# block 1

Fig. 1: block 1, clock wires, drivers and flops
(4 px per um)
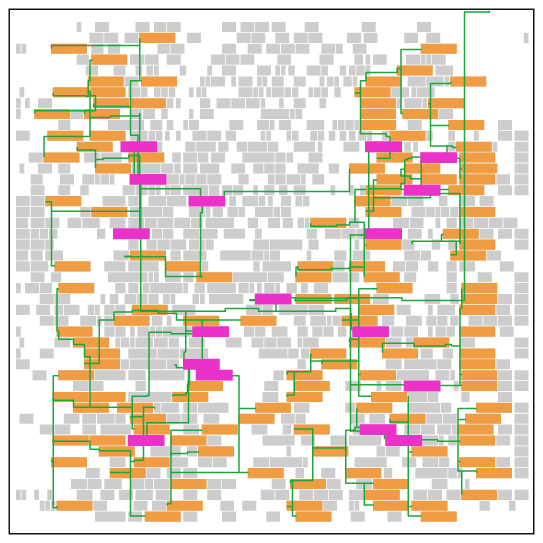

--- src/rtl/riscv_lsu_pkg.sv ---
// riscv_lsu_pkg: shared funct3 codes, FSM states and defaults for the load/store unit
package riscv_lsu_pkg;
    localparam int DM_AW_DEF = 10;
    localparam logic [2:0] LB  = 3'b000;
    localparam logic [2:0] LH  = 3'b001;
    localparam logic [2:0] LW  = 3'b010;
    localparam logic [2:0] LBU = 3'b100;
    localparam logic [2:0] LHU = 3'b101;
    localparam logic [2:0] SB  = 3'b000;
    localparam logic [2:0] SH  = 3'b001;
    localparam logic [2:0] SW  = 3'b010;
    typedef enum logic [1:0] {IDLE, ACCESS, CAPTURE, DONE} lsu_state_t;
    // Width codes with no RV32I meaning for the given direction
    function automatic logic illegal_f3(input logic st, input logic [2:0] f3);
        return st ? (f3 >= 3'b011) : (f3 == 3'b011 || f3[2:1] == 2'b11);
    endfunction
endpackage

--- src/rtl/riscv_lsu_align.sv ---
// riscv_lsu_align: byte-enable generation, store lane replication and load extract/extend
module riscv_lsu_align
    import riscv_lsu_pkg::*;
(
    input  logic [2:0]  funct3,
    input  logic [1:0]  off,
    input  logic [31:0] store_data,
    input  logic [31:0] read_data,
    output logic [3:0]  be,
    output logic [31:0] wdata,
    output logic [31:0] rdata
);
    logic [31:0] sh;
    // Lanes for stores, right-justified and extended value for loads
    always_comb begin
        sh    = read_data >> {off, 3'b000};
        be    = funct3 == SB ? 4'b0001 << off :
                funct3 == SH ? 4'b0011 << {off[1], 1'b0} :
                funct3 == SW ? 4'b1111 : 4'b0000;
        wdata = funct3 == SB ? {4{store_data[7:0]}} :
                funct3 == SH ? {2{store_data[15:0]}} : store_data;
        rdata = funct3 == LB  ? {{24{sh[7]}}, sh[7:0]} :
                funct3 == LH  ? {{16{sh[15]}}, sh[15:0]} :
                funct3 == LW  ? read_data :
                funct3 == LBU ? {24'h0, sh[7:0]} :
                funct3 == LHU ? {16'h0, sh[15:0]} : 32'h0;
    end
endmodule

--- src/rtl/riscv_lsu.sv ---
// riscv_lsu: multi-cycle load/store unit driving the data-memory port
module riscv_lsu
    import riscv_lsu_pkg::*;
#(
    parameter int DM_AW = DM_AW_DEF
) (
    input  logic        clk,
    input  logic        rst_n,
    input  logic        start,
    input  logic        is_store,
    input  logic [2:0]  funct3,
    input  logic [31:0] eff_addr,
    input  logic [31:0] store_data,
    output logic        busy,
    output logic        done,
    output logic        err,
    output logic [31:0] load_data,
    output logic [31:0] addr,
    output logic        DMwr,
    output logic [3:0]  WRbe,
    output logic [31:0] WriteData,
    input  logic [31:0] ReadData
);
    lsu_state_t  state, next_state;
    logic        st_q, st_c, bad, accept;
    logic [2:0]  f3_q, f3_c;
    logic [31:0] ea_q, ea_c, sd_q, sd_c;
    logic [3:0]  be;
    logic [31:0] wdata, rdata;
    logic        busy_n, done_n, err_n, dmwr_n;
    logic [31:0] addr_n, wd_n;
    logic [3:0]  be_n;

    riscv_lsu_align u_align (
        .funct3     (f3_c),
        .off        (ea_c[1:0]),
        .store_data (sd_c),
        .read_data  (ReadData),
        .be         (be),
        .wdata      (wdata),
        .rdata      (rdata)
    );

    // Outputs are registered, so the accept cycle must look at the live inputs
    always_comb begin
        accept = state == IDLE && start;
        st_c   = state == IDLE ? is_store : st_q;
        f3_c   = state == IDLE ? funct3 : f3_q;
        ea_c   = state == IDLE ? eff_addr : ea_q;
        sd_c   = state == IDLE ? store_data : sd_q;
        bad    = illegal_f3(st_c, f3_c) || (|ea_c[31:DM_AW+2]) ||
                 (f3_c[1:0] == 2'b01 && ea_c[0]) || (f3_c[1:0] == 2'b10 && |ea_c[1:0]);
    end

    // State register
    always_ff @(posedge clk or negedge rst_n) begin
        if (!rst_n) state <= IDLE;
        else        state <= next_state;
    end

    // Next-state logic; bad requests skip the memory access entirely
    always_comb begin
        next_state = state == IDLE    ? (start ? (bad ? DONE : ACCESS) : IDLE) :
                     state == ACCESS  ? (st_q ? DONE : CAPTURE) :
                     state == CAPTURE ? DONE : IDLE;
    end

    // Next values of the registered outputs, derived from the state being entered
    always_comb begin
        busy_n = next_state != IDLE;
        done_n = next_state == DONE;
        err_n  = accept && bad;
        dmwr_n = next_state == ACCESS && st_c;
        addr_n = next_state == ACCESS ? 32'(ea_c[DM_AW+1:2]) : 32'h0;
        be_n   = dmwr_n ? be : 4'b0000;
        wd_n   = dmwr_n ? wdata : 32'h0;
    end

    // Output registers, request latch and load result capture
    always_ff @(posedge clk or negedge rst_n) begin
        if (!rst_n) begin
            busy      <= 1'b0;
            done      <= 1'b0;
            err       <= 1'b0;
            DMwr      <= 1'b0;
            addr      <= 32'h0;
            WRbe      <= 4'b0000;
            WriteData <= 32'h0;
            load_data <= 32'h0;
            st_q      <= 1'b0;
            f3_q      <= 3'b000;
            ea_q      <= 32'h0;
            sd_q      <= 32'h0;
        end else begin
            busy      <= busy_n;
            done      <= done_n;
            err       <= err_n;
            DMwr      <= dmwr_n;
            addr      <= addr_n;
            WRbe      <= be_n;
            WriteData <= wd_n;
            if (state == CAPTURE) load_data <= rdata;
            if (accept) begin
                st_q <= is_store;
                f3_q <= funct3;
                ea_q <= eff_addr;
                sd_q <= store_data;
            end
        end
    end
endmodule

--- config.mk ---
export PLATFORM = sky130hd
export DESIGN_NAME = riscv_lsu
export DESIGN_NICKNAME = d
export VERILOG_FILES = /design/src/rtl/riscv_lsu_pkg.sv /design/src/rtl/riscv_lsu_align.sv /design/src/rtl/riscv_lsu.sv
export SDC_FILE = /design/constraint.sdc
export NUM_CORES = 1
export LEC_CHECK = 0
export CAP_MARGIN = 20
export CORE_UTILIZATION = 42
export CTS_CLUSTER_DIAMETER = 150
export DETAILED_ROUTE_END_ITERATION = 6
export HOLD_SLACK_MARGIN = 0.1
export PLACE_DENSITY_LB_ADDON = 0.2
export RECOVER_POWER = 50
export SLEW_MARGIN = 10
export SYNTH_ARGS = -nofsm -noshare
export SYNTH_HDL_FRONTEND = slang
export SYNTH_SLANG_ARGS = --single-unit
--- constraint.sdc ---
create_clock -name clk -period 2.3 [get_ports clk]
set_clock_uncertainty 0.15 [all_clocks]
set_input_delay 0.69 -clock clk [delete_from_list [all_inputs] [get_ports clk]]
set_output_delay 0.69 -clock clk [all_outputs]
set_load 0.01 [all_outputs]
# block 2

<file path="config.mk">
export PLATFORM = sky130hd
export DESIGN_NAME = detector_nota
export DESIGN_NICKNAME = d
export VERILOG_FILES = /design/src/rtl/detector_nota.sv
export SDC_FILE = /design/constraint.sdc
export NUM_CORES = 1
export LEC_CHECK = 0
export ABC_CLOCK_PERIOD_IN_PS = 2720
export CAP_MARGIN = 20
export CORE_MARGIN = 10
export CORE_UTILIZATION = 52
export CTS_CLUSTER_DIAMETER = 40
export DETAILED_ROUTE_END_ITERATION = 16
export PLACE_DENSITY = 0.76
export SLEW_MARGIN = 0
export SYNTH_ARGS = -nofsm -noshare
export SYNTH_HDL_FRONTEND = slang
export SYNTH_SLANG_ARGS = --single-unit
</file>
<file path="constraint.sdc">
create_clock -name clk -period 2.72 [get_ports clk]
set_input_delay 0.272 -clock clk [delete_from_list [all_inputs] [get_ports clk]]
set_output_delay 0.272 -clock clk [all_outputs]
set_load 0.005 [all_outputs]
</file>
<file path="src/rtl/detector_nota.sv">
// Tone decoder: measures the period of a square-wave note in clk cycles and
// reports the confirmed note DO..SI as a one-hot key vector.
module detector_nota #(
  parameter int unsigned CLK_FREQ = 50_000_000,
  parameter int unsigned CNT_W    = 17,
  parameter int unsigned TIMEOUT  = 100_000,
  parameter int unsigned CONFIRM  = 2
) (
  input  logic             clk,
  input  logic             rst_n,
  input  logic             tone_in,
  output logic [6:0]       teclas,
  output logic             nota_valida,
  output logic [CNT_W-1:0] periodo
);

  // Nominal periods of each note, DO lowest pitch (longest period)
  localparam int unsigned P_DO  = CLK_FREQ / 1046;
  localparam int unsigned P_RE  = CLK_FREQ / 1174;
  localparam int unsigned P_MI  = CLK_FREQ / 1318;
  localparam int unsigned P_FA  = CLK_FREQ / 1396;
  localparam int unsigned P_SOL = CLK_FREQ / 1567;
  localparam int unsigned P_LA  = CLK_FREQ / 1760;
  localparam int unsigned P_SI  = CLK_FREQ / 1975;

  // Band edges: inclusive lower bound, exclusive upper bound
  localparam int unsigned B_LO     = P_SI - (P_LA - P_SI) / 2;
  localparam int unsigned B_SI_LA  = (P_SI + P_LA) / 2;
  localparam int unsigned B_LA_SOL = (P_LA + P_SOL) / 2;
  localparam int unsigned B_SOL_FA = (P_SOL + P_FA) / 2;
  localparam int unsigned B_FA_MI  = (P_FA + P_MI) / 2;
  localparam int unsigned B_MI_RE  = (P_MI + P_RE) / 2;
  localparam int unsigned B_RE_DO  = (P_RE + P_DO) / 2;
  localparam int unsigned B_HI     = P_DO + (P_DO - P_RE) / 2;

  localparam logic [CNT_W-1:0] E0 = CNT_W'(B_LO);
  localparam logic [CNT_W-1:0] E1 = CNT_W'(B_SI_LA);
  localparam logic [CNT_W-1:0] E2 = CNT_W'(B_LA_SOL);
  localparam logic [CNT_W-1:0] E3 = CNT_W'(B_SOL_FA);
  localparam logic [CNT_W-1:0] E4 = CNT_W'(B_FA_MI);
  localparam logic [CNT_W-1:0] E5 = CNT_W'(B_MI_RE);
  localparam logic [CNT_W-1:0] E6 = CNT_W'(B_RE_DO);
  localparam logic [CNT_W-1:0] E7 = CNT_W'(B_HI);

  localparam logic [CNT_W-1:0] TO    = CNT_W'(TIMEOUT);
  localparam logic [CNT_W-1:0] TO_M1 = CNT_W'(TIMEOUT - 1);

  localparam int unsigned      MC_W    = (CONFIRM < 1) ? 1 : $clog2(CONFIRM + 1);
  localparam logic [MC_W-1:0]  MC_CONF = MC_W'(CONFIRM);

  localparam logic [1:0] S_IDLE   = 2'd0;
  localparam logic [1:0] S_ARMED  = 2'd1;
  localparam logic [1:0] S_LOCKED = 2'd2;

  // Class index equals the teclas bit; 7 means no note
  localparam logic [2:0] CLS_NONE = 3'd7;

  logic             sync1_q, sync2_q, sync3_q;
  logic             rise_c;
  logic [CNT_W-1:0] cnt_q;
  logic             timeout_c;
  logic [2:0]       cls_c;

  logic [1:0]       state_q, state_d;
  logic [2:0]       cand_q, cand_d;
  logic [MC_W-1:0]  mcnt_q, mcnt_d, mcnt_new_c;
  logic [6:0]       teclas_d;
  logic             valida_d;
  logic [CNT_W-1:0] periodo_d;

  // Two-flop synchronizer plus one history flop for edge detection
  always_ff @(posedge clk or negedge rst_n) begin
    if (!rst_n) begin
      sync1_q <= 1'b0;
      sync2_q <= 1'b0;
      sync3_q <= 1'b0;
    end else begin
      sync1_q <= tone_in;
      sync2_q <= sync1_q;
      sync3_q <= sync2_q;
    end
  end

  assign rise_c = sync2_q & ~sync3_q;

  // Period counter: restarts at 1 on each rise, saturates at TIMEOUT
  always_ff @(posedge clk or negedge rst_n) begin
    if (!rst_n) begin
      cnt_q <= '0;
    end else if (rise_c) begin
      cnt_q <= CNT_W'(1);
    end else if (cnt_q < TO) begin
      cnt_q <= cnt_q + CNT_W'(1);
    end
  end

  // Fires on the cycle where the counter is about to reach TIMEOUT
  assign timeout_c = (state_q != S_IDLE) && !rise_c && (cnt_q >= TO_M1);

  always_comb begin
    cls_c = CLS_NONE;
    if      (cnt_q >= E0 && cnt_q < E1) cls_c = 3'd6;
    else if (cnt_q >= E1 && cnt_q < E2) cls_c = 3'd5;
    else if (cnt_q >= E2 && cnt_q < E3) cls_c = 3'd4;
    else if (cnt_q >= E3 && cnt_q < E4) cls_c = 3'd3;
    else if (cnt_q >= E4 && cnt_q < E5) cls_c = 3'd2;
    else if (cnt_q >= E5 && cnt_q < E6) cls_c = 3'd1;
    else if (cnt_q >= E6 && cnt_q < E7) cls_c = 3'd0;
  end

  always_ff @(posedge clk or negedge rst_n) begin
    if (!rst_n) begin
      state_q     <= S_IDLE;
      cand_q      <= CLS_NONE;
      mcnt_q      <= '0;
      teclas      <= '0;
      nota_valida <= 1'b0;
      periodo     <= '0;
    end else begin
      state_q     <= state_d;
      cand_q      <= cand_d;
      mcnt_q      <= mcnt_d;
      teclas      <= teclas_d;
      nota_valida <= valida_d;
      periodo     <= periodo_d;
    end
  end

  always_comb begin
    state_d    = state_q;
    cand_d     = cand_q;
    mcnt_d     = mcnt_q;
    mcnt_new_c = mcnt_q;
    teclas_d   = teclas;
    valida_d   = nota_valida;
    periodo_d  = periodo;

    case (state_q)
      S_IDLE: begin
        if (rise_c) begin
          state_d = S_ARMED;
          cand_d  = CLS_NONE;
          mcnt_d  = '0;
        end
      end

      S_ARMED, S_LOCKED: begin
        if (rise_c) begin
          periodo_d = cnt_q;
          // A zero match count means no candidate yet, even if cand_q matches
          if ((mcnt_q != '0) && (cls_c == cand_q)) begin
            mcnt_new_c = (mcnt_q >= MC_CONF) ? MC_CONF : mcnt_q + MC_W'(1);
          end else begin
            cand_d     = cls_c;
            mcnt_new_c = MC_W'(1);
          end
          mcnt_d = mcnt_new_c;
          if (mcnt_new_c == MC_CONF) begin
            if (cls_c == CLS_NONE) begin
              teclas_d = '0;
              valida_d = 1'b0;
              state_d  = S_ARMED;
            end else begin
              teclas_d = 7'b1 << cls_c;
              valida_d = 1'b1;
              state_d  = S_LOCKED;
            end
          end
        end else if (timeout_c) begin
          teclas_d = '0;
          valida_d = 1'b0;
          cand_d   = CLS_NONE;
          mcnt_d   = '0;
          state_d  = S_IDLE;
        end
      end

      default: begin
        teclas_d = '0;
        valida_d = 1'b0;
        cand_d   = CLS_NONE;
        mcnt_d   = '0;
        state_d  = S_IDLE;
      end
    endcase
  end

endmodule

</file>
Fig. 2: block 2, clock wires, drivers and flops
(6 px per um)
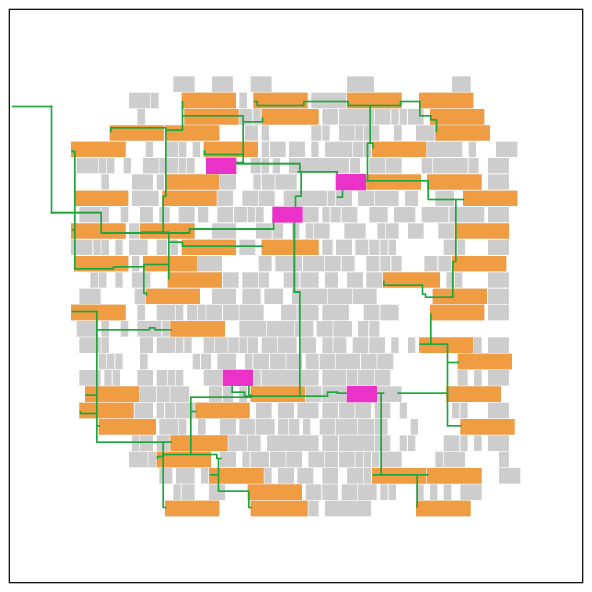
[orange] flip-flops | count: 52
[magenta] clock drivers | count: 5
[green] clock wires | length: 594 um
flops lie: spread over the die

==> out/results.txt, block 2 <==
Dominant kind of cell by area -> logic gates
Syn Std Cell Area -> 0.00295 mm^2
Worst setup path end -> state_q[1]$_DFFE_PN0P_
Outcome -> complete, but fails checks
Max Used Layer -> met4
CP required -> 2960 ps
Seq_cells -> 52
Dpl ws -> -152 ps
Main logic family -> simple AND/OR/NAND/NOR gates
Yosys reg bits -> 52
Buffers plus inverters on the worst setup path -> 0
Non-clock buffers -> 80
Endpoints failing setup -> 10
Failing checks -> negative setup slack
Setup ws final -> -99.6 ps
Met2 GRT Util -> 0.286
Fig. 3: block 1, sequential cells grouped by signal name
(4 px per um) Other sequential cells in the stronger gray, the rest of the logic in the fainter gray.
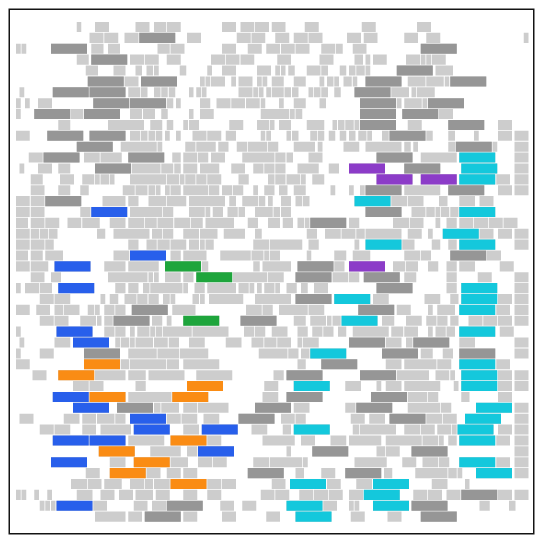
| color | name in the netlist | sequential cells |
|---|---|---|
| purple | `WRbe` | 4 |
| orange | `addr` | 10 |
| green | `f3_q` | 3 |
| blue | `ea_q` | 16 |
| cyan | `WriteData` | 32 |
not colored: 71
Seq/total area: 0.329
fin util: 0.645
seq pwr: 4050 uW

## Picture notes: Fig. 1
[green] clock wires | length: 1770 um
[magenta] clock drivers | count: 17
[orange] flip-flops | count: 136
routed clock nets: 18
flops lie: spread over the die

==> out/results.txt, block 1 <==
Post-CTS sizing -> 26
Async S/R FF share, synth -> 1.00
Synth Instances -> 616
Crit path max-delay family -> multiplexers
Max Cap Viol -> 0
Non-clock buffers -> 261
# diodes -> 1
Busiest grt layer -> met2
Maximum vdd drop -> 0.775 mV
Worst setup EP type -> flop
Final Net Count -> 955
Post-DP HPWL -> 14300 um
Setup ws final -> -49.0 ps
Levels on crit path -> 8
Dominant kind of cell by area -> logic gates
Max Used Layer -> met4
Clock sink count -> 136
Yosys reg bits -> 136
Yosys synthesis chip area -> 0.00696 mm^2
Clk pwr share -> 0.174
Endpoints failing setup -> 36
Sequential Power Share -> 0.271
Critical Path Slowest Stage Cell -> dfrtp_1
Row count -> 46
PortBufs -> 184
Outcome -> complete, but fails checks
Largest net degree at the start of global routing -> 50
P_leak -> 0.00433 uW
Clk pwr -> 2610 uW
Fp_density -> 0.433
Logic area -> 0.00348 mm^2
Comb pwr share -> 0.554
Critical Path AT -> 2510 ps
Most frequent cell after synthesis -> dfrtp_1
Rel. slew slack -> 0.556
Global-route wire length before repair -> 30400 um
Failing checks -> negative setup slack
Fmax -> 0.426 GHz
M1 WL -> 8960 um
Setup bufs post-CTS -> 5
Tool Warnings -> 30
Final Total Pwr -> 14900 uW
RSZ-0062 raised after global routing -> yes

# block 3

Fig. 4: block 3, placed cells, one color a class
(4 px per um) Fill, decap, tap and diode cells in gray.
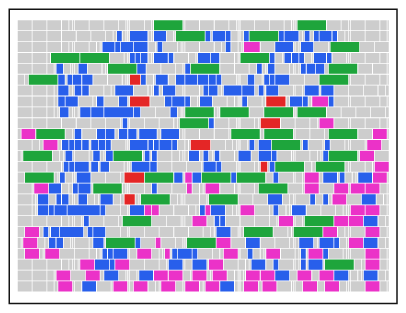

### src/rtl/uart_tx_arbiter.sv
// Purpose: shares one UART byte transmitter among N_REQ byte-stream requesters, locked per packet.
// Latency: a valid seen in IDLE gives tx_start/req_ready one cycle later; a finish gives the next start two cycles later.
// Backpressure: one byte in flight; req_ready pulses only when a byte is handed to the transmitter, and a watchdog releases stalls.
//
// Ports:
//   clk, rst      - system clock, synchronous active-high reset
//   req_valid     - [N_REQ] requester i presents a byte (held until its req_ready pulse)
//   req_data      - [8*N_REQ] byte of requester i in bits [8i+7:8i]
//   req_last      - [N_REQ] presented byte ends its packet
//   req_ready     - [N_REQ] registered one-cycle consume pulse
//   tx_data       - [8] byte to the transmitter, stable from start until finish
//   tx_start      - registered one-cycle start pulse
//   tx_finish     - one-cycle pulse from the transmitter after the stop bit
//   grant         - [N_REQ] one-hot owner, zero when idle
//   busy          - arbiter is not idle
//   timeout_err   - one-cycle pulse when the watchdog expires
module uart_tx_arbiter #(
  parameter int N_REQ   = 4,
  parameter int TIMEOUT = 200000
) (
  input  logic               clk,
  input  logic               rst,
  input  logic [N_REQ-1:0]   req_valid,
  input  logic [8*N_REQ-1:0] req_data,
  input  logic [N_REQ-1:0]   req_last,
  output logic [N_REQ-1:0]   req_ready,
  output logic [7:0]         tx_data,
  output logic               tx_start,
  input  logic               tx_finish,
  output logic [N_REQ-1:0]   grant,
  output logic               busy,
  output logic               timeout_err
);

  localparam int PW = (N_REQ > 1) ? $clog2(N_REQ) : 1;
  localparam int WW = (TIMEOUT > 1) ? $clog2(TIMEOUT) : 1;
  localparam logic [WW-1:0] WD_LAST = WW'(TIMEOUT - 1);

  typedef enum logic [1:0] {
    S_IDLE = 2'd0,  // no owner
    S_WAIT = 2'd1,  // byte in flight, waiting for tx_finish
    S_HOLD = 2'd2   // packet locked, waiting for the owner's next byte
  } state_t;

  state_t           state_q, state_d;
  logic [N_REQ-1:0] grant_q, grant_d;
  logic [PW-1:0]    owner_q, owner_d;
  logic             last_q, last_d;
  logic [7:0]       tx_data_q, tx_data_d;
  logic             tx_start_q, tx_start_d;
  logic [N_REQ-1:0] req_ready_q, req_ready_d;
  logic             timeout_err_q, timeout_err_d;
  logic [PW-1:0]    ptr_q, ptr_d;
  logic [WW-1:0]    wd_q, wd_d;

  logic [PW:0]      pick;
  logic             pick_vld;
  logic [PW-1:0]    pick_idx;
  logic [PW-1:0]    ptr_adv;
  logic             load_en;
  logic [PW-1:0]    load_idx;

  // Round-robin search starting at the pointer. Walking the offsets from the
  // far end down lets the nearest valid requester overwrite later ones.
  // Result is {found, index}.
  function automatic logic [PW:0] rr_pick(input logic [N_REQ-1:0] v,
                                          input logic [PW-1:0]    p);
    logic [PW:0] r;
    int          j;
    r = '0;
    for (int k = N_REQ - 1; k >= 0; k--) begin
      j = (int'(p) + k) % N_REQ;
      if (v[j]) begin
        r = {1'b1, PW'(j)};
      end
    end
    return r;
  endfunction

  always_comb begin
    pick     = rr_pick(req_valid, ptr_q);
    pick_vld = pick[PW];
    pick_idx = pick[PW-1:0];
    // Pointer moves to the requester after the one releasing the lock.
    ptr_adv  = PW'((int'(owner_q) + 1) % N_REQ);
  end

  always_comb begin
    state_d       = state_q;
    grant_d       = grant_q;
    owner_d       = owner_q;
    last_d        = last_q;
    tx_data_d     = tx_data_q;
    ptr_d         = ptr_q;
    wd_d          = wd_q;
    tx_start_d    = 1'b0;
    req_ready_d   = '0;
    timeout_err_d = 1'b0;
    load_en       = 1'b0;
    load_idx      = owner_q;

    case (state_q)
      S_IDLE: begin
        if (pick_vld) begin
          load_en  = 1'b1;
          load_idx = pick_idx;
        end
      end

      S_WAIT: begin
        // A finish on the expiry cycle wins over the watchdog.
        if (tx_finish) begin
          if (last_q) begin
            state_d = S_IDLE;
            grant_d = '0;
            ptr_d   = ptr_adv;
          end else begin
            state_d = S_HOLD;
            wd_d    = '0;
          end
        end else if (wd_q == WD_LAST) begin
          state_d       = S_IDLE;
          grant_d       = '0;
          ptr_d         = ptr_adv;
          timeout_err_d = 1'b1;
        end else begin
          wd_d = wd_q + WW'(1);
        end
      end

      S_HOLD: begin
        // Only the owner can continue; tx_finish here is stale and ignored.
        if (req_valid[owner_q]) begin
          load_en  = 1'b1;
          load_idx = owner_q;
        end else if (wd_q == WD_LAST) begin
          state_d       = S_IDLE;
          grant_d       = '0;
          ptr_d         = ptr_adv;
          timeout_err_d = 1'b1;
        end else begin
          wd_d = wd_q + WW'(1);
        end
      end

      default: begin
        state_d = S_IDLE;
        grant_d = '0;
      end
    endcase

    // Hand one byte to the transmitter: shared by IDLE and HOLD.
    if (load_en) begin
      state_d               = S_WAIT;
      grant_d               = '0;
      grant_d[load_idx]     = 1'b1;
      owner_d               = load_idx;
      tx_data_d             = req_data[8*load_idx +: 8];
      last_d                = req_last[load_idx];
      tx_start_d            = 1'b1;
      req_ready_d[load_idx] = 1'b1;
      wd_d                  = '0;
    end
  end

  always_ff @(posedge clk) begin
    if (rst) begin
      state_q       <= S_IDLE;
      grant_q       <= '0;
      owner_q       <= '0;
      last_q        <= 1'b0;
      tx_data_q     <= 8'h00;
      tx_start_q    <= 1'b0;
      req_ready_q   <= '0;
      timeout_err_q <= 1'b0;
      ptr_q         <= '0;
      wd_q          <= '0;
    end else begin
      state_q       <= state_d;
      grant_q       <= grant_d;
      owner_q       <= owner_d;
      last_q        <= last_d;
      tx_data_q     <= tx_data_d;
      tx_start_q    <= tx_start_d;
      req_ready_q   <= req_ready_d;
      timeout_err_q <= timeout_err_d;
      ptr_q         <= ptr_d;
      wd_q          <= wd_d;
    end
  end

  assign req_ready   = req_ready_q;
  assign tx_data     = tx_data_q;
  assign tx_start    = tx_start_q;
  assign grant       = grant_q;
  assign busy        = (state_q != S_IDLE);
  assign timeout_err = timeout_err_q;

endmodule

### config.mk
export PLATFORM = sky130hd
export DESIGN_NAME = uart_tx_arbiter
export DESIGN_NICKNAME = d
export VERILOG_FILES = /design/src/rtl/uart_tx_arbiter.sv
export SDC_FILE = /design/constraint.sdc
export NUM_CORES = 1
export LEC_CHECK = 0
export ABC_AREA = 0
export CAP_MARGIN = 20
export CELL_PAD_IN_SITES_DETAIL_PLACEMENT = 0
export CELL_PAD_IN_SITES_GLOBAL_PLACEMENT = 1
export CORE_ASPECT_RATIO = 0.75
export CORE_MARGIN = 1.5
export CORE_UTILIZATION = 35
export DETAILED_ROUTE_END_ITERATION = 16
export GPL_TIMING_DRIVEN = 0
export PLACE_DENSITY_LB_ADDON = 0.1
export SETUP_SLACK_MARGIN = 0.15
export SLEW_MARGIN = 30
export SYNTH_ARGS = -nofsm -noshare
export SYNTH_HDL_FRONTEND = slang
export SYNTH_SLANG_ARGS = --single-unit
### constraint.sdc
create_clock -name clk -period 2.8 [get_ports clk]
set_input_delay 0.28 -clock clk [delete_from_list [all_inputs] [get_ports clk]]
set_output_delay 0.28 -clock clk [all_outputs]
set_load 0.01 [all_outputs]
# block 4

File: src/rtl/fetch_stage.sv
// rtl/fetch_stage.sv - MIPS IF stage: PC, ready/valid imem port, skid buffer and IF/ID register.
module fetch_stage #(
   parameter logic [31:0] RESET_PC = 32'h0000_0000
) (
   input  logic        clk_i,
   input  logic        reset_i,
   input  logic        stall_i,
   input  logic        pc_beq_i,
   input  logic [31:0] pc_branch_i32,
   input  logic        pc_j_i,
   input  logic [31:0] pc_jump_i32,
   output logic        imem_req_o,
   output logic [31:0] imem_addr_o32,
   input  logic        imem_ready_i,
   input  logic [31:0] imem_rdata_i32,
   output logic [31:0] instr_o32,
   output logic [31:0] pc_plus4_o32,
   output logic        valid_o
);

   typedef enum logic [1:0] {
      FETCH = 2'd0,
      HOLD  = 2'd1,
      DRAIN = 2'd2
   } state_t;

   state_t      r_state;
   logic [31:0] r_pc;
   logic [31:0] r_tgt;
   logic [31:0] r_skid_instr;
   logic [31:0] r_skid_pc4;
   logic [31:0] r_instr;
   logic [31:0] r_pc4;
   logic        r_valid;

   logic        w_redir;
   logic        w_xfer;
   logic [31:0] w_target;
   logic [31:0] w_pc_plus4;

   assign w_redir    = (pc_beq_i | pc_j_i) & ~stall_i;
   assign w_target   = (pc_beq_i ? pc_branch_i32 : pc_jump_i32) & 32'hFFFF_FFFC;
   assign w_pc_plus4 = r_pc + 32'd4;

   // Request is gated by reset so a ready seen during reset can never form a transfer.
   assign imem_req_o    = ~reset_i & (r_state != HOLD);
   assign imem_addr_o32 = r_pc;
   assign w_xfer        = imem_req_o & imem_ready_i;

   assign instr_o32    = r_instr;
   assign pc_plus4_o32 = r_pc4;
   assign valid_o      = r_valid;

   always_ff @(posedge clk_i) begin
      if (reset_i) begin
         r_state      <= FETCH;
         r_pc         <= RESET_PC;
         r_tgt        <= 32'd0;
         r_skid_instr <= 32'd0;
         r_skid_pc4   <= 32'd0;
         r_instr      <= 32'd0;
         r_pc4        <= 32'd0;
         r_valid      <= 1'b0;
      end else begin
         case (r_state)
            FETCH: begin
               if (w_redir) begin
                  r_valid <= 1'b0;
                  if (w_xfer) begin
                     r_pc <= w_target;
                  end else begin
                     r_tgt   <= w_target;
                     r_state <= DRAIN;
                  end
               end else if (w_xfer) begin
                  r_pc <= w_pc_plus4;
                  if (stall_i) begin
                     r_skid_instr <= imem_rdata_i32;
                     r_skid_pc4   <= w_pc_plus4;
                     r_state      <= HOLD;
                  end else begin
                     r_instr <= imem_rdata_i32;
                     r_pc4   <= w_pc_plus4;
                     r_valid <= 1'b1;
                  end
               end else if (!stall_i) begin
                  r_valid <= 1'b0;
               end
            end
            HOLD: begin
               if (!stall_i) begin
                  r_state <= FETCH;
                  if (w_redir) begin
                     r_pc    <= w_target;
                     r_valid <= 1'b0;
                  end else begin
                     r_instr <= r_skid_instr;
                     r_pc4   <= r_skid_pc4;
                     r_valid <= 1'b1;
                  end
               end
            end
            DRAIN: begin
               // The stale request must complete before the new target can be issued.
               if (!stall_i) begin
                  r_valid <= 1'b0;
               end
               if (w_redir) begin
                  r_tgt <= w_target;
               end
               if (w_xfer) begin
                  r_pc    <= w_redir ? w_target : r_tgt;
                  r_state <= FETCH;
               end
            end
            default: begin
               r_state <= FETCH;
            end
         endcase
      end
   end

endmodule
File: config.mk
export PLATFORM = sky130hd
export DESIGN_NAME = fetch_stage
export DESIGN_NICKNAME = d
export VERILOG_FILES = /design/src/rtl/fetch_stage.sv
export SDC_FILE = /design/constraint.sdc
export NUM_CORES = 1
export LEC_CHECK = 0
export CAP_MARGIN = 20
export CORE_UTILIZATION = 45
export DETAILED_ROUTE_END_ITERATION = 8
export PLACE_DENSITY = 0.75
export SYNTH_ARGS = -nofsm -noshare
export SYNTH_HDL_FRONTEND = slang
export SYNTH_SLANG_ARGS = --single-unit
export TNS_END_PERCENT = 1
File: constraint.sdc
create_clock -name clk_i -period 2.29 [get_ports clk_i]
set_input_delay 0.458 -clock clk_i [delete_from_list [all_inputs] [get_ports clk_i]]
set_output_delay 0.458 -clock clk_i [all_outputs]
set_load 0.05 [all_outputs]
# block 5

## src/rtl/regfile_alu_sequencer.sv

```systemverilog
// Execution stage: reads two operands through one register-file read port,
// runs an 8-bit ALU op and writes the result back through one write port.
module regfile_alu_sequencer #(
    parameter int DATA_WIDTH = 8,
    parameter int ADDR_WIDTH = 4
) (
    input  logic                  clk,
    input  logic                  rst,
    input  logic                  CmdValid,
    output logic                  CmdReady,
    input  logic [2:0]            CmdOp,
    input  logic [ADDR_WIDTH-1:0] CmdSrcA,
    input  logic [ADDR_WIDTH-1:0] CmdSrcB,
    input  logic [ADDR_WIDTH-1:0] CmdDst,
    output logic [ADDR_WIDTH-1:0] ReadReg,
    input  logic [DATA_WIDTH-1:0] ReadData,
    output logic [ADDR_WIDTH-1:0] WriteReg,
    output logic [DATA_WIDTH-1:0] WriteData,
    output logic                  WriteEn,
    output logic [DATA_WIDTH-1:0] Result,
    output logic                  CarryOut,
    output logic                  Zero,
    output logic                  Done
);

    typedef enum logic [2:0] {
        IDLE,
        READ_A,
        READ_B,
        EXEC,
        WRITE
    } state_t;

    localparam logic [2:0] OP_ADD = 3'b000;
    localparam logic [2:0] OP_SUB = 3'b001;
    localparam logic [2:0] OP_AND = 3'b010;
    localparam logic [2:0] OP_OR  = 3'b011;
    localparam logic [2:0] OP_XOR = 3'b100;
    localparam logic [2:0] OP_MOV = 3'b101;
    localparam logic [2:0] OP_SHL = 3'b110;
    localparam logic [2:0] OP_SHR = 3'b111;

    state_t                state;
    state_t                state_nxt;
    logic                  accept;
    logic [2:0]            op_q;
    logic [ADDR_WIDTH-1:0] src_b_q;
    logic [ADDR_WIDTH-1:0] dst_q;
    logic [DATA_WIDTH-1:0] op_a;
    logic [DATA_WIDTH-1:0] op_b;
    logic [DATA_WIDTH:0]   alu_wide;
    logic [DATA_WIDTH-1:0] alu_res;
    logic                  alu_c;

    always_comb begin
        state_nxt = state;
        CmdReady  = 1'b0;
        WriteEn   = 1'b0;
        Done      = 1'b0;
        accept    = 1'b0;
        unique case (state)
            IDLE: begin
                CmdReady  = 1'b1;
                accept    = CmdValid;
                state_nxt = CmdValid ? READ_A : IDLE;
            end
            READ_A: state_nxt = READ_B;
            READ_B: state_nxt = EXEC;
            EXEC:   state_nxt = WRITE;
            WRITE: begin
                CmdReady  = 1'b1;
                WriteEn   = 1'b1;
                Done      = 1'b1;
                accept    = CmdValid;
                state_nxt = CmdValid ? READ_A : IDLE;
            end
            default: state_nxt = IDLE;
        endcase
    end

    always_comb begin
        alu_wide = '0;
        alu_res  = '0;
        alu_c    = 1'b0;
        unique case (op_q)
            OP_ADD: begin
                alu_wide = {1'b0, op_a} + {1'b0, op_b};
                alu_res  = alu_wide[DATA_WIDTH-1:0];
                alu_c    = alu_wide[DATA_WIDTH];
            end
            OP_SUB: begin
                // Top bit of the widened difference is the borrow (A < B).
                alu_wide = {1'b0, op_a} - {1'b0, op_b};
                alu_res  = alu_wide[DATA_WIDTH-1:0];
                alu_c    = alu_wide[DATA_WIDTH];
            end
            OP_AND: alu_res = op_a & op_b;
            OP_OR:  alu_res = op_a | op_b;
            OP_XOR: alu_res = op_a ^ op_b;
            OP_MOV: alu_res = op_a;
            OP_SHL: begin
                alu_res = {op_a[DATA_WIDTH-2:0], 1'b0};
                alu_c   = op_a[DATA_WIDTH-1];
            end
            OP_SHR: begin
                alu_res = {1'b0, op_a[DATA_WIDTH-1:1]};
                alu_c   = op_a[0];
            end
            default: alu_res = '0;
        endcase
    end

    always_ff @(posedge clk or negedge rst) begin
        if (!rst) begin
            state    <= IDLE;
            op_q     <= '0;
            src_b_q  <= '0;
            dst_q    <= '0;
            op_a     <= '0;
            op_b     <= '0;
            ReadReg  <= '0;
            Result   <= '0;
            CarryOut <= 1'b0;
            Zero     <= 1'b1;
        end else begin
            state <= state_nxt;
            // ReadReg is registered ahead so it is stable for the whole read cycle.
            if (accept) begin
                op_q    <= CmdOp;
                src_b_q <= CmdSrcB;
                dst_q   <= CmdDst;
                ReadReg <= CmdSrcA;
            end
            if (state == READ_A) begin
                op_a    <= ReadData;
                ReadReg <= src_b_q;
            end
            if (state == READ_B) begin
                op_b <= ReadData;
            end
            if (state == EXEC) begin
                Result   <= alu_res;
                CarryOut <= alu_c;
                Zero     <= (alu_res == '0);
            end
        end
    end

    assign WriteReg  = dst_q;
    assign WriteData = Result;

endmodule

```

## config.mk

```make
export PLATFORM = sky130hd
export DESIGN_NAME = regfile_alu_sequencer
export DESIGN_NICKNAME = d
export VERILOG_FILES = /design/src/rtl/regfile_alu_sequencer.sv
export SDC_FILE = /design/constraint.sdc
export NUM_CORES = 1
export LEC_CHECK = 0
export CAP_MARGIN = 20
export CORE_ASPECT_RATIO = 1.75
export CORE_MARGIN = 3
export CORE_UTILIZATION = 44
export DETAILED_ROUTE_END_ITERATION = 10
export GPL_ROUTABILITY_DRIVEN = 1
export PLACE_DENSITY = 0.67
export SKIP_LAST_GASP = 1
export SYNTH_ARGS = -nofsm -noshare
export SYNTH_HDL_FRONTEND = slang
export SYNTH_SLANG_ARGS = --single-unit
```

## constraint.sdc

```tcl
create_clock -name clk -period 2.4 [get_ports clk]
set_input_delay 0.36 -clock clk [delete_from_list [all_inputs] [get_ports clk]]
set_output_delay 0.36 -clock clk [all_outputs]
set_load 0.05 [all_outputs]
```

Fig. 5: block 3, sequential cells grouped by signal name
(4 px per um) Other sequential cells in the stronger gray, the rest of the logic in the fainter gray.
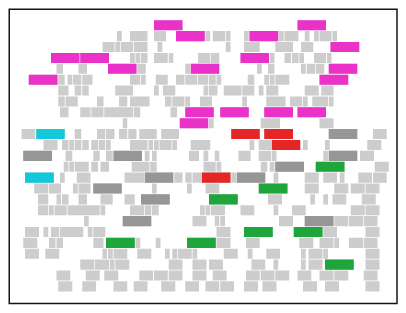
| color | name in the netlist | sequential cells |
|---|---|---|
| cyan | `ptr_q` | 2 |
| green | `tx_data` | 8 |
| red | `grant` | 4 |
| magenta | `wd_q` | 18 |
Seq/total area: 0.278
fin util: 0.490
register area: 861 um^2

About Fig. 4:
| color | class | cells |
|---|---|---|
| blue | combinational and other logic | 212 |
| green | flops | 43 |
| magenta | other buffers and delay cells | 70 |
| red | clock drivers and dummy loads | 8 |
row count: 25
core area: 0.00632 mm^2
cell area after layout: 0.00310 mm^2

==> out/results.txt, block 3 <==
Outcome -> finished, final reports clean
RSZ-0062 raised after global routing -> no
Tap cells -> 81
Grt ovf -> 0
Crit path max-delay family -> buffers and inverters
Seq_cells -> 43
Area grow syn2layout -> 34.8%
DIE AREA -> 0.00707 mm^2
DR WL met2 -> 2310 um
Worst setup EP type -> flop
XOR Share, Synth -> 0.0610
Commonest cells post-synth -> dfxtp_1 (43), nor2_1 (34), nand2_1 (32)
Hold Startpoint -> tx_data[7]$_SDFFE_PP0P_
Critical Path Slowest Stage Cell -> mux4_2
Non-clock buffers -> 70
Combinational share of cell area -> 0.428
CP max stage delay -> 560 ps
Post-place instance area -> 0.00301 mm^2
CTS buffer count -> 5
Crit Path Class -> in2reg
MUX share of area -> 0.101
Top Layout Cells -> clkdlybuf4s50_1 (61), dfxtp_1 (43), nor2_1 (34)
Clock buffers -> 5
Basic Gates by Area -> 0.236
RR Endpoint -> wd_q[15]$_SDFFE_PP0P_
Initial antenna violation count -> 0
Final Net Count -> 380
Cell total after placement -> 406
Final Hold Fails -> 0
Post-CTS Hold Fix Bufs -> 0
PortBufs -> 61
Cycle use final -> 0.878
Cell Type Count -> 46
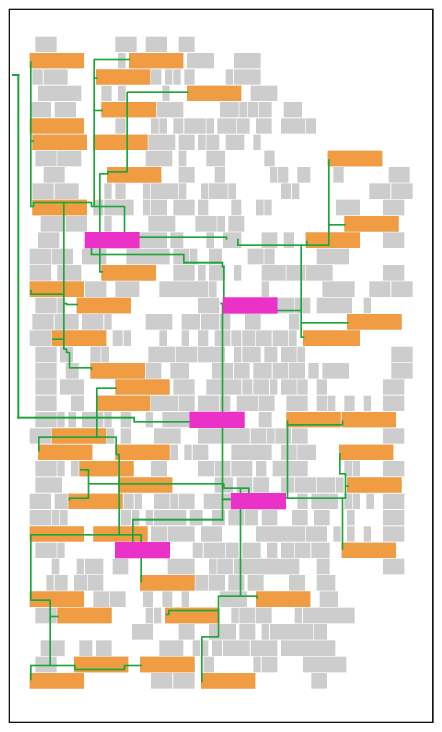
Fig. 6. Clock wires, drivers and flops (block 5).
(6 px per um)
[orange] flip-flops | count: 44
[green] clock wires | length: 700 um
[magenta] clock drivers | count: 5
flops lie: spread over the die
routed clock nets: 6
clk_skew: 5.33 ps

==> out/results.txt, block 5 <==
Drt pass-1 iters -> 5
Combinational share of cell area -> 0.442
WL met3 -> 405 um
Levels on crit path -> 9
MUX share of area -> 0.0789
Core area -> 0.00696 mm^2
# diodes -> 0
Clock sink count -> 44
Via/cell ratio -> 5.58
Seq_cells -> 44
Largest fanout on the critical path -> 3
Syn Std Cell Area -> 0.00319 mm^2
Fmax -> 0.417 GHz
Cell Type Count -> 67
RR Endpoint -> Zero$_DFFE_PN1P_
Clock-pin slew on the worst setup and hold paths -> 70 ps
Htree depth -> 2
M1 WL -> 3150 um
# IOs -> 55
Final weighted congestion in routability-driven placement -> 0.973
Critical Path AT -> 2590 ps
Area fraction of clock buffers and clock inverters -> 0.0425
Row count -> 40
Post-place instance area -> 0.00393 mm^2
Async S/R FF share, synth -> 1.00
Logic inverters -> 25
Worst-Margin Slew -> 669 ps
Outcome -> finished, final reports clean
Post-synthesis sequential area ratio -> 0.346
Avg Cell Area, Syn -> 9.40 um^2
Yosys aoi share -> 0.203
Startpoint types -> flop
Grt ovf -> 0
Fig. 7: block 4, clock wires, drivers and flops
(4 px per um)
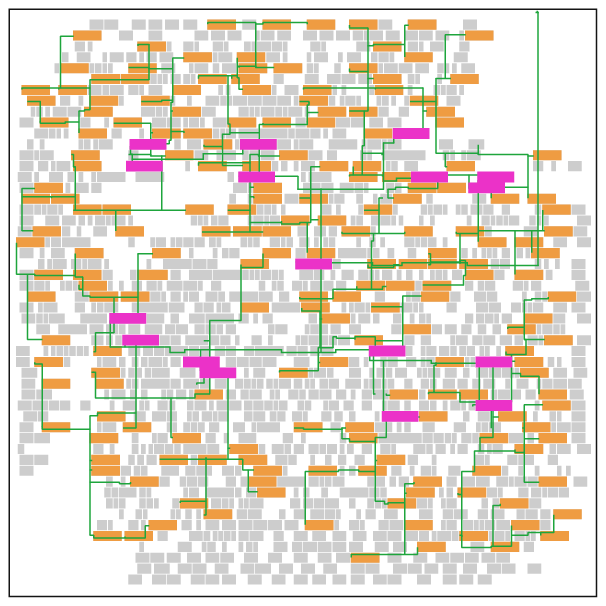
[magenta] clock drivers | count: 17
[orange] flip-flops | count: 195
[green] clock wires | length: 2310 um
routed clock nets: 18

Fig. 8: block 4, PDN straps and rails
(2 px per um) Pins as bars on the die edge.
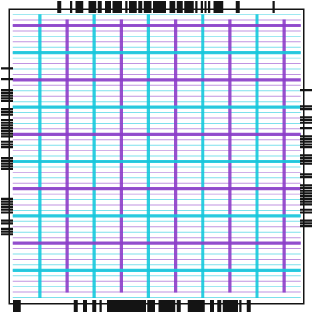
| color | net |
|---|---|
| purple | VDD |
| cyan | VSS |
met5 straps: 10
met1 rails: 53
signal pins: 200
rows: 52
met4 straps: 10
Chip Height: 146 um
core area: 0.0204 mm^2
Die W: 146 um

==> out/results.txt, block 4 <==
Outcome -> finished, final reports clean
Yosys reg bits -> 195
Non-clock buffers -> 306
M1 WL -> 12000 um
EDFF count, synth -> 0
Syn Std Cell Area -> 0.00939 mm^2
Worst reg2reg path depth -> 8
Vias in the first global route -> 8628
Yosys stat cell total -> 1168
Cell area after layout -> 0.0130 mm^2
Fin util -> 0.638
Crit. Startpoint -> imem_addr_o32[2]$_SDFFE_PP0P_
Cell total after placement -> 1638
Dominant kind of cell by area -> logic gates
Max Cap Viol -> 0
Clock sink count -> 195
Tap cells -> 270
Clock-pin slew on the worst setup and hold paths -> 80 ps
Main logic family -> AND-OR/OR-AND gates
Clk_skew -> 13.1 ps
DIE AREA -> 0.0215 mm^2
Fill cells -> 1716
Worst R2R Start -> imem_addr_o32[2]$_SDFFE_PP0P_
Cycle use final -> 0.974
Endpoints failing setup -> 0
Area fraction of clock buffers and clock inverters -> 0.0472
Post-route minimum period -> 2230 ps

==> notes/layouts.md <==
Pictures saved along the way, in no particular order.

Routing congestion.
panel A
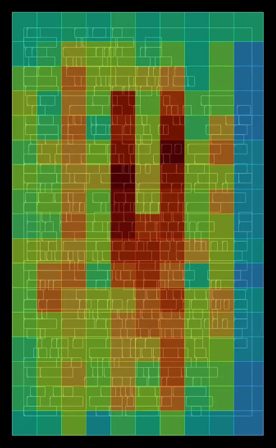
panel B
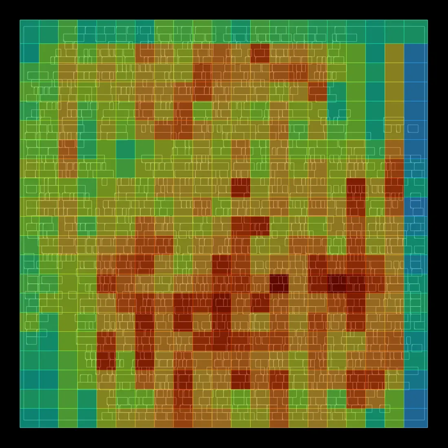
panel C
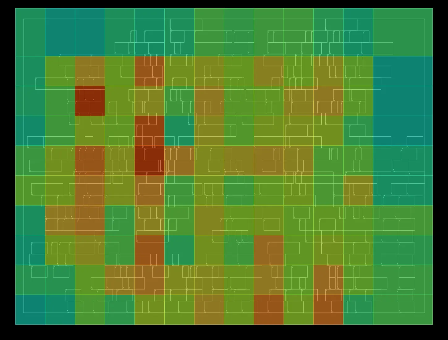
panel A: block 5
panel C: block 3
panel B: block 4
Of these, lowest utilization: panel C
Of these, highest track usage: panel B


# block 6

==> config.mk <==
export PLATFORM = sky130hd
export DESIGN_NAME = eng_pipe_mt_flat
export DESIGN_NICKNAME = d
export VERILOG_FILES = /design/src/rtl/eng_pipe_mt_if.sv /design/src/rtl/eng_pipe_mt.sv /design/src/flat_wrapper.sv
export SDC_FILE = /design/constraint.sdc
export NUM_CORES = 1
export LEC_CHECK = 0
export CAP_MARGIN = 20
export CORE_ASPECT_RATIO = 0.8
export CORE_MARGIN = 4
export CORE_UTILIZATION = 49
export CTS_CLUSTER_DIAMETER = 60
export DETAILED_ROUTE_END_ITERATION = 8
export GPL_ROUTABILITY_DRIVEN = 0
export PLACE_DENSITY = 0.77
export REMOVE_ABC_BUFFERS = 1
export SYNTH_ARGS = -nofsm -noshare
export SYNTH_HDL_FRONTEND = slang
export SYNTH_SLANG_ARGS = --single-unit
export TNS_END_PERCENT = 10
==> constraint.sdc <==
create_clock -name clk -period 3.6 [get_ports clk]
set_input_delay 0.36 -clock clk [delete_from_list [all_inputs] [get_ports clk]]
set_output_delay 0.36 -clock clk [all_outputs]
set_load 0.05 [all_outputs]
==> src/rtl/eng_pipe_mt_if.sv <==
// Bus bundle for the multi-context fetch/execute/commit pipeline eng_pipe_mt.
//
// Signals:
//   i_start_vld / i_start_ctx / i_start_pc  - request to start a context at a given PC
//   o_ctx_busy                              - one bit per context, set when not idle
//   o_fa_vld / o_fa_ctx / o_fa_pc           - fetch issued in the FA stage
//   i_xa_stall                              - holds FA and XA, bubbles CA
//   i_xa_redirect_vld / i_xa_redirect_pc    - taken branch for the instruction in XA
//   i_xa_halt                               - instruction in XA ends its context
//   o_ca_vld / o_ca_ctx / o_ca_pc           - commit in the CA stage
//   o_perf_commit_cnt                       - committed-instruction count
//
// Modports: master drives the i_* side (pipeline environment), slave is the pipeline.

interface eng_pipe_mt_if #(
    parameter int unsigned CTX_N = 4,
    parameter int unsigned PC_W  = 16
);
    localparam int unsigned CTX_W = $clog2(CTX_N);

    logic             i_start_vld;
    logic [CTX_W-1:0] i_start_ctx;
    logic [PC_W-1:0]  i_start_pc;
    logic [CTX_N-1:0] o_ctx_busy;
    logic             o_fa_vld;
    logic [CTX_W-1:0] o_fa_ctx;
    logic [PC_W-1:0]  o_fa_pc;
    logic             i_xa_stall;
    logic             i_xa_redirect_vld;
    logic [PC_W-1:0]  i_xa_redirect_pc;
    logic             i_xa_halt;
    logic             o_ca_vld;
    logic [CTX_W-1:0] o_ca_ctx;
    logic [PC_W-1:0]  o_ca_pc;
    logic [31:0]      o_perf_commit_cnt;

    modport master (
        output i_start_vld, i_start_ctx, i_start_pc,
        output i_xa_stall, i_xa_redirect_vld, i_xa_redirect_pc, i_xa_halt,
        input  o_ctx_busy, o_fa_vld, o_fa_ctx, o_fa_pc,
        input  o_ca_vld, o_ca_ctx, o_ca_pc, o_perf_commit_cnt
    );

    modport slave (
        input  i_start_vld, i_start_ctx, i_start_pc,
        input  i_xa_stall, i_xa_redirect_vld, i_xa_redirect_pc, i_xa_halt,
        output o_ctx_busy, o_fa_vld, o_fa_ctx, o_fa_pc,
        output o_ca_vld, o_ca_ctx, o_ca_pc, o_perf_commit_cnt
    );
endinterface

==> src/rtl/eng_pipe_mt.sv <==
// Barrel-style multi-context pipeline: FA (fetch issue) -> XA (execute) -> CA (commit).
// Each context is IDLE, READY or INFLIGHT and owns a PC; at most one instruction per
// context is in the pipe. FA picks READY contexts round-robin.
//
// Ports:
//   clk  - sole clock, rising edge
//   arst - asynchronous active-high reset
//   bus  - eng_pipe_mt_if.slave (start requests, FA issue, XA controls, CA commit, perf count)
//
// Optional feature: define ENG_PIPE_PERF_CNT_EN to build the saturating commit counter;
// without it o_perf_commit_cnt is tied to 0.

module eng_pipe_mt #(
    parameter int unsigned CTX_N = 4,
    parameter int unsigned PC_W  = 16
) (
    input logic         clk,
    input logic         arst,
    eng_pipe_mt_if.slave bus
);
    localparam int unsigned CTX_W = $clog2(CTX_N);

    typedef enum logic [1:0] {StIdle, StReady, StInflight} ctx_st_e;

    ctx_st_e          ctx_st_q [CTX_N];
    logic [PC_W-1:0]  ctx_pc_q [CTX_N];
    logic [CTX_W-1:0] rr_ptr_q;

    // fa_occ_q tracks an instruction sitting in FA; fa_vld_q is only the issue pulse, so
    // an instruction frozen in FA by a stall is not reported as a second issue.
    logic             fa_occ_q;
    logic             fa_vld_q;
    logic [CTX_W-1:0] fa_ctx_q;
    logic [PC_W-1:0]  fa_pc_q;
    logic             xa_vld_q;
    logic [CTX_W-1:0] xa_ctx_q;
    logic [PC_W-1:0]  xa_pc_q;
    logic             ca_vld_q;
    logic [CTX_W-1:0] ca_ctx_q;
    logic [PC_W-1:0]  ca_pc_q;

    logic             pick_vld;
    logic [CTX_W-1:0] pick_ctx;
    logic             issue;
    logic             xa_adv;
    logic [PC_W-1:0]  xa_next_pc;

    function automatic logic [CTX_W-1:0] ctx_wrap(input int unsigned v);
        return CTX_W'(v % CTX_N);
    endfunction

    // First READY context at or after the pointer, wrapping.
    always_comb begin
        pick_vld = 1'b0;
        pick_ctx = '0;
        for (int unsigned k = 0; k < CTX_N; k++) begin
            if (!pick_vld && ctx_st_q[ctx_wrap(32'(rr_ptr_q) + k)] == StReady) begin
                pick_vld = 1'b1;
                pick_ctx = ctx_wrap(32'(rr_ptr_q) + k);
            end
        end
    end

    assign issue      = pick_vld && !bus.i_xa_stall;
    // Redirect/halt only matter when XA actually moves a valid instruction into CA.
    assign xa_adv     = xa_vld_q && !bus.i_xa_stall;
    assign xa_next_pc = bus.i_xa_redirect_vld ? bus.i_xa_redirect_pc : xa_pc_q + PC_W'(1);

    always_ff @(posedge clk or posedge arst) begin
        if (arst) begin
            for (int unsigned i = 0; i < CTX_N; i++) begin
                ctx_st_q[i] <= StIdle;
                ctx_pc_q[i] <= '0;
            end
            rr_ptr_q <= '0;
            fa_occ_q <= 1'b0;
            fa_vld_q <= 1'b0;
            fa_ctx_q <= '0;
            fa_pc_q  <= '0;
            xa_vld_q <= 1'b0;
            xa_ctx_q <= '0;
            xa_pc_q  <= '0;
            ca_vld_q <= 1'b0;
            ca_ctx_q <= '0;
            ca_pc_q  <= '0;
        end else begin
            fa_vld_q <= issue;
            if (!bus.i_xa_stall) begin
                fa_occ_q <= issue;
                xa_vld_q <= fa_occ_q;
                xa_ctx_q <= fa_ctx_q;
                xa_pc_q  <= fa_pc_q;
            end
            if (issue) begin
                fa_ctx_q <= pick_ctx;
                fa_pc_q  <= ctx_pc_q[pick_ctx];
                rr_ptr_q <= ctx_wrap(32'(pick_ctx) + 32'd1);
            end

            ca_vld_q <= xa_adv;
            if (xa_adv) begin
                ca_ctx_q <= xa_ctx_q;
                ca_pc_q  <= xa_pc_q;
            end

            // Start, issue and commit each act on a different state (IDLE, READY,
            // INFLIGHT), so they never collide on one context. A start aimed at a
            // context that is committing to IDLE sees it INFLIGHT and is dropped.
            for (int unsigned i = 0; i < CTX_N; i++) begin
                if (bus.i_start_vld && bus.i_start_ctx == CTX_W'(i) &&
                    ctx_st_q[i] == StIdle) begin
                    ctx_st_q[i] <= StReady;
                    ctx_pc_q[i] <= bus.i_start_pc;
                end
                if (issue && pick_ctx == CTX_W'(i)) begin
                    ctx_st_q[i] <= StInflight;
                end
                if (xa_adv && xa_ctx_q == CTX_W'(i)) begin
                    if (bus.i_xa_halt) begin
                        ctx_st_q[i] <= StIdle;
                    end else begin
                        ctx_st_q[i] <= StReady;
                        ctx_pc_q[i] <= xa_next_pc;
                    end
                end
            end
        end
    end

    always_comb begin
        bus.o_ctx_busy = '0;
        for (int unsigned i = 0; i < CTX_N; i++) begin
            bus.o_ctx_busy[i] = (ctx_st_q[i] != StIdle);
        end
    end

    assign bus.o_fa_vld = fa_vld_q;
    assign bus.o_fa_ctx = fa_ctx_q;
    assign bus.o_fa_pc  = fa_pc_q;
    assign bus.o_ca_vld = ca_vld_q;
    assign bus.o_ca_ctx = ca_ctx_q;
    assign bus.o_ca_pc  = ca_pc_q;

`ifdef ENG_PIPE_PERF_CNT_EN
    logic [31:0] perf_cnt_q;

    // Counts on the same edge that raises o_ca_vld, so the value includes the visible commit.
    always_ff @(posedge clk or posedge arst) begin
        if (arst) begin
            perf_cnt_q <= '0;
        end else if (xa_adv && perf_cnt_q != 32'hFFFF_FFFF) begin
            perf_cnt_q <= perf_cnt_q + 32'd1;
        end
    end

    assign bus.o_perf_commit_cnt = perf_cnt_q;
`else
    assign bus.o_perf_commit_cnt = '0;
`endif
endmodule
==> src/flat_wrapper.sv <==
// flat-port wrapper written by rule: the top's interface ports become plain ports
module eng_pipe_mt_flat 
#(
    parameter int unsigned CTX_N = 4,
    parameter int unsigned PC_W  = 16
)
  (clk, arst, bus_i_start_vld, bus_i_start_ctx, bus_i_start_pc, bus_i_xa_stall, bus_i_xa_redirect_vld, bus_i_xa_redirect_pc, bus_i_xa_halt, bus_o_ctx_busy, bus_o_fa_vld, bus_o_fa_ctx, bus_o_fa_pc, bus_o_ca_vld, bus_o_ca_ctx, bus_o_ca_pc, bus_o_perf_commit_cnt);
  eng_pipe_mt_if #(.CTX_N(CTX_N), .PC_W(PC_W)) bus_i ();
  input logic clk;
  input logic arst;
  input wire logic [$bits(bus_i.i_start_vld)-1:0] bus_i_start_vld;
  input wire logic [$bits(bus_i.i_start_ctx)-1:0] bus_i_start_ctx;
  input wire logic [$bits(bus_i.i_start_pc)-1:0] bus_i_start_pc;
  input wire logic [$bits(bus_i.i_xa_stall)-1:0] bus_i_xa_stall;
  input wire logic [$bits(bus_i.i_xa_redirect_vld)-1:0] bus_i_xa_redirect_vld;
  input wire logic [$bits(bus_i.i_xa_redirect_pc)-1:0] bus_i_xa_redirect_pc;
  input wire logic [$bits(bus_i.i_xa_halt)-1:0] bus_i_xa_halt;
  output wire logic [$bits(bus_i.o_ctx_busy)-1:0] bus_o_ctx_busy;
  output wire logic [$bits(bus_i.o_fa_vld)-1:0] bus_o_fa_vld;
  output wire logic [$bits(bus_i.o_fa_ctx)-1:0] bus_o_fa_ctx;
  output wire logic [$bits(bus_i.o_fa_pc)-1:0] bus_o_fa_pc;
  output wire logic [$bits(bus_i.o_ca_vld)-1:0] bus_o_ca_vld;
  output wire logic [$bits(bus_i.o_ca_ctx)-1:0] bus_o_ca_ctx;
  output wire logic [$bits(bus_i.o_ca_pc)-1:0] bus_o_ca_pc;
  output wire logic [$bits(bus_i.o_perf_commit_cnt)-1:0] bus_o_perf_commit_cnt;
  assign bus_i.i_start_vld = bus_i_start_vld;
  assign bus_i.i_start_ctx = bus_i_start_ctx;
  assign bus_i.i_start_pc = bus_i_start_pc;
  assign bus_i.i_xa_stall = bus_i_xa_stall;
  assign bus_i.i_xa_redirect_vld = bus_i_xa_redirect_vld;
  assign bus_i.i_xa_redirect_pc = bus_i_xa_redirect_pc;
  assign bus_i.i_xa_halt = bus_i_xa_halt;
  assign bus_o_ctx_busy = bus_i.o_ctx_busy;
  assign bus_o_fa_vld = bus_i.o_fa_vld;
  assign bus_o_fa_ctx = bus_i.o_fa_ctx;
  assign bus_o_fa_pc = bus_i.o_fa_pc;
  assign bus_o_ca_vld = bus_i.o_ca_vld;
  assign bus_o_ca_ctx = bus_i.o_ca_ctx;
  assign bus_o_ca_pc = bus_i.o_ca_pc;
  assign bus_o_perf_commit_cnt = bus_i.o_perf_commit_cnt;
  eng_pipe_mt #(.CTX_N(CTX_N), .PC_W(PC_W)) u_core (.clk(clk), .arst(arst), .bus(bus_i));
endmodule
# block 7

==> src/rtl/manage_tx_arb.sv <==
// Round-robin arbiter moving whole packets from NCH show-ahead channel FIFOs
// into one downstream FIFO, forwarding or dropping each according to its valid flag.
//
//   state | meaning
//   IDLE  | wait for an eligible channel and room downstream; grant pops its valid flag
//   PASS  | pop granted channel each cycle and write the word downstream
//   DROP  | pop granted channel each cycle, discard the word
//   GAP   | one idle cycle so tx_pkt_usedw settles before the next threshold check
module manage_tx_arb #(
  parameter int NCH       = 4,
  parameter int USEDW_W   = 8,
  parameter int TX_THRESH = 161,
  parameter int CNT_W     = 32
) (
  input  logic                   clk,
  input  logic                   reset_n,
  input  logic [NCH*139-1:0]     in_pkt_q,
  output logic [NCH-1:0]         in_pkt_rdreq,
  input  logic [NCH-1:0]         in_valid_q,
  input  logic [NCH-1:0]         in_valid_empty,
  output logic [NCH-1:0]         in_valid_rdreq,
  input  logic [NCH-1:0]         chan_en,
  output logic [138:0]           tx_pkt,
  output logic                   tx_pkt_wrreq,
  output logic                   tx_pkt_valid,
  output logic                   tx_pkt_valid_wrreq,
  input  logic [USEDW_W-1:0]     tx_pkt_usedw,
  output logic [NCH*CNT_W-1:0]   pkt_cnt,
  output logic [NCH*CNT_W-1:0]   drop_cnt
);

  localparam int GW = $clog2(NCH);
  localparam logic [USEDW_W-1:0] THRESH = USEDW_W'(TX_THRESH);

  typedef enum logic [1:0] {IDLE, PASS, DROP, GAP} state_t;

  state_t                        state_q, state_d;
  logic [GW-1:0]                 last_grant_q, last_grant_d;
  logic [138:0]                  tx_pkt_q, tx_pkt_d;
  logic                          tx_pkt_wrreq_q, tx_pkt_wrreq_d;
  logic                          tx_pkt_valid_q, tx_pkt_valid_d;
  logic                          tx_pkt_valid_wrreq_q, tx_pkt_valid_wrreq_d;
  logic [NCH-1:0][CNT_W-1:0]     pkt_cnt_q, pkt_cnt_d;
  logic [NCH-1:0][CNT_W-1:0]     drop_cnt_q, drop_cnt_d;

  logic [NCH-1:0]                eligible;
  logic                          found;
  logic [GW-1:0]                 cand;
  logic [GW-1:0]                 grant_idx;
  logic [138:0]                  cur_word;
  logic                          is_tail;
  logic [NCH-1:0]                pkt_rd;
  logic [NCH-1:0]                valid_rd;

  assign eligible = ~in_valid_empty & chan_en;
  assign cur_word = in_pkt_q[int'(last_grant_q)*139 +: 139];
  assign is_tail  = (cur_word[138:136] == 3'b110);

  // Round-robin search starting just after the previous grant.
  always_comb begin
    found     = 1'b0;
    grant_idx = '0;
    cand      = '0;
    for (int k = 1; k <= NCH; k++) begin
      cand = GW'((int'(last_grant_q) + k) % NCH);
      if (!found && eligible[cand]) begin
        found     = 1'b1;
        grant_idx = cand;
      end
    end
  end

  always_comb begin
    state_d              = state_q;
    last_grant_d         = last_grant_q;
    tx_pkt_d             = tx_pkt_q;
    tx_pkt_wrreq_d       = 1'b0;
    tx_pkt_valid_d       = 1'b0;
    tx_pkt_valid_wrreq_d = 1'b0;
    pkt_cnt_d            = pkt_cnt_q;
    drop_cnt_d           = drop_cnt_q;
    pkt_rd               = '0;
    valid_rd             = '0;
    case (state_q)
      IDLE: begin
        if (found && (tx_pkt_usedw <= THRESH)) begin
          valid_rd[grant_idx] = 1'b1;
          last_grant_d        = grant_idx;
          state_d             = in_valid_q[grant_idx] ? PASS : DROP;
        end
      end
      PASS: begin
        pkt_rd[last_grant_q] = 1'b1;
        tx_pkt_d             = cur_word;
        tx_pkt_wrreq_d       = 1'b1;
        if (is_tail) begin
          tx_pkt_valid_d          = 1'b1;
          tx_pkt_valid_wrreq_d    = 1'b1;
          pkt_cnt_d[last_grant_q] = pkt_cnt_q[last_grant_q] + CNT_W'(1);
          state_d                 = GAP;
        end
      end
      DROP: begin
        pkt_rd[last_grant_q] = 1'b1;
        if (is_tail) begin
          drop_cnt_d[last_grant_q] = drop_cnt_q[last_grant_q] + CNT_W'(1);
          state_d                  = GAP;
        end
      end
      GAP:     state_d = IDLE;
      default: state_d = IDLE;
    endcase
  end

  always_ff @(posedge clk or negedge reset_n) begin
    if (!reset_n) begin
      state_q              <= IDLE;
      last_grant_q         <= GW'(NCH - 1);
      tx_pkt_q             <= '0;
      tx_pkt_wrreq_q       <= 1'b0;
      tx_pkt_valid_q       <= 1'b0;
      tx_pkt_valid_wrreq_q <= 1'b0;
      pkt_cnt_q            <= '0;
      drop_cnt_q           <= '0;
    end else begin
      state_q              <= state_d;
      last_grant_q         <= last_grant_d;
      tx_pkt_q             <= tx_pkt_d;
      tx_pkt_wrreq_q       <= tx_pkt_wrreq_d;
      tx_pkt_valid_q       <= tx_pkt_valid_d;
      tx_pkt_valid_wrreq_q <= tx_pkt_valid_wrreq_d;
      pkt_cnt_q            <= pkt_cnt_d;
      drop_cnt_q           <= drop_cnt_d;
    end
  end

  // FIFO pops are held off while reset is asserted.
  assign in_pkt_rdreq       = pkt_rd & {NCH{reset_n}};
  assign in_valid_rdreq     = valid_rd & {NCH{reset_n}};
  assign tx_pkt             = tx_pkt_q;
  assign tx_pkt_wrreq       = tx_pkt_wrreq_q;
  assign tx_pkt_valid       = tx_pkt_valid_q;
  assign tx_pkt_valid_wrreq = tx_pkt_valid_wrreq_q;
  assign pkt_cnt            = pkt_cnt_q;
  assign drop_cnt           = drop_cnt_q;

endmodule

==> config.mk <==
export PLATFORM = sky130hd
export DESIGN_NAME = manage_tx_arb
export DESIGN_NICKNAME = d
export VERILOG_FILES = /design/src/rtl/manage_tx_arb.sv
export SDC_FILE = /design/constraint.sdc
export NUM_CORES = 1
export LEC_CHECK = 0
export CAP_MARGIN = 0
export CORE_AREA = 2 2 384 386
export DETAILED_ROUTE_END_ITERATION = 8
export DIE_AREA = 0 0 386 388
export HOLD_SLACK_MARGIN = 0.08
export PLACE_DENSITY = 0.35
export RECOVER_POWER = 100
export SKIP_LAST_GASP = 1
export SLEW_MARGIN = 15
export SYNTH_ARGS = -nofsm -noshare
export SYNTH_HDL_FRONTEND = slang
export SYNTH_SLANG_ARGS = --single-unit
==> constraint.sdc <==
create_clock -name clk -period 4 [get_ports clk]
set_input_delay 0.6 -clock clk [delete_from_list [all_inputs] [get_ports clk]]
set_output_delay 0.6 -clock clk [all_outputs]
set_load 0.01 [all_outputs]
# block 8

File: config.mk
export PLATFORM = sky130hd
export DESIGN_NAME = cla_adder_pipe
export DESIGN_NICKNAME = d
export VERILOG_FILES = /design/src/rtl/cla_pkg.sv /design/src/rtl/cla_group_4bit.sv /design/src/rtl/cla_adder_pipe.sv
export SDC_FILE = /design/constraint.sdc
export NUM_CORES = 1
export LEC_CHECK = 0
export CORE_MARGIN = 3
export CORE_UTILIZATION = 30
export DETAILED_ROUTE_END_ITERATION = 16
export GPL_ROUTABILITY_DRIVEN = 1
export PLACE_DENSITY = 0.58
export SYNTH_ARGS = -nofsm -noshare
export SYNTH_HDL_FRONTEND = slang
export SYNTH_SLANG_ARGS = --single-unit
File: constraint.sdc
create_clock -name clk -period 5.7 [get_ports clk]
set_clock_uncertainty 0.1 [all_clocks]
set_input_delay 1.71 -clock clk [delete_from_list [all_inputs] [get_ports clk]]
set_output_delay 1.71 -clock clk [all_outputs]
set_load 0.02 [all_outputs]
File: src/rtl/cla_pkg.sv
// Shared constants and the second-level lookahead function for the pipelined CLA.
package cla_pkg;

  localparam logic OP_ADD = 1'b0;
  localparam logic OP_SUB = 1'b1;

  localparam int unsigned GROUP_BITS = 4;
  // Widest slice supported is MAX_GROUPS * GROUP_BITS bits.
  localparam int unsigned MAX_GROUPS = 32;

  // Carry into group idx as a flat sum of products over group P/G, so no
  // group waits on the carry of its neighbour.
  function automatic logic group_carry(input logic [MAX_GROUPS-1:0] p,
                                       input logic [MAX_GROUPS-1:0] g,
                                       input logic                  cin,
                                       input int unsigned           idx);
    logic c;
    logic term;
    c = 1'b0;
    for (int unsigned j = 0; j < MAX_GROUPS; j++) begin
      if (j < idx) begin
        term = g[j];
        for (int unsigned m = 0; m < MAX_GROUPS; m++) begin
          if ((m > j) && (m < idx)) term = term & p[m];
        end
        c = c | term;
      end
    end
    term = cin;
    for (int unsigned m = 0; m < MAX_GROUPS; m++) begin
      if (m < idx) term = term & p[m];
    end
    return c | term;
  endfunction

endpackage

File: src/rtl/cla_group_4bit.sv
// 4-bit carry-lookahead group: sum plus group propagate/generate for the next level.
module cla_group_4bit (
  input  logic [3:0] a,
  input  logic [3:0] b,
  input  logic       cin,
  output logic [3:0] sum,
  output logic       p,
  output logic       g
);

  logic [3:0] bp;
  logic [3:0] bg;
  logic [3:0] c;

  assign bp = a ^ b;
  assign bg = a & b;

  assign c[0] = cin;
  assign c[1] = bg[0] | (bp[0] & cin);
  assign c[2] = bg[1] | (bp[1] & bg[0]) | (bp[1] & bp[0] & cin);
  assign c[3] = bg[2] | (bp[2] & bg[1]) | (bp[2] & bp[1] & bg[0]) |
                (bp[2] & bp[1] & bp[0] & cin);

  assign sum = bp ^ c;
  assign p   = &bp;
  assign g   = bg[3] | (bp[3] & bg[2]) | (bp[3] & bp[2] & bg[1]) |
               (bp[3] & bp[2] & bp[1] & bg[0]);

endmodule

File: src/rtl/cla_adder_pipe.sv
// Pipelined carry-lookahead adder/subtractor: one slice per stage, carry registered
// between slices, whole-pipe stall on output backpressure.
module cla_adder_pipe
  import cla_pkg::*;
#(
  parameter int unsigned WIDTH  = 32,
  parameter int unsigned STAGES = 2
) (
  input  logic             clk,
  input  logic             rst_n,
  input  logic             in_valid,
  output logic             in_ready,
  input  logic [WIDTH-1:0] in_a,
  input  logic [WIDTH-1:0] in_b,
  input  logic             in_cin,
  input  logic             in_sub,
  output logic             out_valid,
  input  logic             out_ready,
  output logic [WIDTH-1:0] out_sum,
  output logic             out_cout,
  output logic             out_ovf,
  output logic             out_zero
);

  localparam int unsigned S  = WIDTH / STAGES;
  localparam int unsigned NG = S / GROUP_BITS;

  if ((STAGES < 1) || (STAGES > WIDTH / GROUP_BITS) ||
      ((WIDTH % (GROUP_BITS * STAGES)) != 0) || (NG > MAX_GROUPS)) begin : g_bad_params
    $error("cla_adder_pipe: WIDTH must be a multiple of 4*STAGES, STAGES in 1..WIDTH/4");
  end

  logic             advance;
  logic [WIDTH-1:0] b_eff;
  logic             c0;

  logic [STAGES-1:0] vld_q, src_vld;
  logic [STAGES-1:0] carry_q, carry_d;
  // Operand registers hold the not-yet-summed upper slices right-aligned; the sum
  // register shifts completed slices down from the top, so it is in place at the end.
  logic [WIDTH-1:0]  a_q   [STAGES];
  logic [WIDTH-1:0]  b_q   [STAGES];
  logic [WIDTH-1:0]  sum_q [STAGES];
  logic [WIDTH-1:0]  a_d   [STAGES];
  logic [WIDTH-1:0]  b_d   [STAGES];
  logic [WIDTH-1:0]  sum_d [STAGES];
  logic              ovf_q, ovf_d;
  logic              zero_q, zero_d;

  assign advance  = ~out_valid | out_ready;
  assign in_ready = advance;
  assign b_eff    = (in_sub == OP_SUB) ? ~in_b : in_b;
  assign c0       = (in_sub == OP_ADD) ? in_cin : 1'b1;

  for (genvar k = 0; k < STAGES; k++) begin : g_stage
    logic [WIDTH-1:0]      a_in, b_in, sum_in;
    logic                  c_in;
    logic [S-1:0]          sum_sl;
    logic [NG-1:0]         gp, gg;
    logic [NG:0]           gc;
    logic [MAX_GROUPS-1:0] gp_ext, gg_ext;

    if (k == 0) begin : g_first
      assign a_in       = in_a;
      assign b_in       = b_eff;
      assign sum_in     = '0;
      assign c_in       = c0;
      assign src_vld[k] = in_valid;
    end else begin : g_next
      assign a_in       = a_q[k-1];
      assign b_in       = b_q[k-1];
      assign sum_in     = sum_q[k-1];
      assign c_in       = carry_q[k-1];
      assign src_vld[k] = vld_q[k-1];
    end

    for (genvar i = 0; i < NG; i++) begin : g_grp
      cla_group_4bit u_grp (
        .a   (a_in[i*GROUP_BITS +: GROUP_BITS]),
        .b   (b_in[i*GROUP_BITS +: GROUP_BITS]),
        .cin (gc[i]),
        .sum (sum_sl[i*GROUP_BITS +: GROUP_BITS]),
        .p   (gp[i]),
        .g   (gg[i])
      );
    end

    assign gp_ext = MAX_GROUPS'(gp);
    assign gg_ext = MAX_GROUPS'(gg);
    for (genvar i = 0; i <= NG; i++) begin : g_carry
      assign gc[i] = group_carry(gp_ext, gg_ext, c_in, i);
    end

    assign a_d[k]     = a_in >> S;
    assign b_d[k]     = b_in >> S;
    assign sum_d[k]   = (sum_in >> S) | (WIDTH'(sum_sl) << (WIDTH - S));
    assign carry_d[k] = gc[NG];

    // Slice top bits are the operand signs in the last stage.
    if (k == STAGES - 1) begin : g_flags
      assign ovf_d  = a_in[S-1] ^ b_in[S-1] ^ sum_sl[S-1] ^ gc[NG];
      assign zero_d = ~|sum_d[k];
    end
  end

  always_ff @(posedge clk) begin
    if (!rst_n) begin
      vld_q   <= '0;
      carry_q <= '0;
      ovf_q   <= 1'b0;
      zero_q  <= 1'b0;
      for (int k = 0; k < STAGES; k++) begin
        a_q[k]   <= '0;
        b_q[k]   <= '0;
        sum_q[k] <= '0;
      end
    end else if (advance) begin
      vld_q <= src_vld;
      // Bubbles leave data untouched so idle operand values never reach the outputs.
      for (int k = 0; k < STAGES; k++) begin
        if (src_vld[k]) begin
          a_q[k]     <= a_d[k];
          b_q[k]     <= b_d[k];
          sum_q[k]   <= sum_d[k];
          carry_q[k] <= carry_d[k];
        end
      end
      if (src_vld[STAGES-1]) begin
        ovf_q  <= ovf_d;
        zero_q <= zero_d;
      end
    end
  end

  assign out_valid = vld_q[STAGES-1];
  assign out_sum   = sum_q[STAGES-1];
  assign out_cout  = carry_q[STAGES-1];
  assign out_ovf   = ovf_q;
  assign out_zero  = zero_q;

endmodule
# block 9

`config.mk`:
```
export PLATFORM = sky130hd
export DESIGN_NAME = mem_arbiter
export DESIGN_NICKNAME = d
export VERILOG_FILES = /design/src/rtl/mem_arbiter.sv
export SDC_FILE = /design/constraint.sdc
export NUM_CORES = 1
export LEC_CHECK = 0
export CAP_MARGIN = 20
export CORE_MARGIN = 2
export CORE_UTILIZATION = 47
export CTS_BUF_LIST = sky130_fd_sc_hd__clkbuf_16
export DETAILED_ROUTE_END_ITERATION = 10
export HOLD_SLACK_MARGIN = 0.15
export PLACE_DENSITY = 0.79
export SYNTH_ARGS = -nofsm -noshare
export SYNTH_HDL_FRONTEND = slang
export SYNTH_SLANG_ARGS = --single-unit
```
`constraint.sdc`:
```
create_clock -name clk -period 2.17 [get_ports clk]
set_input_delay 0.5425 -clock clk [delete_from_list [all_inputs] [get_ports clk]]
set_output_delay 0.5425 -clock clk [all_outputs]
set_load 0.02 [all_outputs]
```
`src/rtl/mem_arbiter.sv`:
```
// Two-requester memory arbiter: serialises imem fetches and dmem accesses onto one
// shared memory port, dmem first, with a starvation bound that eventually lets imem through.
module mem_arbiter #(
    parameter int STARVE_LIMIT = 4
) (
    input  logic        clk,
    input  logic        rst,
    input  logic [31:0] imem_addr,
    input  logic [3:0]  imem_rmask,
    output logic [31:0] imem_rdata,
    output logic        imem_resp,
    input  logic [31:0] dmem_addr,
    input  logic [3:0]  dmem_rmask,
    input  logic [3:0]  dmem_wmask,
    input  logic [31:0] dmem_wdata,
    output logic [31:0] dmem_rdata,
    output logic        dmem_resp,
    output logic [31:0] mem_addr,
    output logic [3:0]  mem_rmask,
    output logic [3:0]  mem_wmask,
    output logic [31:0] mem_wdata,
    input  logic [31:0] mem_rdata,
    input  logic        mem_resp
);

    localparam int CW = $clog2(STARVE_LIMIT + 1);

    typedef enum logic [1:0] {IDLE, I_WAIT, D_WAIT} state_t;

    state_t state, state_next;

    logic          i_valid;
    logic [31:0]   i_addr;
    logic [3:0]    i_rmask;
    logic          d_valid;
    logic [31:0]   d_addr;
    logic [3:0]    d_rmask;
    logic [3:0]    d_wmask;
    logic [31:0]   d_wdata;
    logic [31:0]   hold_addr;
    logic [31:0]   hold_wdata;
    logic [CW-1:0] starve_cnt;

    logic i_req, d_req, i_done, d_done, starved, grant_i, grant_d;

    assign i_req   = (imem_rmask != 4'b0);
    assign d_req   = (dmem_rmask != 4'b0) || (dmem_wmask != 4'b0);
    assign i_done  = (state == I_WAIT) && mem_resp;
    assign d_done  = (state == D_WAIT) && mem_resp;
    assign starved = (starve_cnt == CW'(STARVE_LIMIT));

    // Slots stay valid while in flight, so in IDLE a valid slot is exactly a pending one.
    assign grant_i = (state == IDLE) && i_valid && (!d_valid || starved);
    assign grant_d = (state == IDLE) && d_valid && !grant_i;

    always_ff @(posedge clk) begin
        if (rst) begin
            state <= IDLE;
        end else begin
            state <= state_next;
        end
    end

    always_comb begin
        state_next = state;
        mem_addr   = 32'b0;
        mem_rmask  = 4'b0;
        mem_wmask  = 4'b0;
        mem_wdata  = 32'b0;
        imem_resp  = 1'b0;
        imem_rdata = 32'b0;
        dmem_resp  = 1'b0;
        dmem_rdata = 32'b0;
        case (state)
            IDLE: begin
                if (grant_d) begin
                    mem_addr   = d_addr;
                    mem_rmask  = d_rmask;
                    mem_wmask  = d_wmask;
                    mem_wdata  = d_wdata;
                    state_next = D_WAIT;
                end else if (grant_i) begin
                    mem_addr   = i_addr;
                    mem_rmask  = i_rmask;
                    state_next = I_WAIT;
                end
            end
            I_WAIT: begin
                mem_addr  = hold_addr;
                mem_wdata = hold_wdata;
                if (mem_resp) begin
                    imem_resp  = 1'b1;
                    imem_rdata = mem_rdata;
                    state_next = IDLE;
                end
            end
            D_WAIT: begin
                mem_addr  = hold_addr;
                mem_wdata = hold_wdata;
                if (mem_resp) begin
                    dmem_resp  = 1'b1;
                    dmem_rdata = mem_rdata;
                    state_next = IDLE;
                end
            end
            default: state_next = IDLE;
        endcase
        // Outputs read as zero for the whole reset cycle, even mid-transaction.
        if (rst) begin
            mem_addr   = 32'b0;
            mem_rmask  = 4'b0;
            mem_wmask  = 4'b0;
            mem_wdata  = 32'b0;
            imem_resp  = 1'b0;
            imem_rdata = 32'b0;
            dmem_resp  = 1'b0;
            dmem_rdata = 32'b0;
        end
    end

    // A request arriving on its own completion cycle recaptures rather than clears.
    always_ff @(posedge clk) begin
        if (rst) begin
            i_valid <= 1'b0;
            i_addr  <= 32'b0;
            i_rmask <= 4'b0;
            d_valid <= 1'b0;
            d_addr  <= 32'b0;
            d_rmask <= 4'b0;
            d_wmask <= 4'b0;
            d_wdata <= 32'b0;
        end else begin
            if (i_req && (!i_valid || i_done)) begin
                i_valid <= 1'b1;
                i_addr  <= imem_addr;
                i_rmask <= imem_rmask;
            end else if (i_done) begin
                i_valid <= 1'b0;
            end
            if (d_req && (!d_valid || d_done)) begin
                d_valid <= 1'b1;
                d_addr  <= dmem_addr;
                d_rmask <= dmem_rmask;
                d_wmask <= dmem_wmask;
                d_wdata <= dmem_wdata;
            end else if (d_done) begin
                d_valid <= 1'b0;
            end
        end
    end

    always_ff @(posedge clk) begin
        if (rst) begin
            hold_addr  <= 32'b0;
            hold_wdata <= 32'b0;
            starve_cnt <= '0;
        end else begin
            if (grant_d) begin
                hold_addr  <= d_addr;
                hold_wdata <= d_wdata;
            end else if (grant_i) begin
                hold_addr  <= i_addr;
                hold_wdata <= 32'b0;
            end
            if (grant_i) begin
                starve_cnt <= '0;
            end else if (grant_d && i_valid && !starved) begin
                starve_cnt <= starve_cnt + 1'b1;
            end
        end
    end

    a_imem_busy: assert property (@(posedge clk) disable iff (rst)
        !(i_req && i_valid && !i_done));
    a_dmem_busy: assert property (@(posedge clk) disable iff (rst)
        !(d_req && d_valid && !d_done));
    a_dmem_rw: assert property (@(posedge clk) disable iff (rst)
        !((dmem_rmask != 4'b0) && (dmem_wmask != 4'b0)));

endmodule

```
Fig. 9: block 7, placed cells, one color a class
(1 px per um) Fill, decap, tap and diode cells in gray.
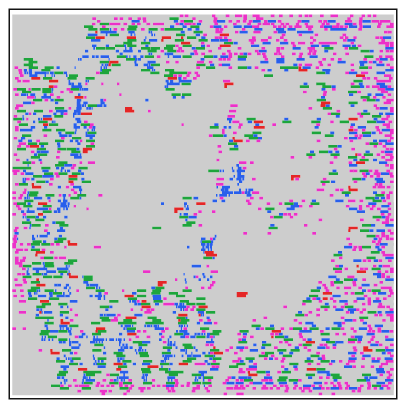
| color | class | cells |
|---|---|---|
| magenta | other buffers and delay cells | 1032 |
| blue | combinational and other logic | 1127 |
| green | flops | 401 |
| red | clock drivers and dummy loads | 105 |

Fig. 10: block 7, PDN straps and rails
(1 px per um) Pins as bars on the die edge.
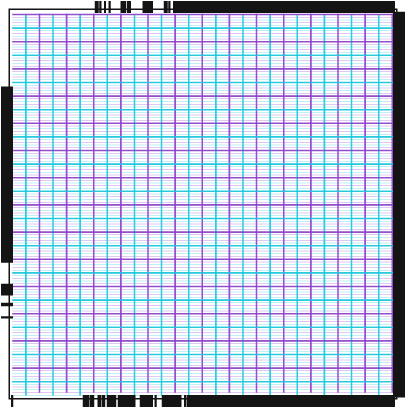
| color | net |
|---|---|
| cyan | VSS |
| purple | VDD |
rows: 140
met5 straps: 28
met4 straps: 28
met1 rails: 141

==> out/results.txt, block 7 <==
Max Cap Viol -> 1
Yosys reg bits -> 401
P_leak -> 0.0140 uW
Clock buffers -> 81
Setup ws final -> 207 ps
Largest fanout on the critical path -> 129
Commonest cells post-synth -> dfrtp_1 (399), nand2_1 (284), o21ai_0 (250)
Max-slew violations -> 237
DIE AREA -> 0.150 mm^2
Failing checks -> max-capacitance violations, max-slew violations
Outcome -> complete, but fails checks
Yosys stat cell total -> 1647
Layout cells sized above 1 -> 0.189
# diodes -> 10
Main logic family -> multiplexers
Most frequent cell after synthesis -> dfrtp_1
Fig. 11: block 9, layout detail
Region (97, 97) to (117, 117) um. Cells in gray, sequential cells in the stronger gray; small squares are vias.
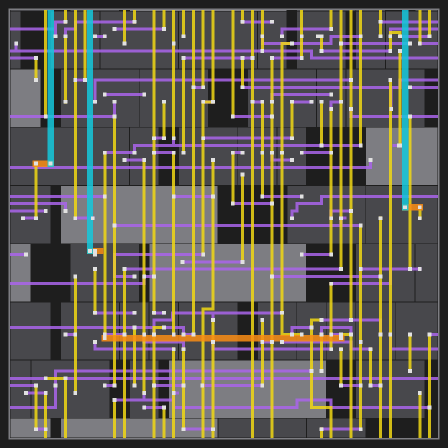
| color | layer |
|---|---|
| purple | metal 1 |
| cyan | metal 4 |
| yellow | metal 2 |
| orange | metal 3 |
netlist names of flops here include: `hold_wdata` (3)
cells with their middle in the window: 36
sequential cells in the window: 3
most frequent: nand2_1 (10), a21oi_2 (4), buf_4 (4)

Fig. 12: block 9, PDN straps and rails
(2 px per um) Pins as bars on the die edge.
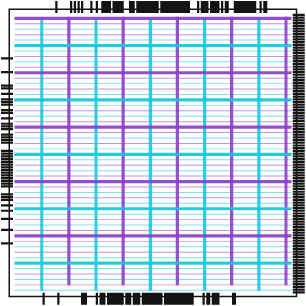
| color | net |
|---|---|
| purple | VDD |
| cyan | VSS |
rows: 50
signal pins: 281
met5 straps: 10
Chip Height: 143 um
core area: 0.0188 mm^2
Die W: 143 um
maximum vdd drop: 0.730 mV

==> out/results.txt, block 9 <==
Outcome -> complete, but fails checks
Failing checks -> negative setup slack
Setup bufs post-CTS -> 8
Top Layout Cells -> dfxtp_1 (175), clkdlybuf4s50_1 (141), nand2b_1 (137)
Via/cell ratio -> 5.81
Clk pwr share -> 0.266
Grt ovf -> 0
NonClk Buf Share -> 0.285
Commonest cells post-synth -> dfxtp_1 (179), a21oi_1 (140), nand2b_1 (137)
Global Route met3 Usage -> 0.0473
Yosys stat cell total -> 1099
PD cells -> 763 mW/mm^2
Yosys reg bits -> 179
CP required -> 1630 ps
Htree depth -> 4
Final weighted congestion in routability-driven placement -> 0.826
Setup ws final -> -398 ps
RSZ-0062 raised after global routing -> yes
Hold path cells -> 2
Fill cells -> 1201
Post-Route WL -> 33500 um
Clock sink count -> 179
Syn nets -> 1248
PortBufs -> 280
Fin util -> 0.791
Sw Share -> 0.356
Via count -> 9852
Most numerous logic cell after layout -> dfxtp_1
Worst reg2reg path depth -> 9
Levels on crit path -> 7
Startpoint types -> flop
Seq pwr -> 3970 uW
Post-CTS Hold Fix Bufs -> 0
Max-slew violations -> 0
Vias in the first global route -> 9208
Logic area -> 0.00615 mm^2
Syn Std Cell Area -> 0.00907 mm^2
DR WL met2 -> 16800 um
Comb gates -> 805
Post-route minimum period -> 2570 ps
P_comb -> 4380 uW
XOR Share, Synth -> 0
Endpoints failing setup -> 138
Critical Path Slowest Stage Cell -> dfxtp_2
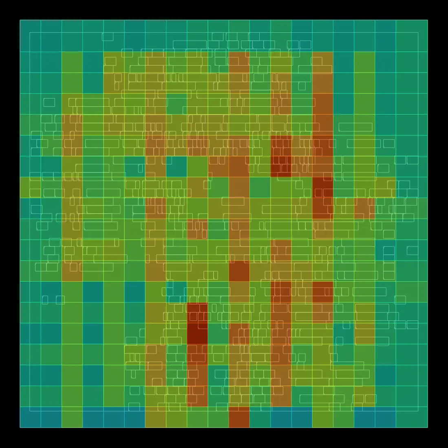
Fig. 13. Routing congestion (block 8).
wire per inst: 14.6 um
met2 GRT Util: 0.223
M1 GR Usage: 0.156

==> out/results.txt, block 8 <==
R2R Setup Slk -> 1860 ps
Largest fanout on the critical path -> 6
Largest Register -> sum_q
Tap cells -> 216
Outcome -> finished, final reports clean
Total track usage -> 0.126
Vias in the first global route -> 3701
Yosys stat cell total -> 439
Die W -> 135 um
Yosys aoi share -> 0.107
Crit. Startpoint -> out_ready
CTS buffer count -> 9
Final Net Count -> 655
# diodes -> 0
NonClk Buf Share -> 0.164
Max Cap Viol -> 0
Cell area after layout -> 0.00658 mm^2
Internal Pwr Total -> 1360 uW
Worst R2R Start -> a_q[0][0]$_SDFFCE_PN0P_
Final weighted congestion in routability-driven placement -> 0.838
Via count -> 3538
Post-Route WL -> 11200 um
P_leak -> 0.00261 uW
Main logic family -> simple AND/OR/NAND/NOR gates
Endpoints failing setup -> 0
CP max stage delay -> 640 ps
Async S/R FF share, synth -> 0
Seq_cells -> 86
# IOs -> 107
Fig. 14: block 6, PDN straps and rails
(3 px per um) Pins as bars on the die edge.
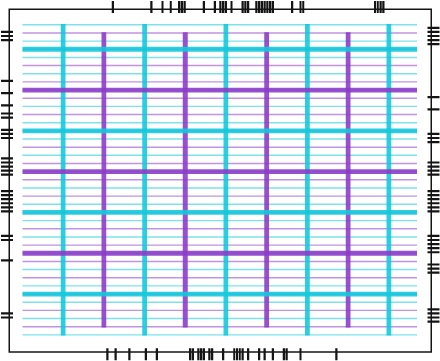
| color | net |
|---|---|
| cyan | VSS |
| purple | VDD |
met5 straps: 7
met4 straps: 9
met1 rails: 39
Chip Height: 114 um
maximum vdd drop: 0.431 mV
core area: 0.0136 mm^2
Die W: 140 um

==> out/results.txt, block 6 <==
Outcome -> finished, final reports clean
Fin cells -> 883
Critical path, cell by cell -> nand2b_1 -> nand3b_1 -> a21oi_4 -> buf_12 -> mux2i_1 -> o221ai_1
Clock root buffer -> clkbuf_16
Via/cell ratio -> 5.83
PD cells -> 985 mW/mm^2
Fp_density -> 0.503
Dpl ws -> 1030 ps
Startpoint types -> flop
Initial antenna violation count -> 0
Clk_skew -> 6.41 ps
1st-iter DRT viols -> 525
Setup bufs post-CTS -> 0
Levels on crit path -> 6
Syn Std Cell Area -> 0.00685 mm^2
Post-place instance area -> 0.00772 mm^2
Final Total Pwr -> 8130 uW
WL met3 -> 1440 um
Worst setup EP type -> flop
Worst hold slack -> 388 ps
Avg Cell Area, Syn -> 11.2 um^2
Logic area -> 0.00321 mm^2
R2R Setup Slk -> 1220 ps
Crit path max-delay family -> AND-OR/OR-AND gates
Drt pass-1 iters -> 5
Main power group -> combinational cells
Post-CTS sizing -> 0
Async S/R FF share, synth -> 1.00
Post-Route WL -> 18200 um
Post-route minimum period -> 2380 ps
Dominant kind of cell by area -> registers
Combinational share of cell area -> 0.389
Vias in the first global route -> 5421
Largest Register -> u_core.ctx_pc_q
Min-Delay Path Class -> in2async
NonClk Buf Share -> 0.116
Max-slew violations -> 0


## Gallery

Placed cells, one color a class.
shot_01.png
(4 px per um) Fill, decap, tap and diode cells in gray.
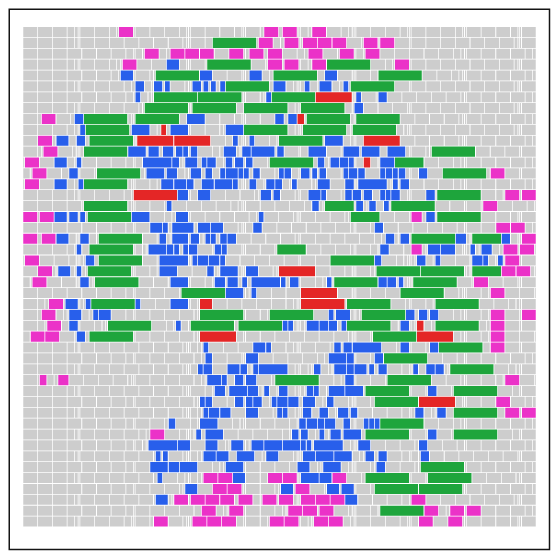
shot_02.png
(3 px per um) Fill, decap, tap and diode cells in gray.
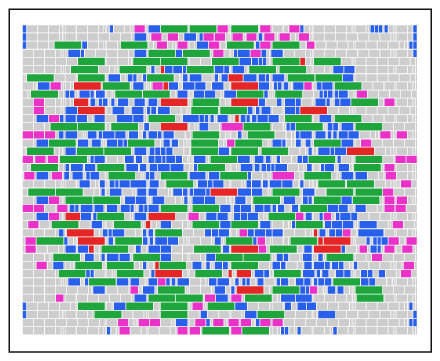
shot_03.png
(3 px per um) Fill, decap, tap and diode cells in gray.
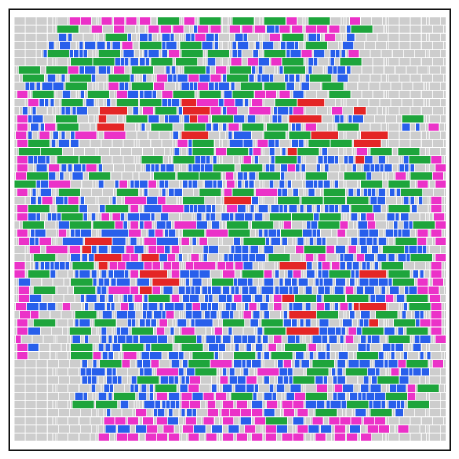
shot_04.png
(4 px per um) Fill, decap, tap and diode cells in gray.
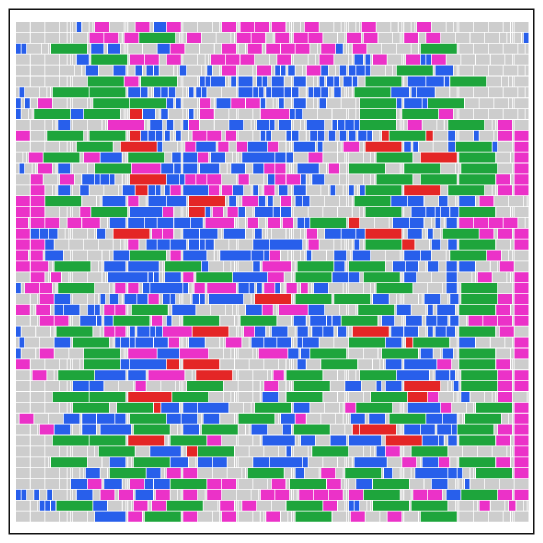
shot_05.png
(3 px per um) Fill, decap, tap and diode cells in gray.
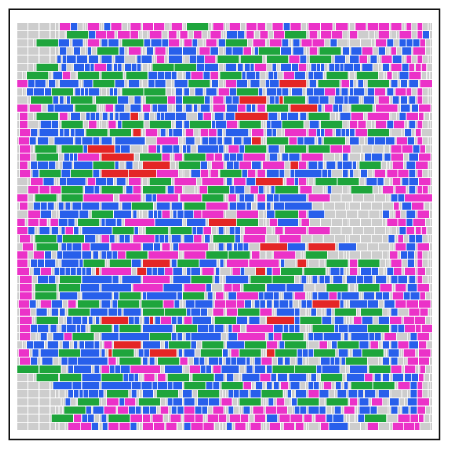
shot_06.png
(4 px per um) Fill, decap, tap and diode cells in gray.
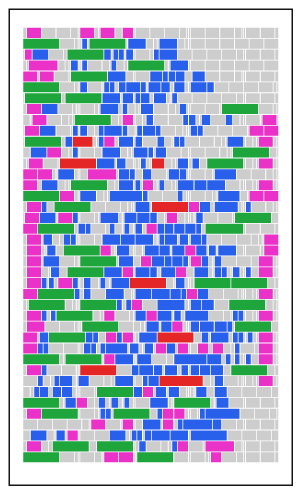
- fewest cells: shot_06.png
Block 8 is shot_01.png.
Block 4 is shot_03.png.
Block 1 is shot_04.png.
Block 5 is shot_06.png.
Block 6 is shot_02.png.
Block 9 is shot_05.png.

Key to shot_05.png:
| color | class | cells |
|---|---|---|
| red | clock drivers and dummy loads | 31 |
| blue | combinational and other logic | 810 |
| green | flops | 179 |
| magenta | other buffers and delay cells | 416 |


==> notes/layouts.md <==
Pictures saved along the way, in no particular order.

Routing congestion.
Plate I
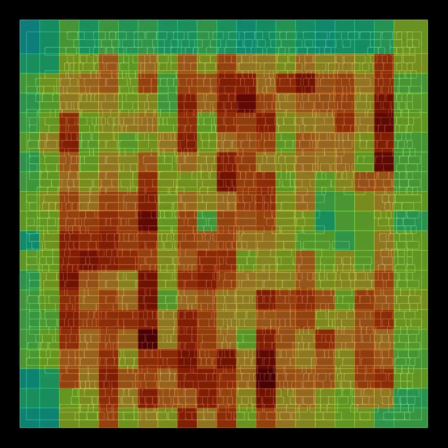
Plate II
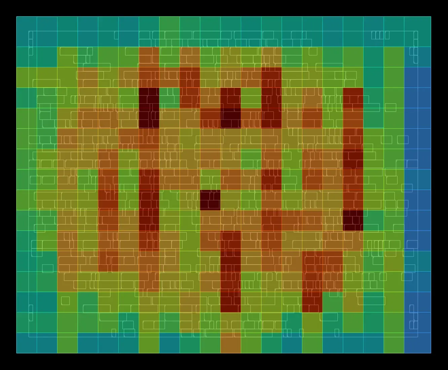
Plate III
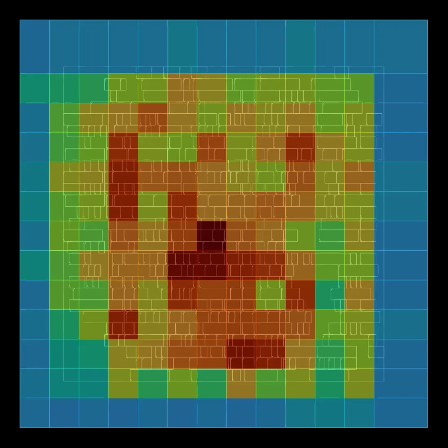
Plate IV
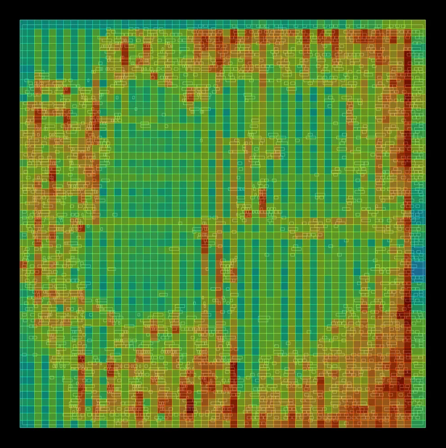
Plate V
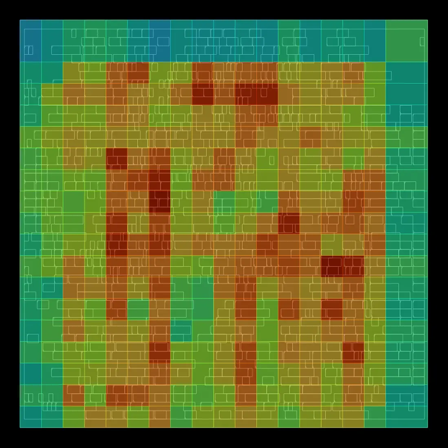
- highest track usage: Plate I
- block 7 = Plate IV
- block 1 = Plate V
- block 6 = Plate II
- block 2 = Plate III
- block 9 = Plate I

Power figures rest on the tool's default switching activity, not on a simulated workload.
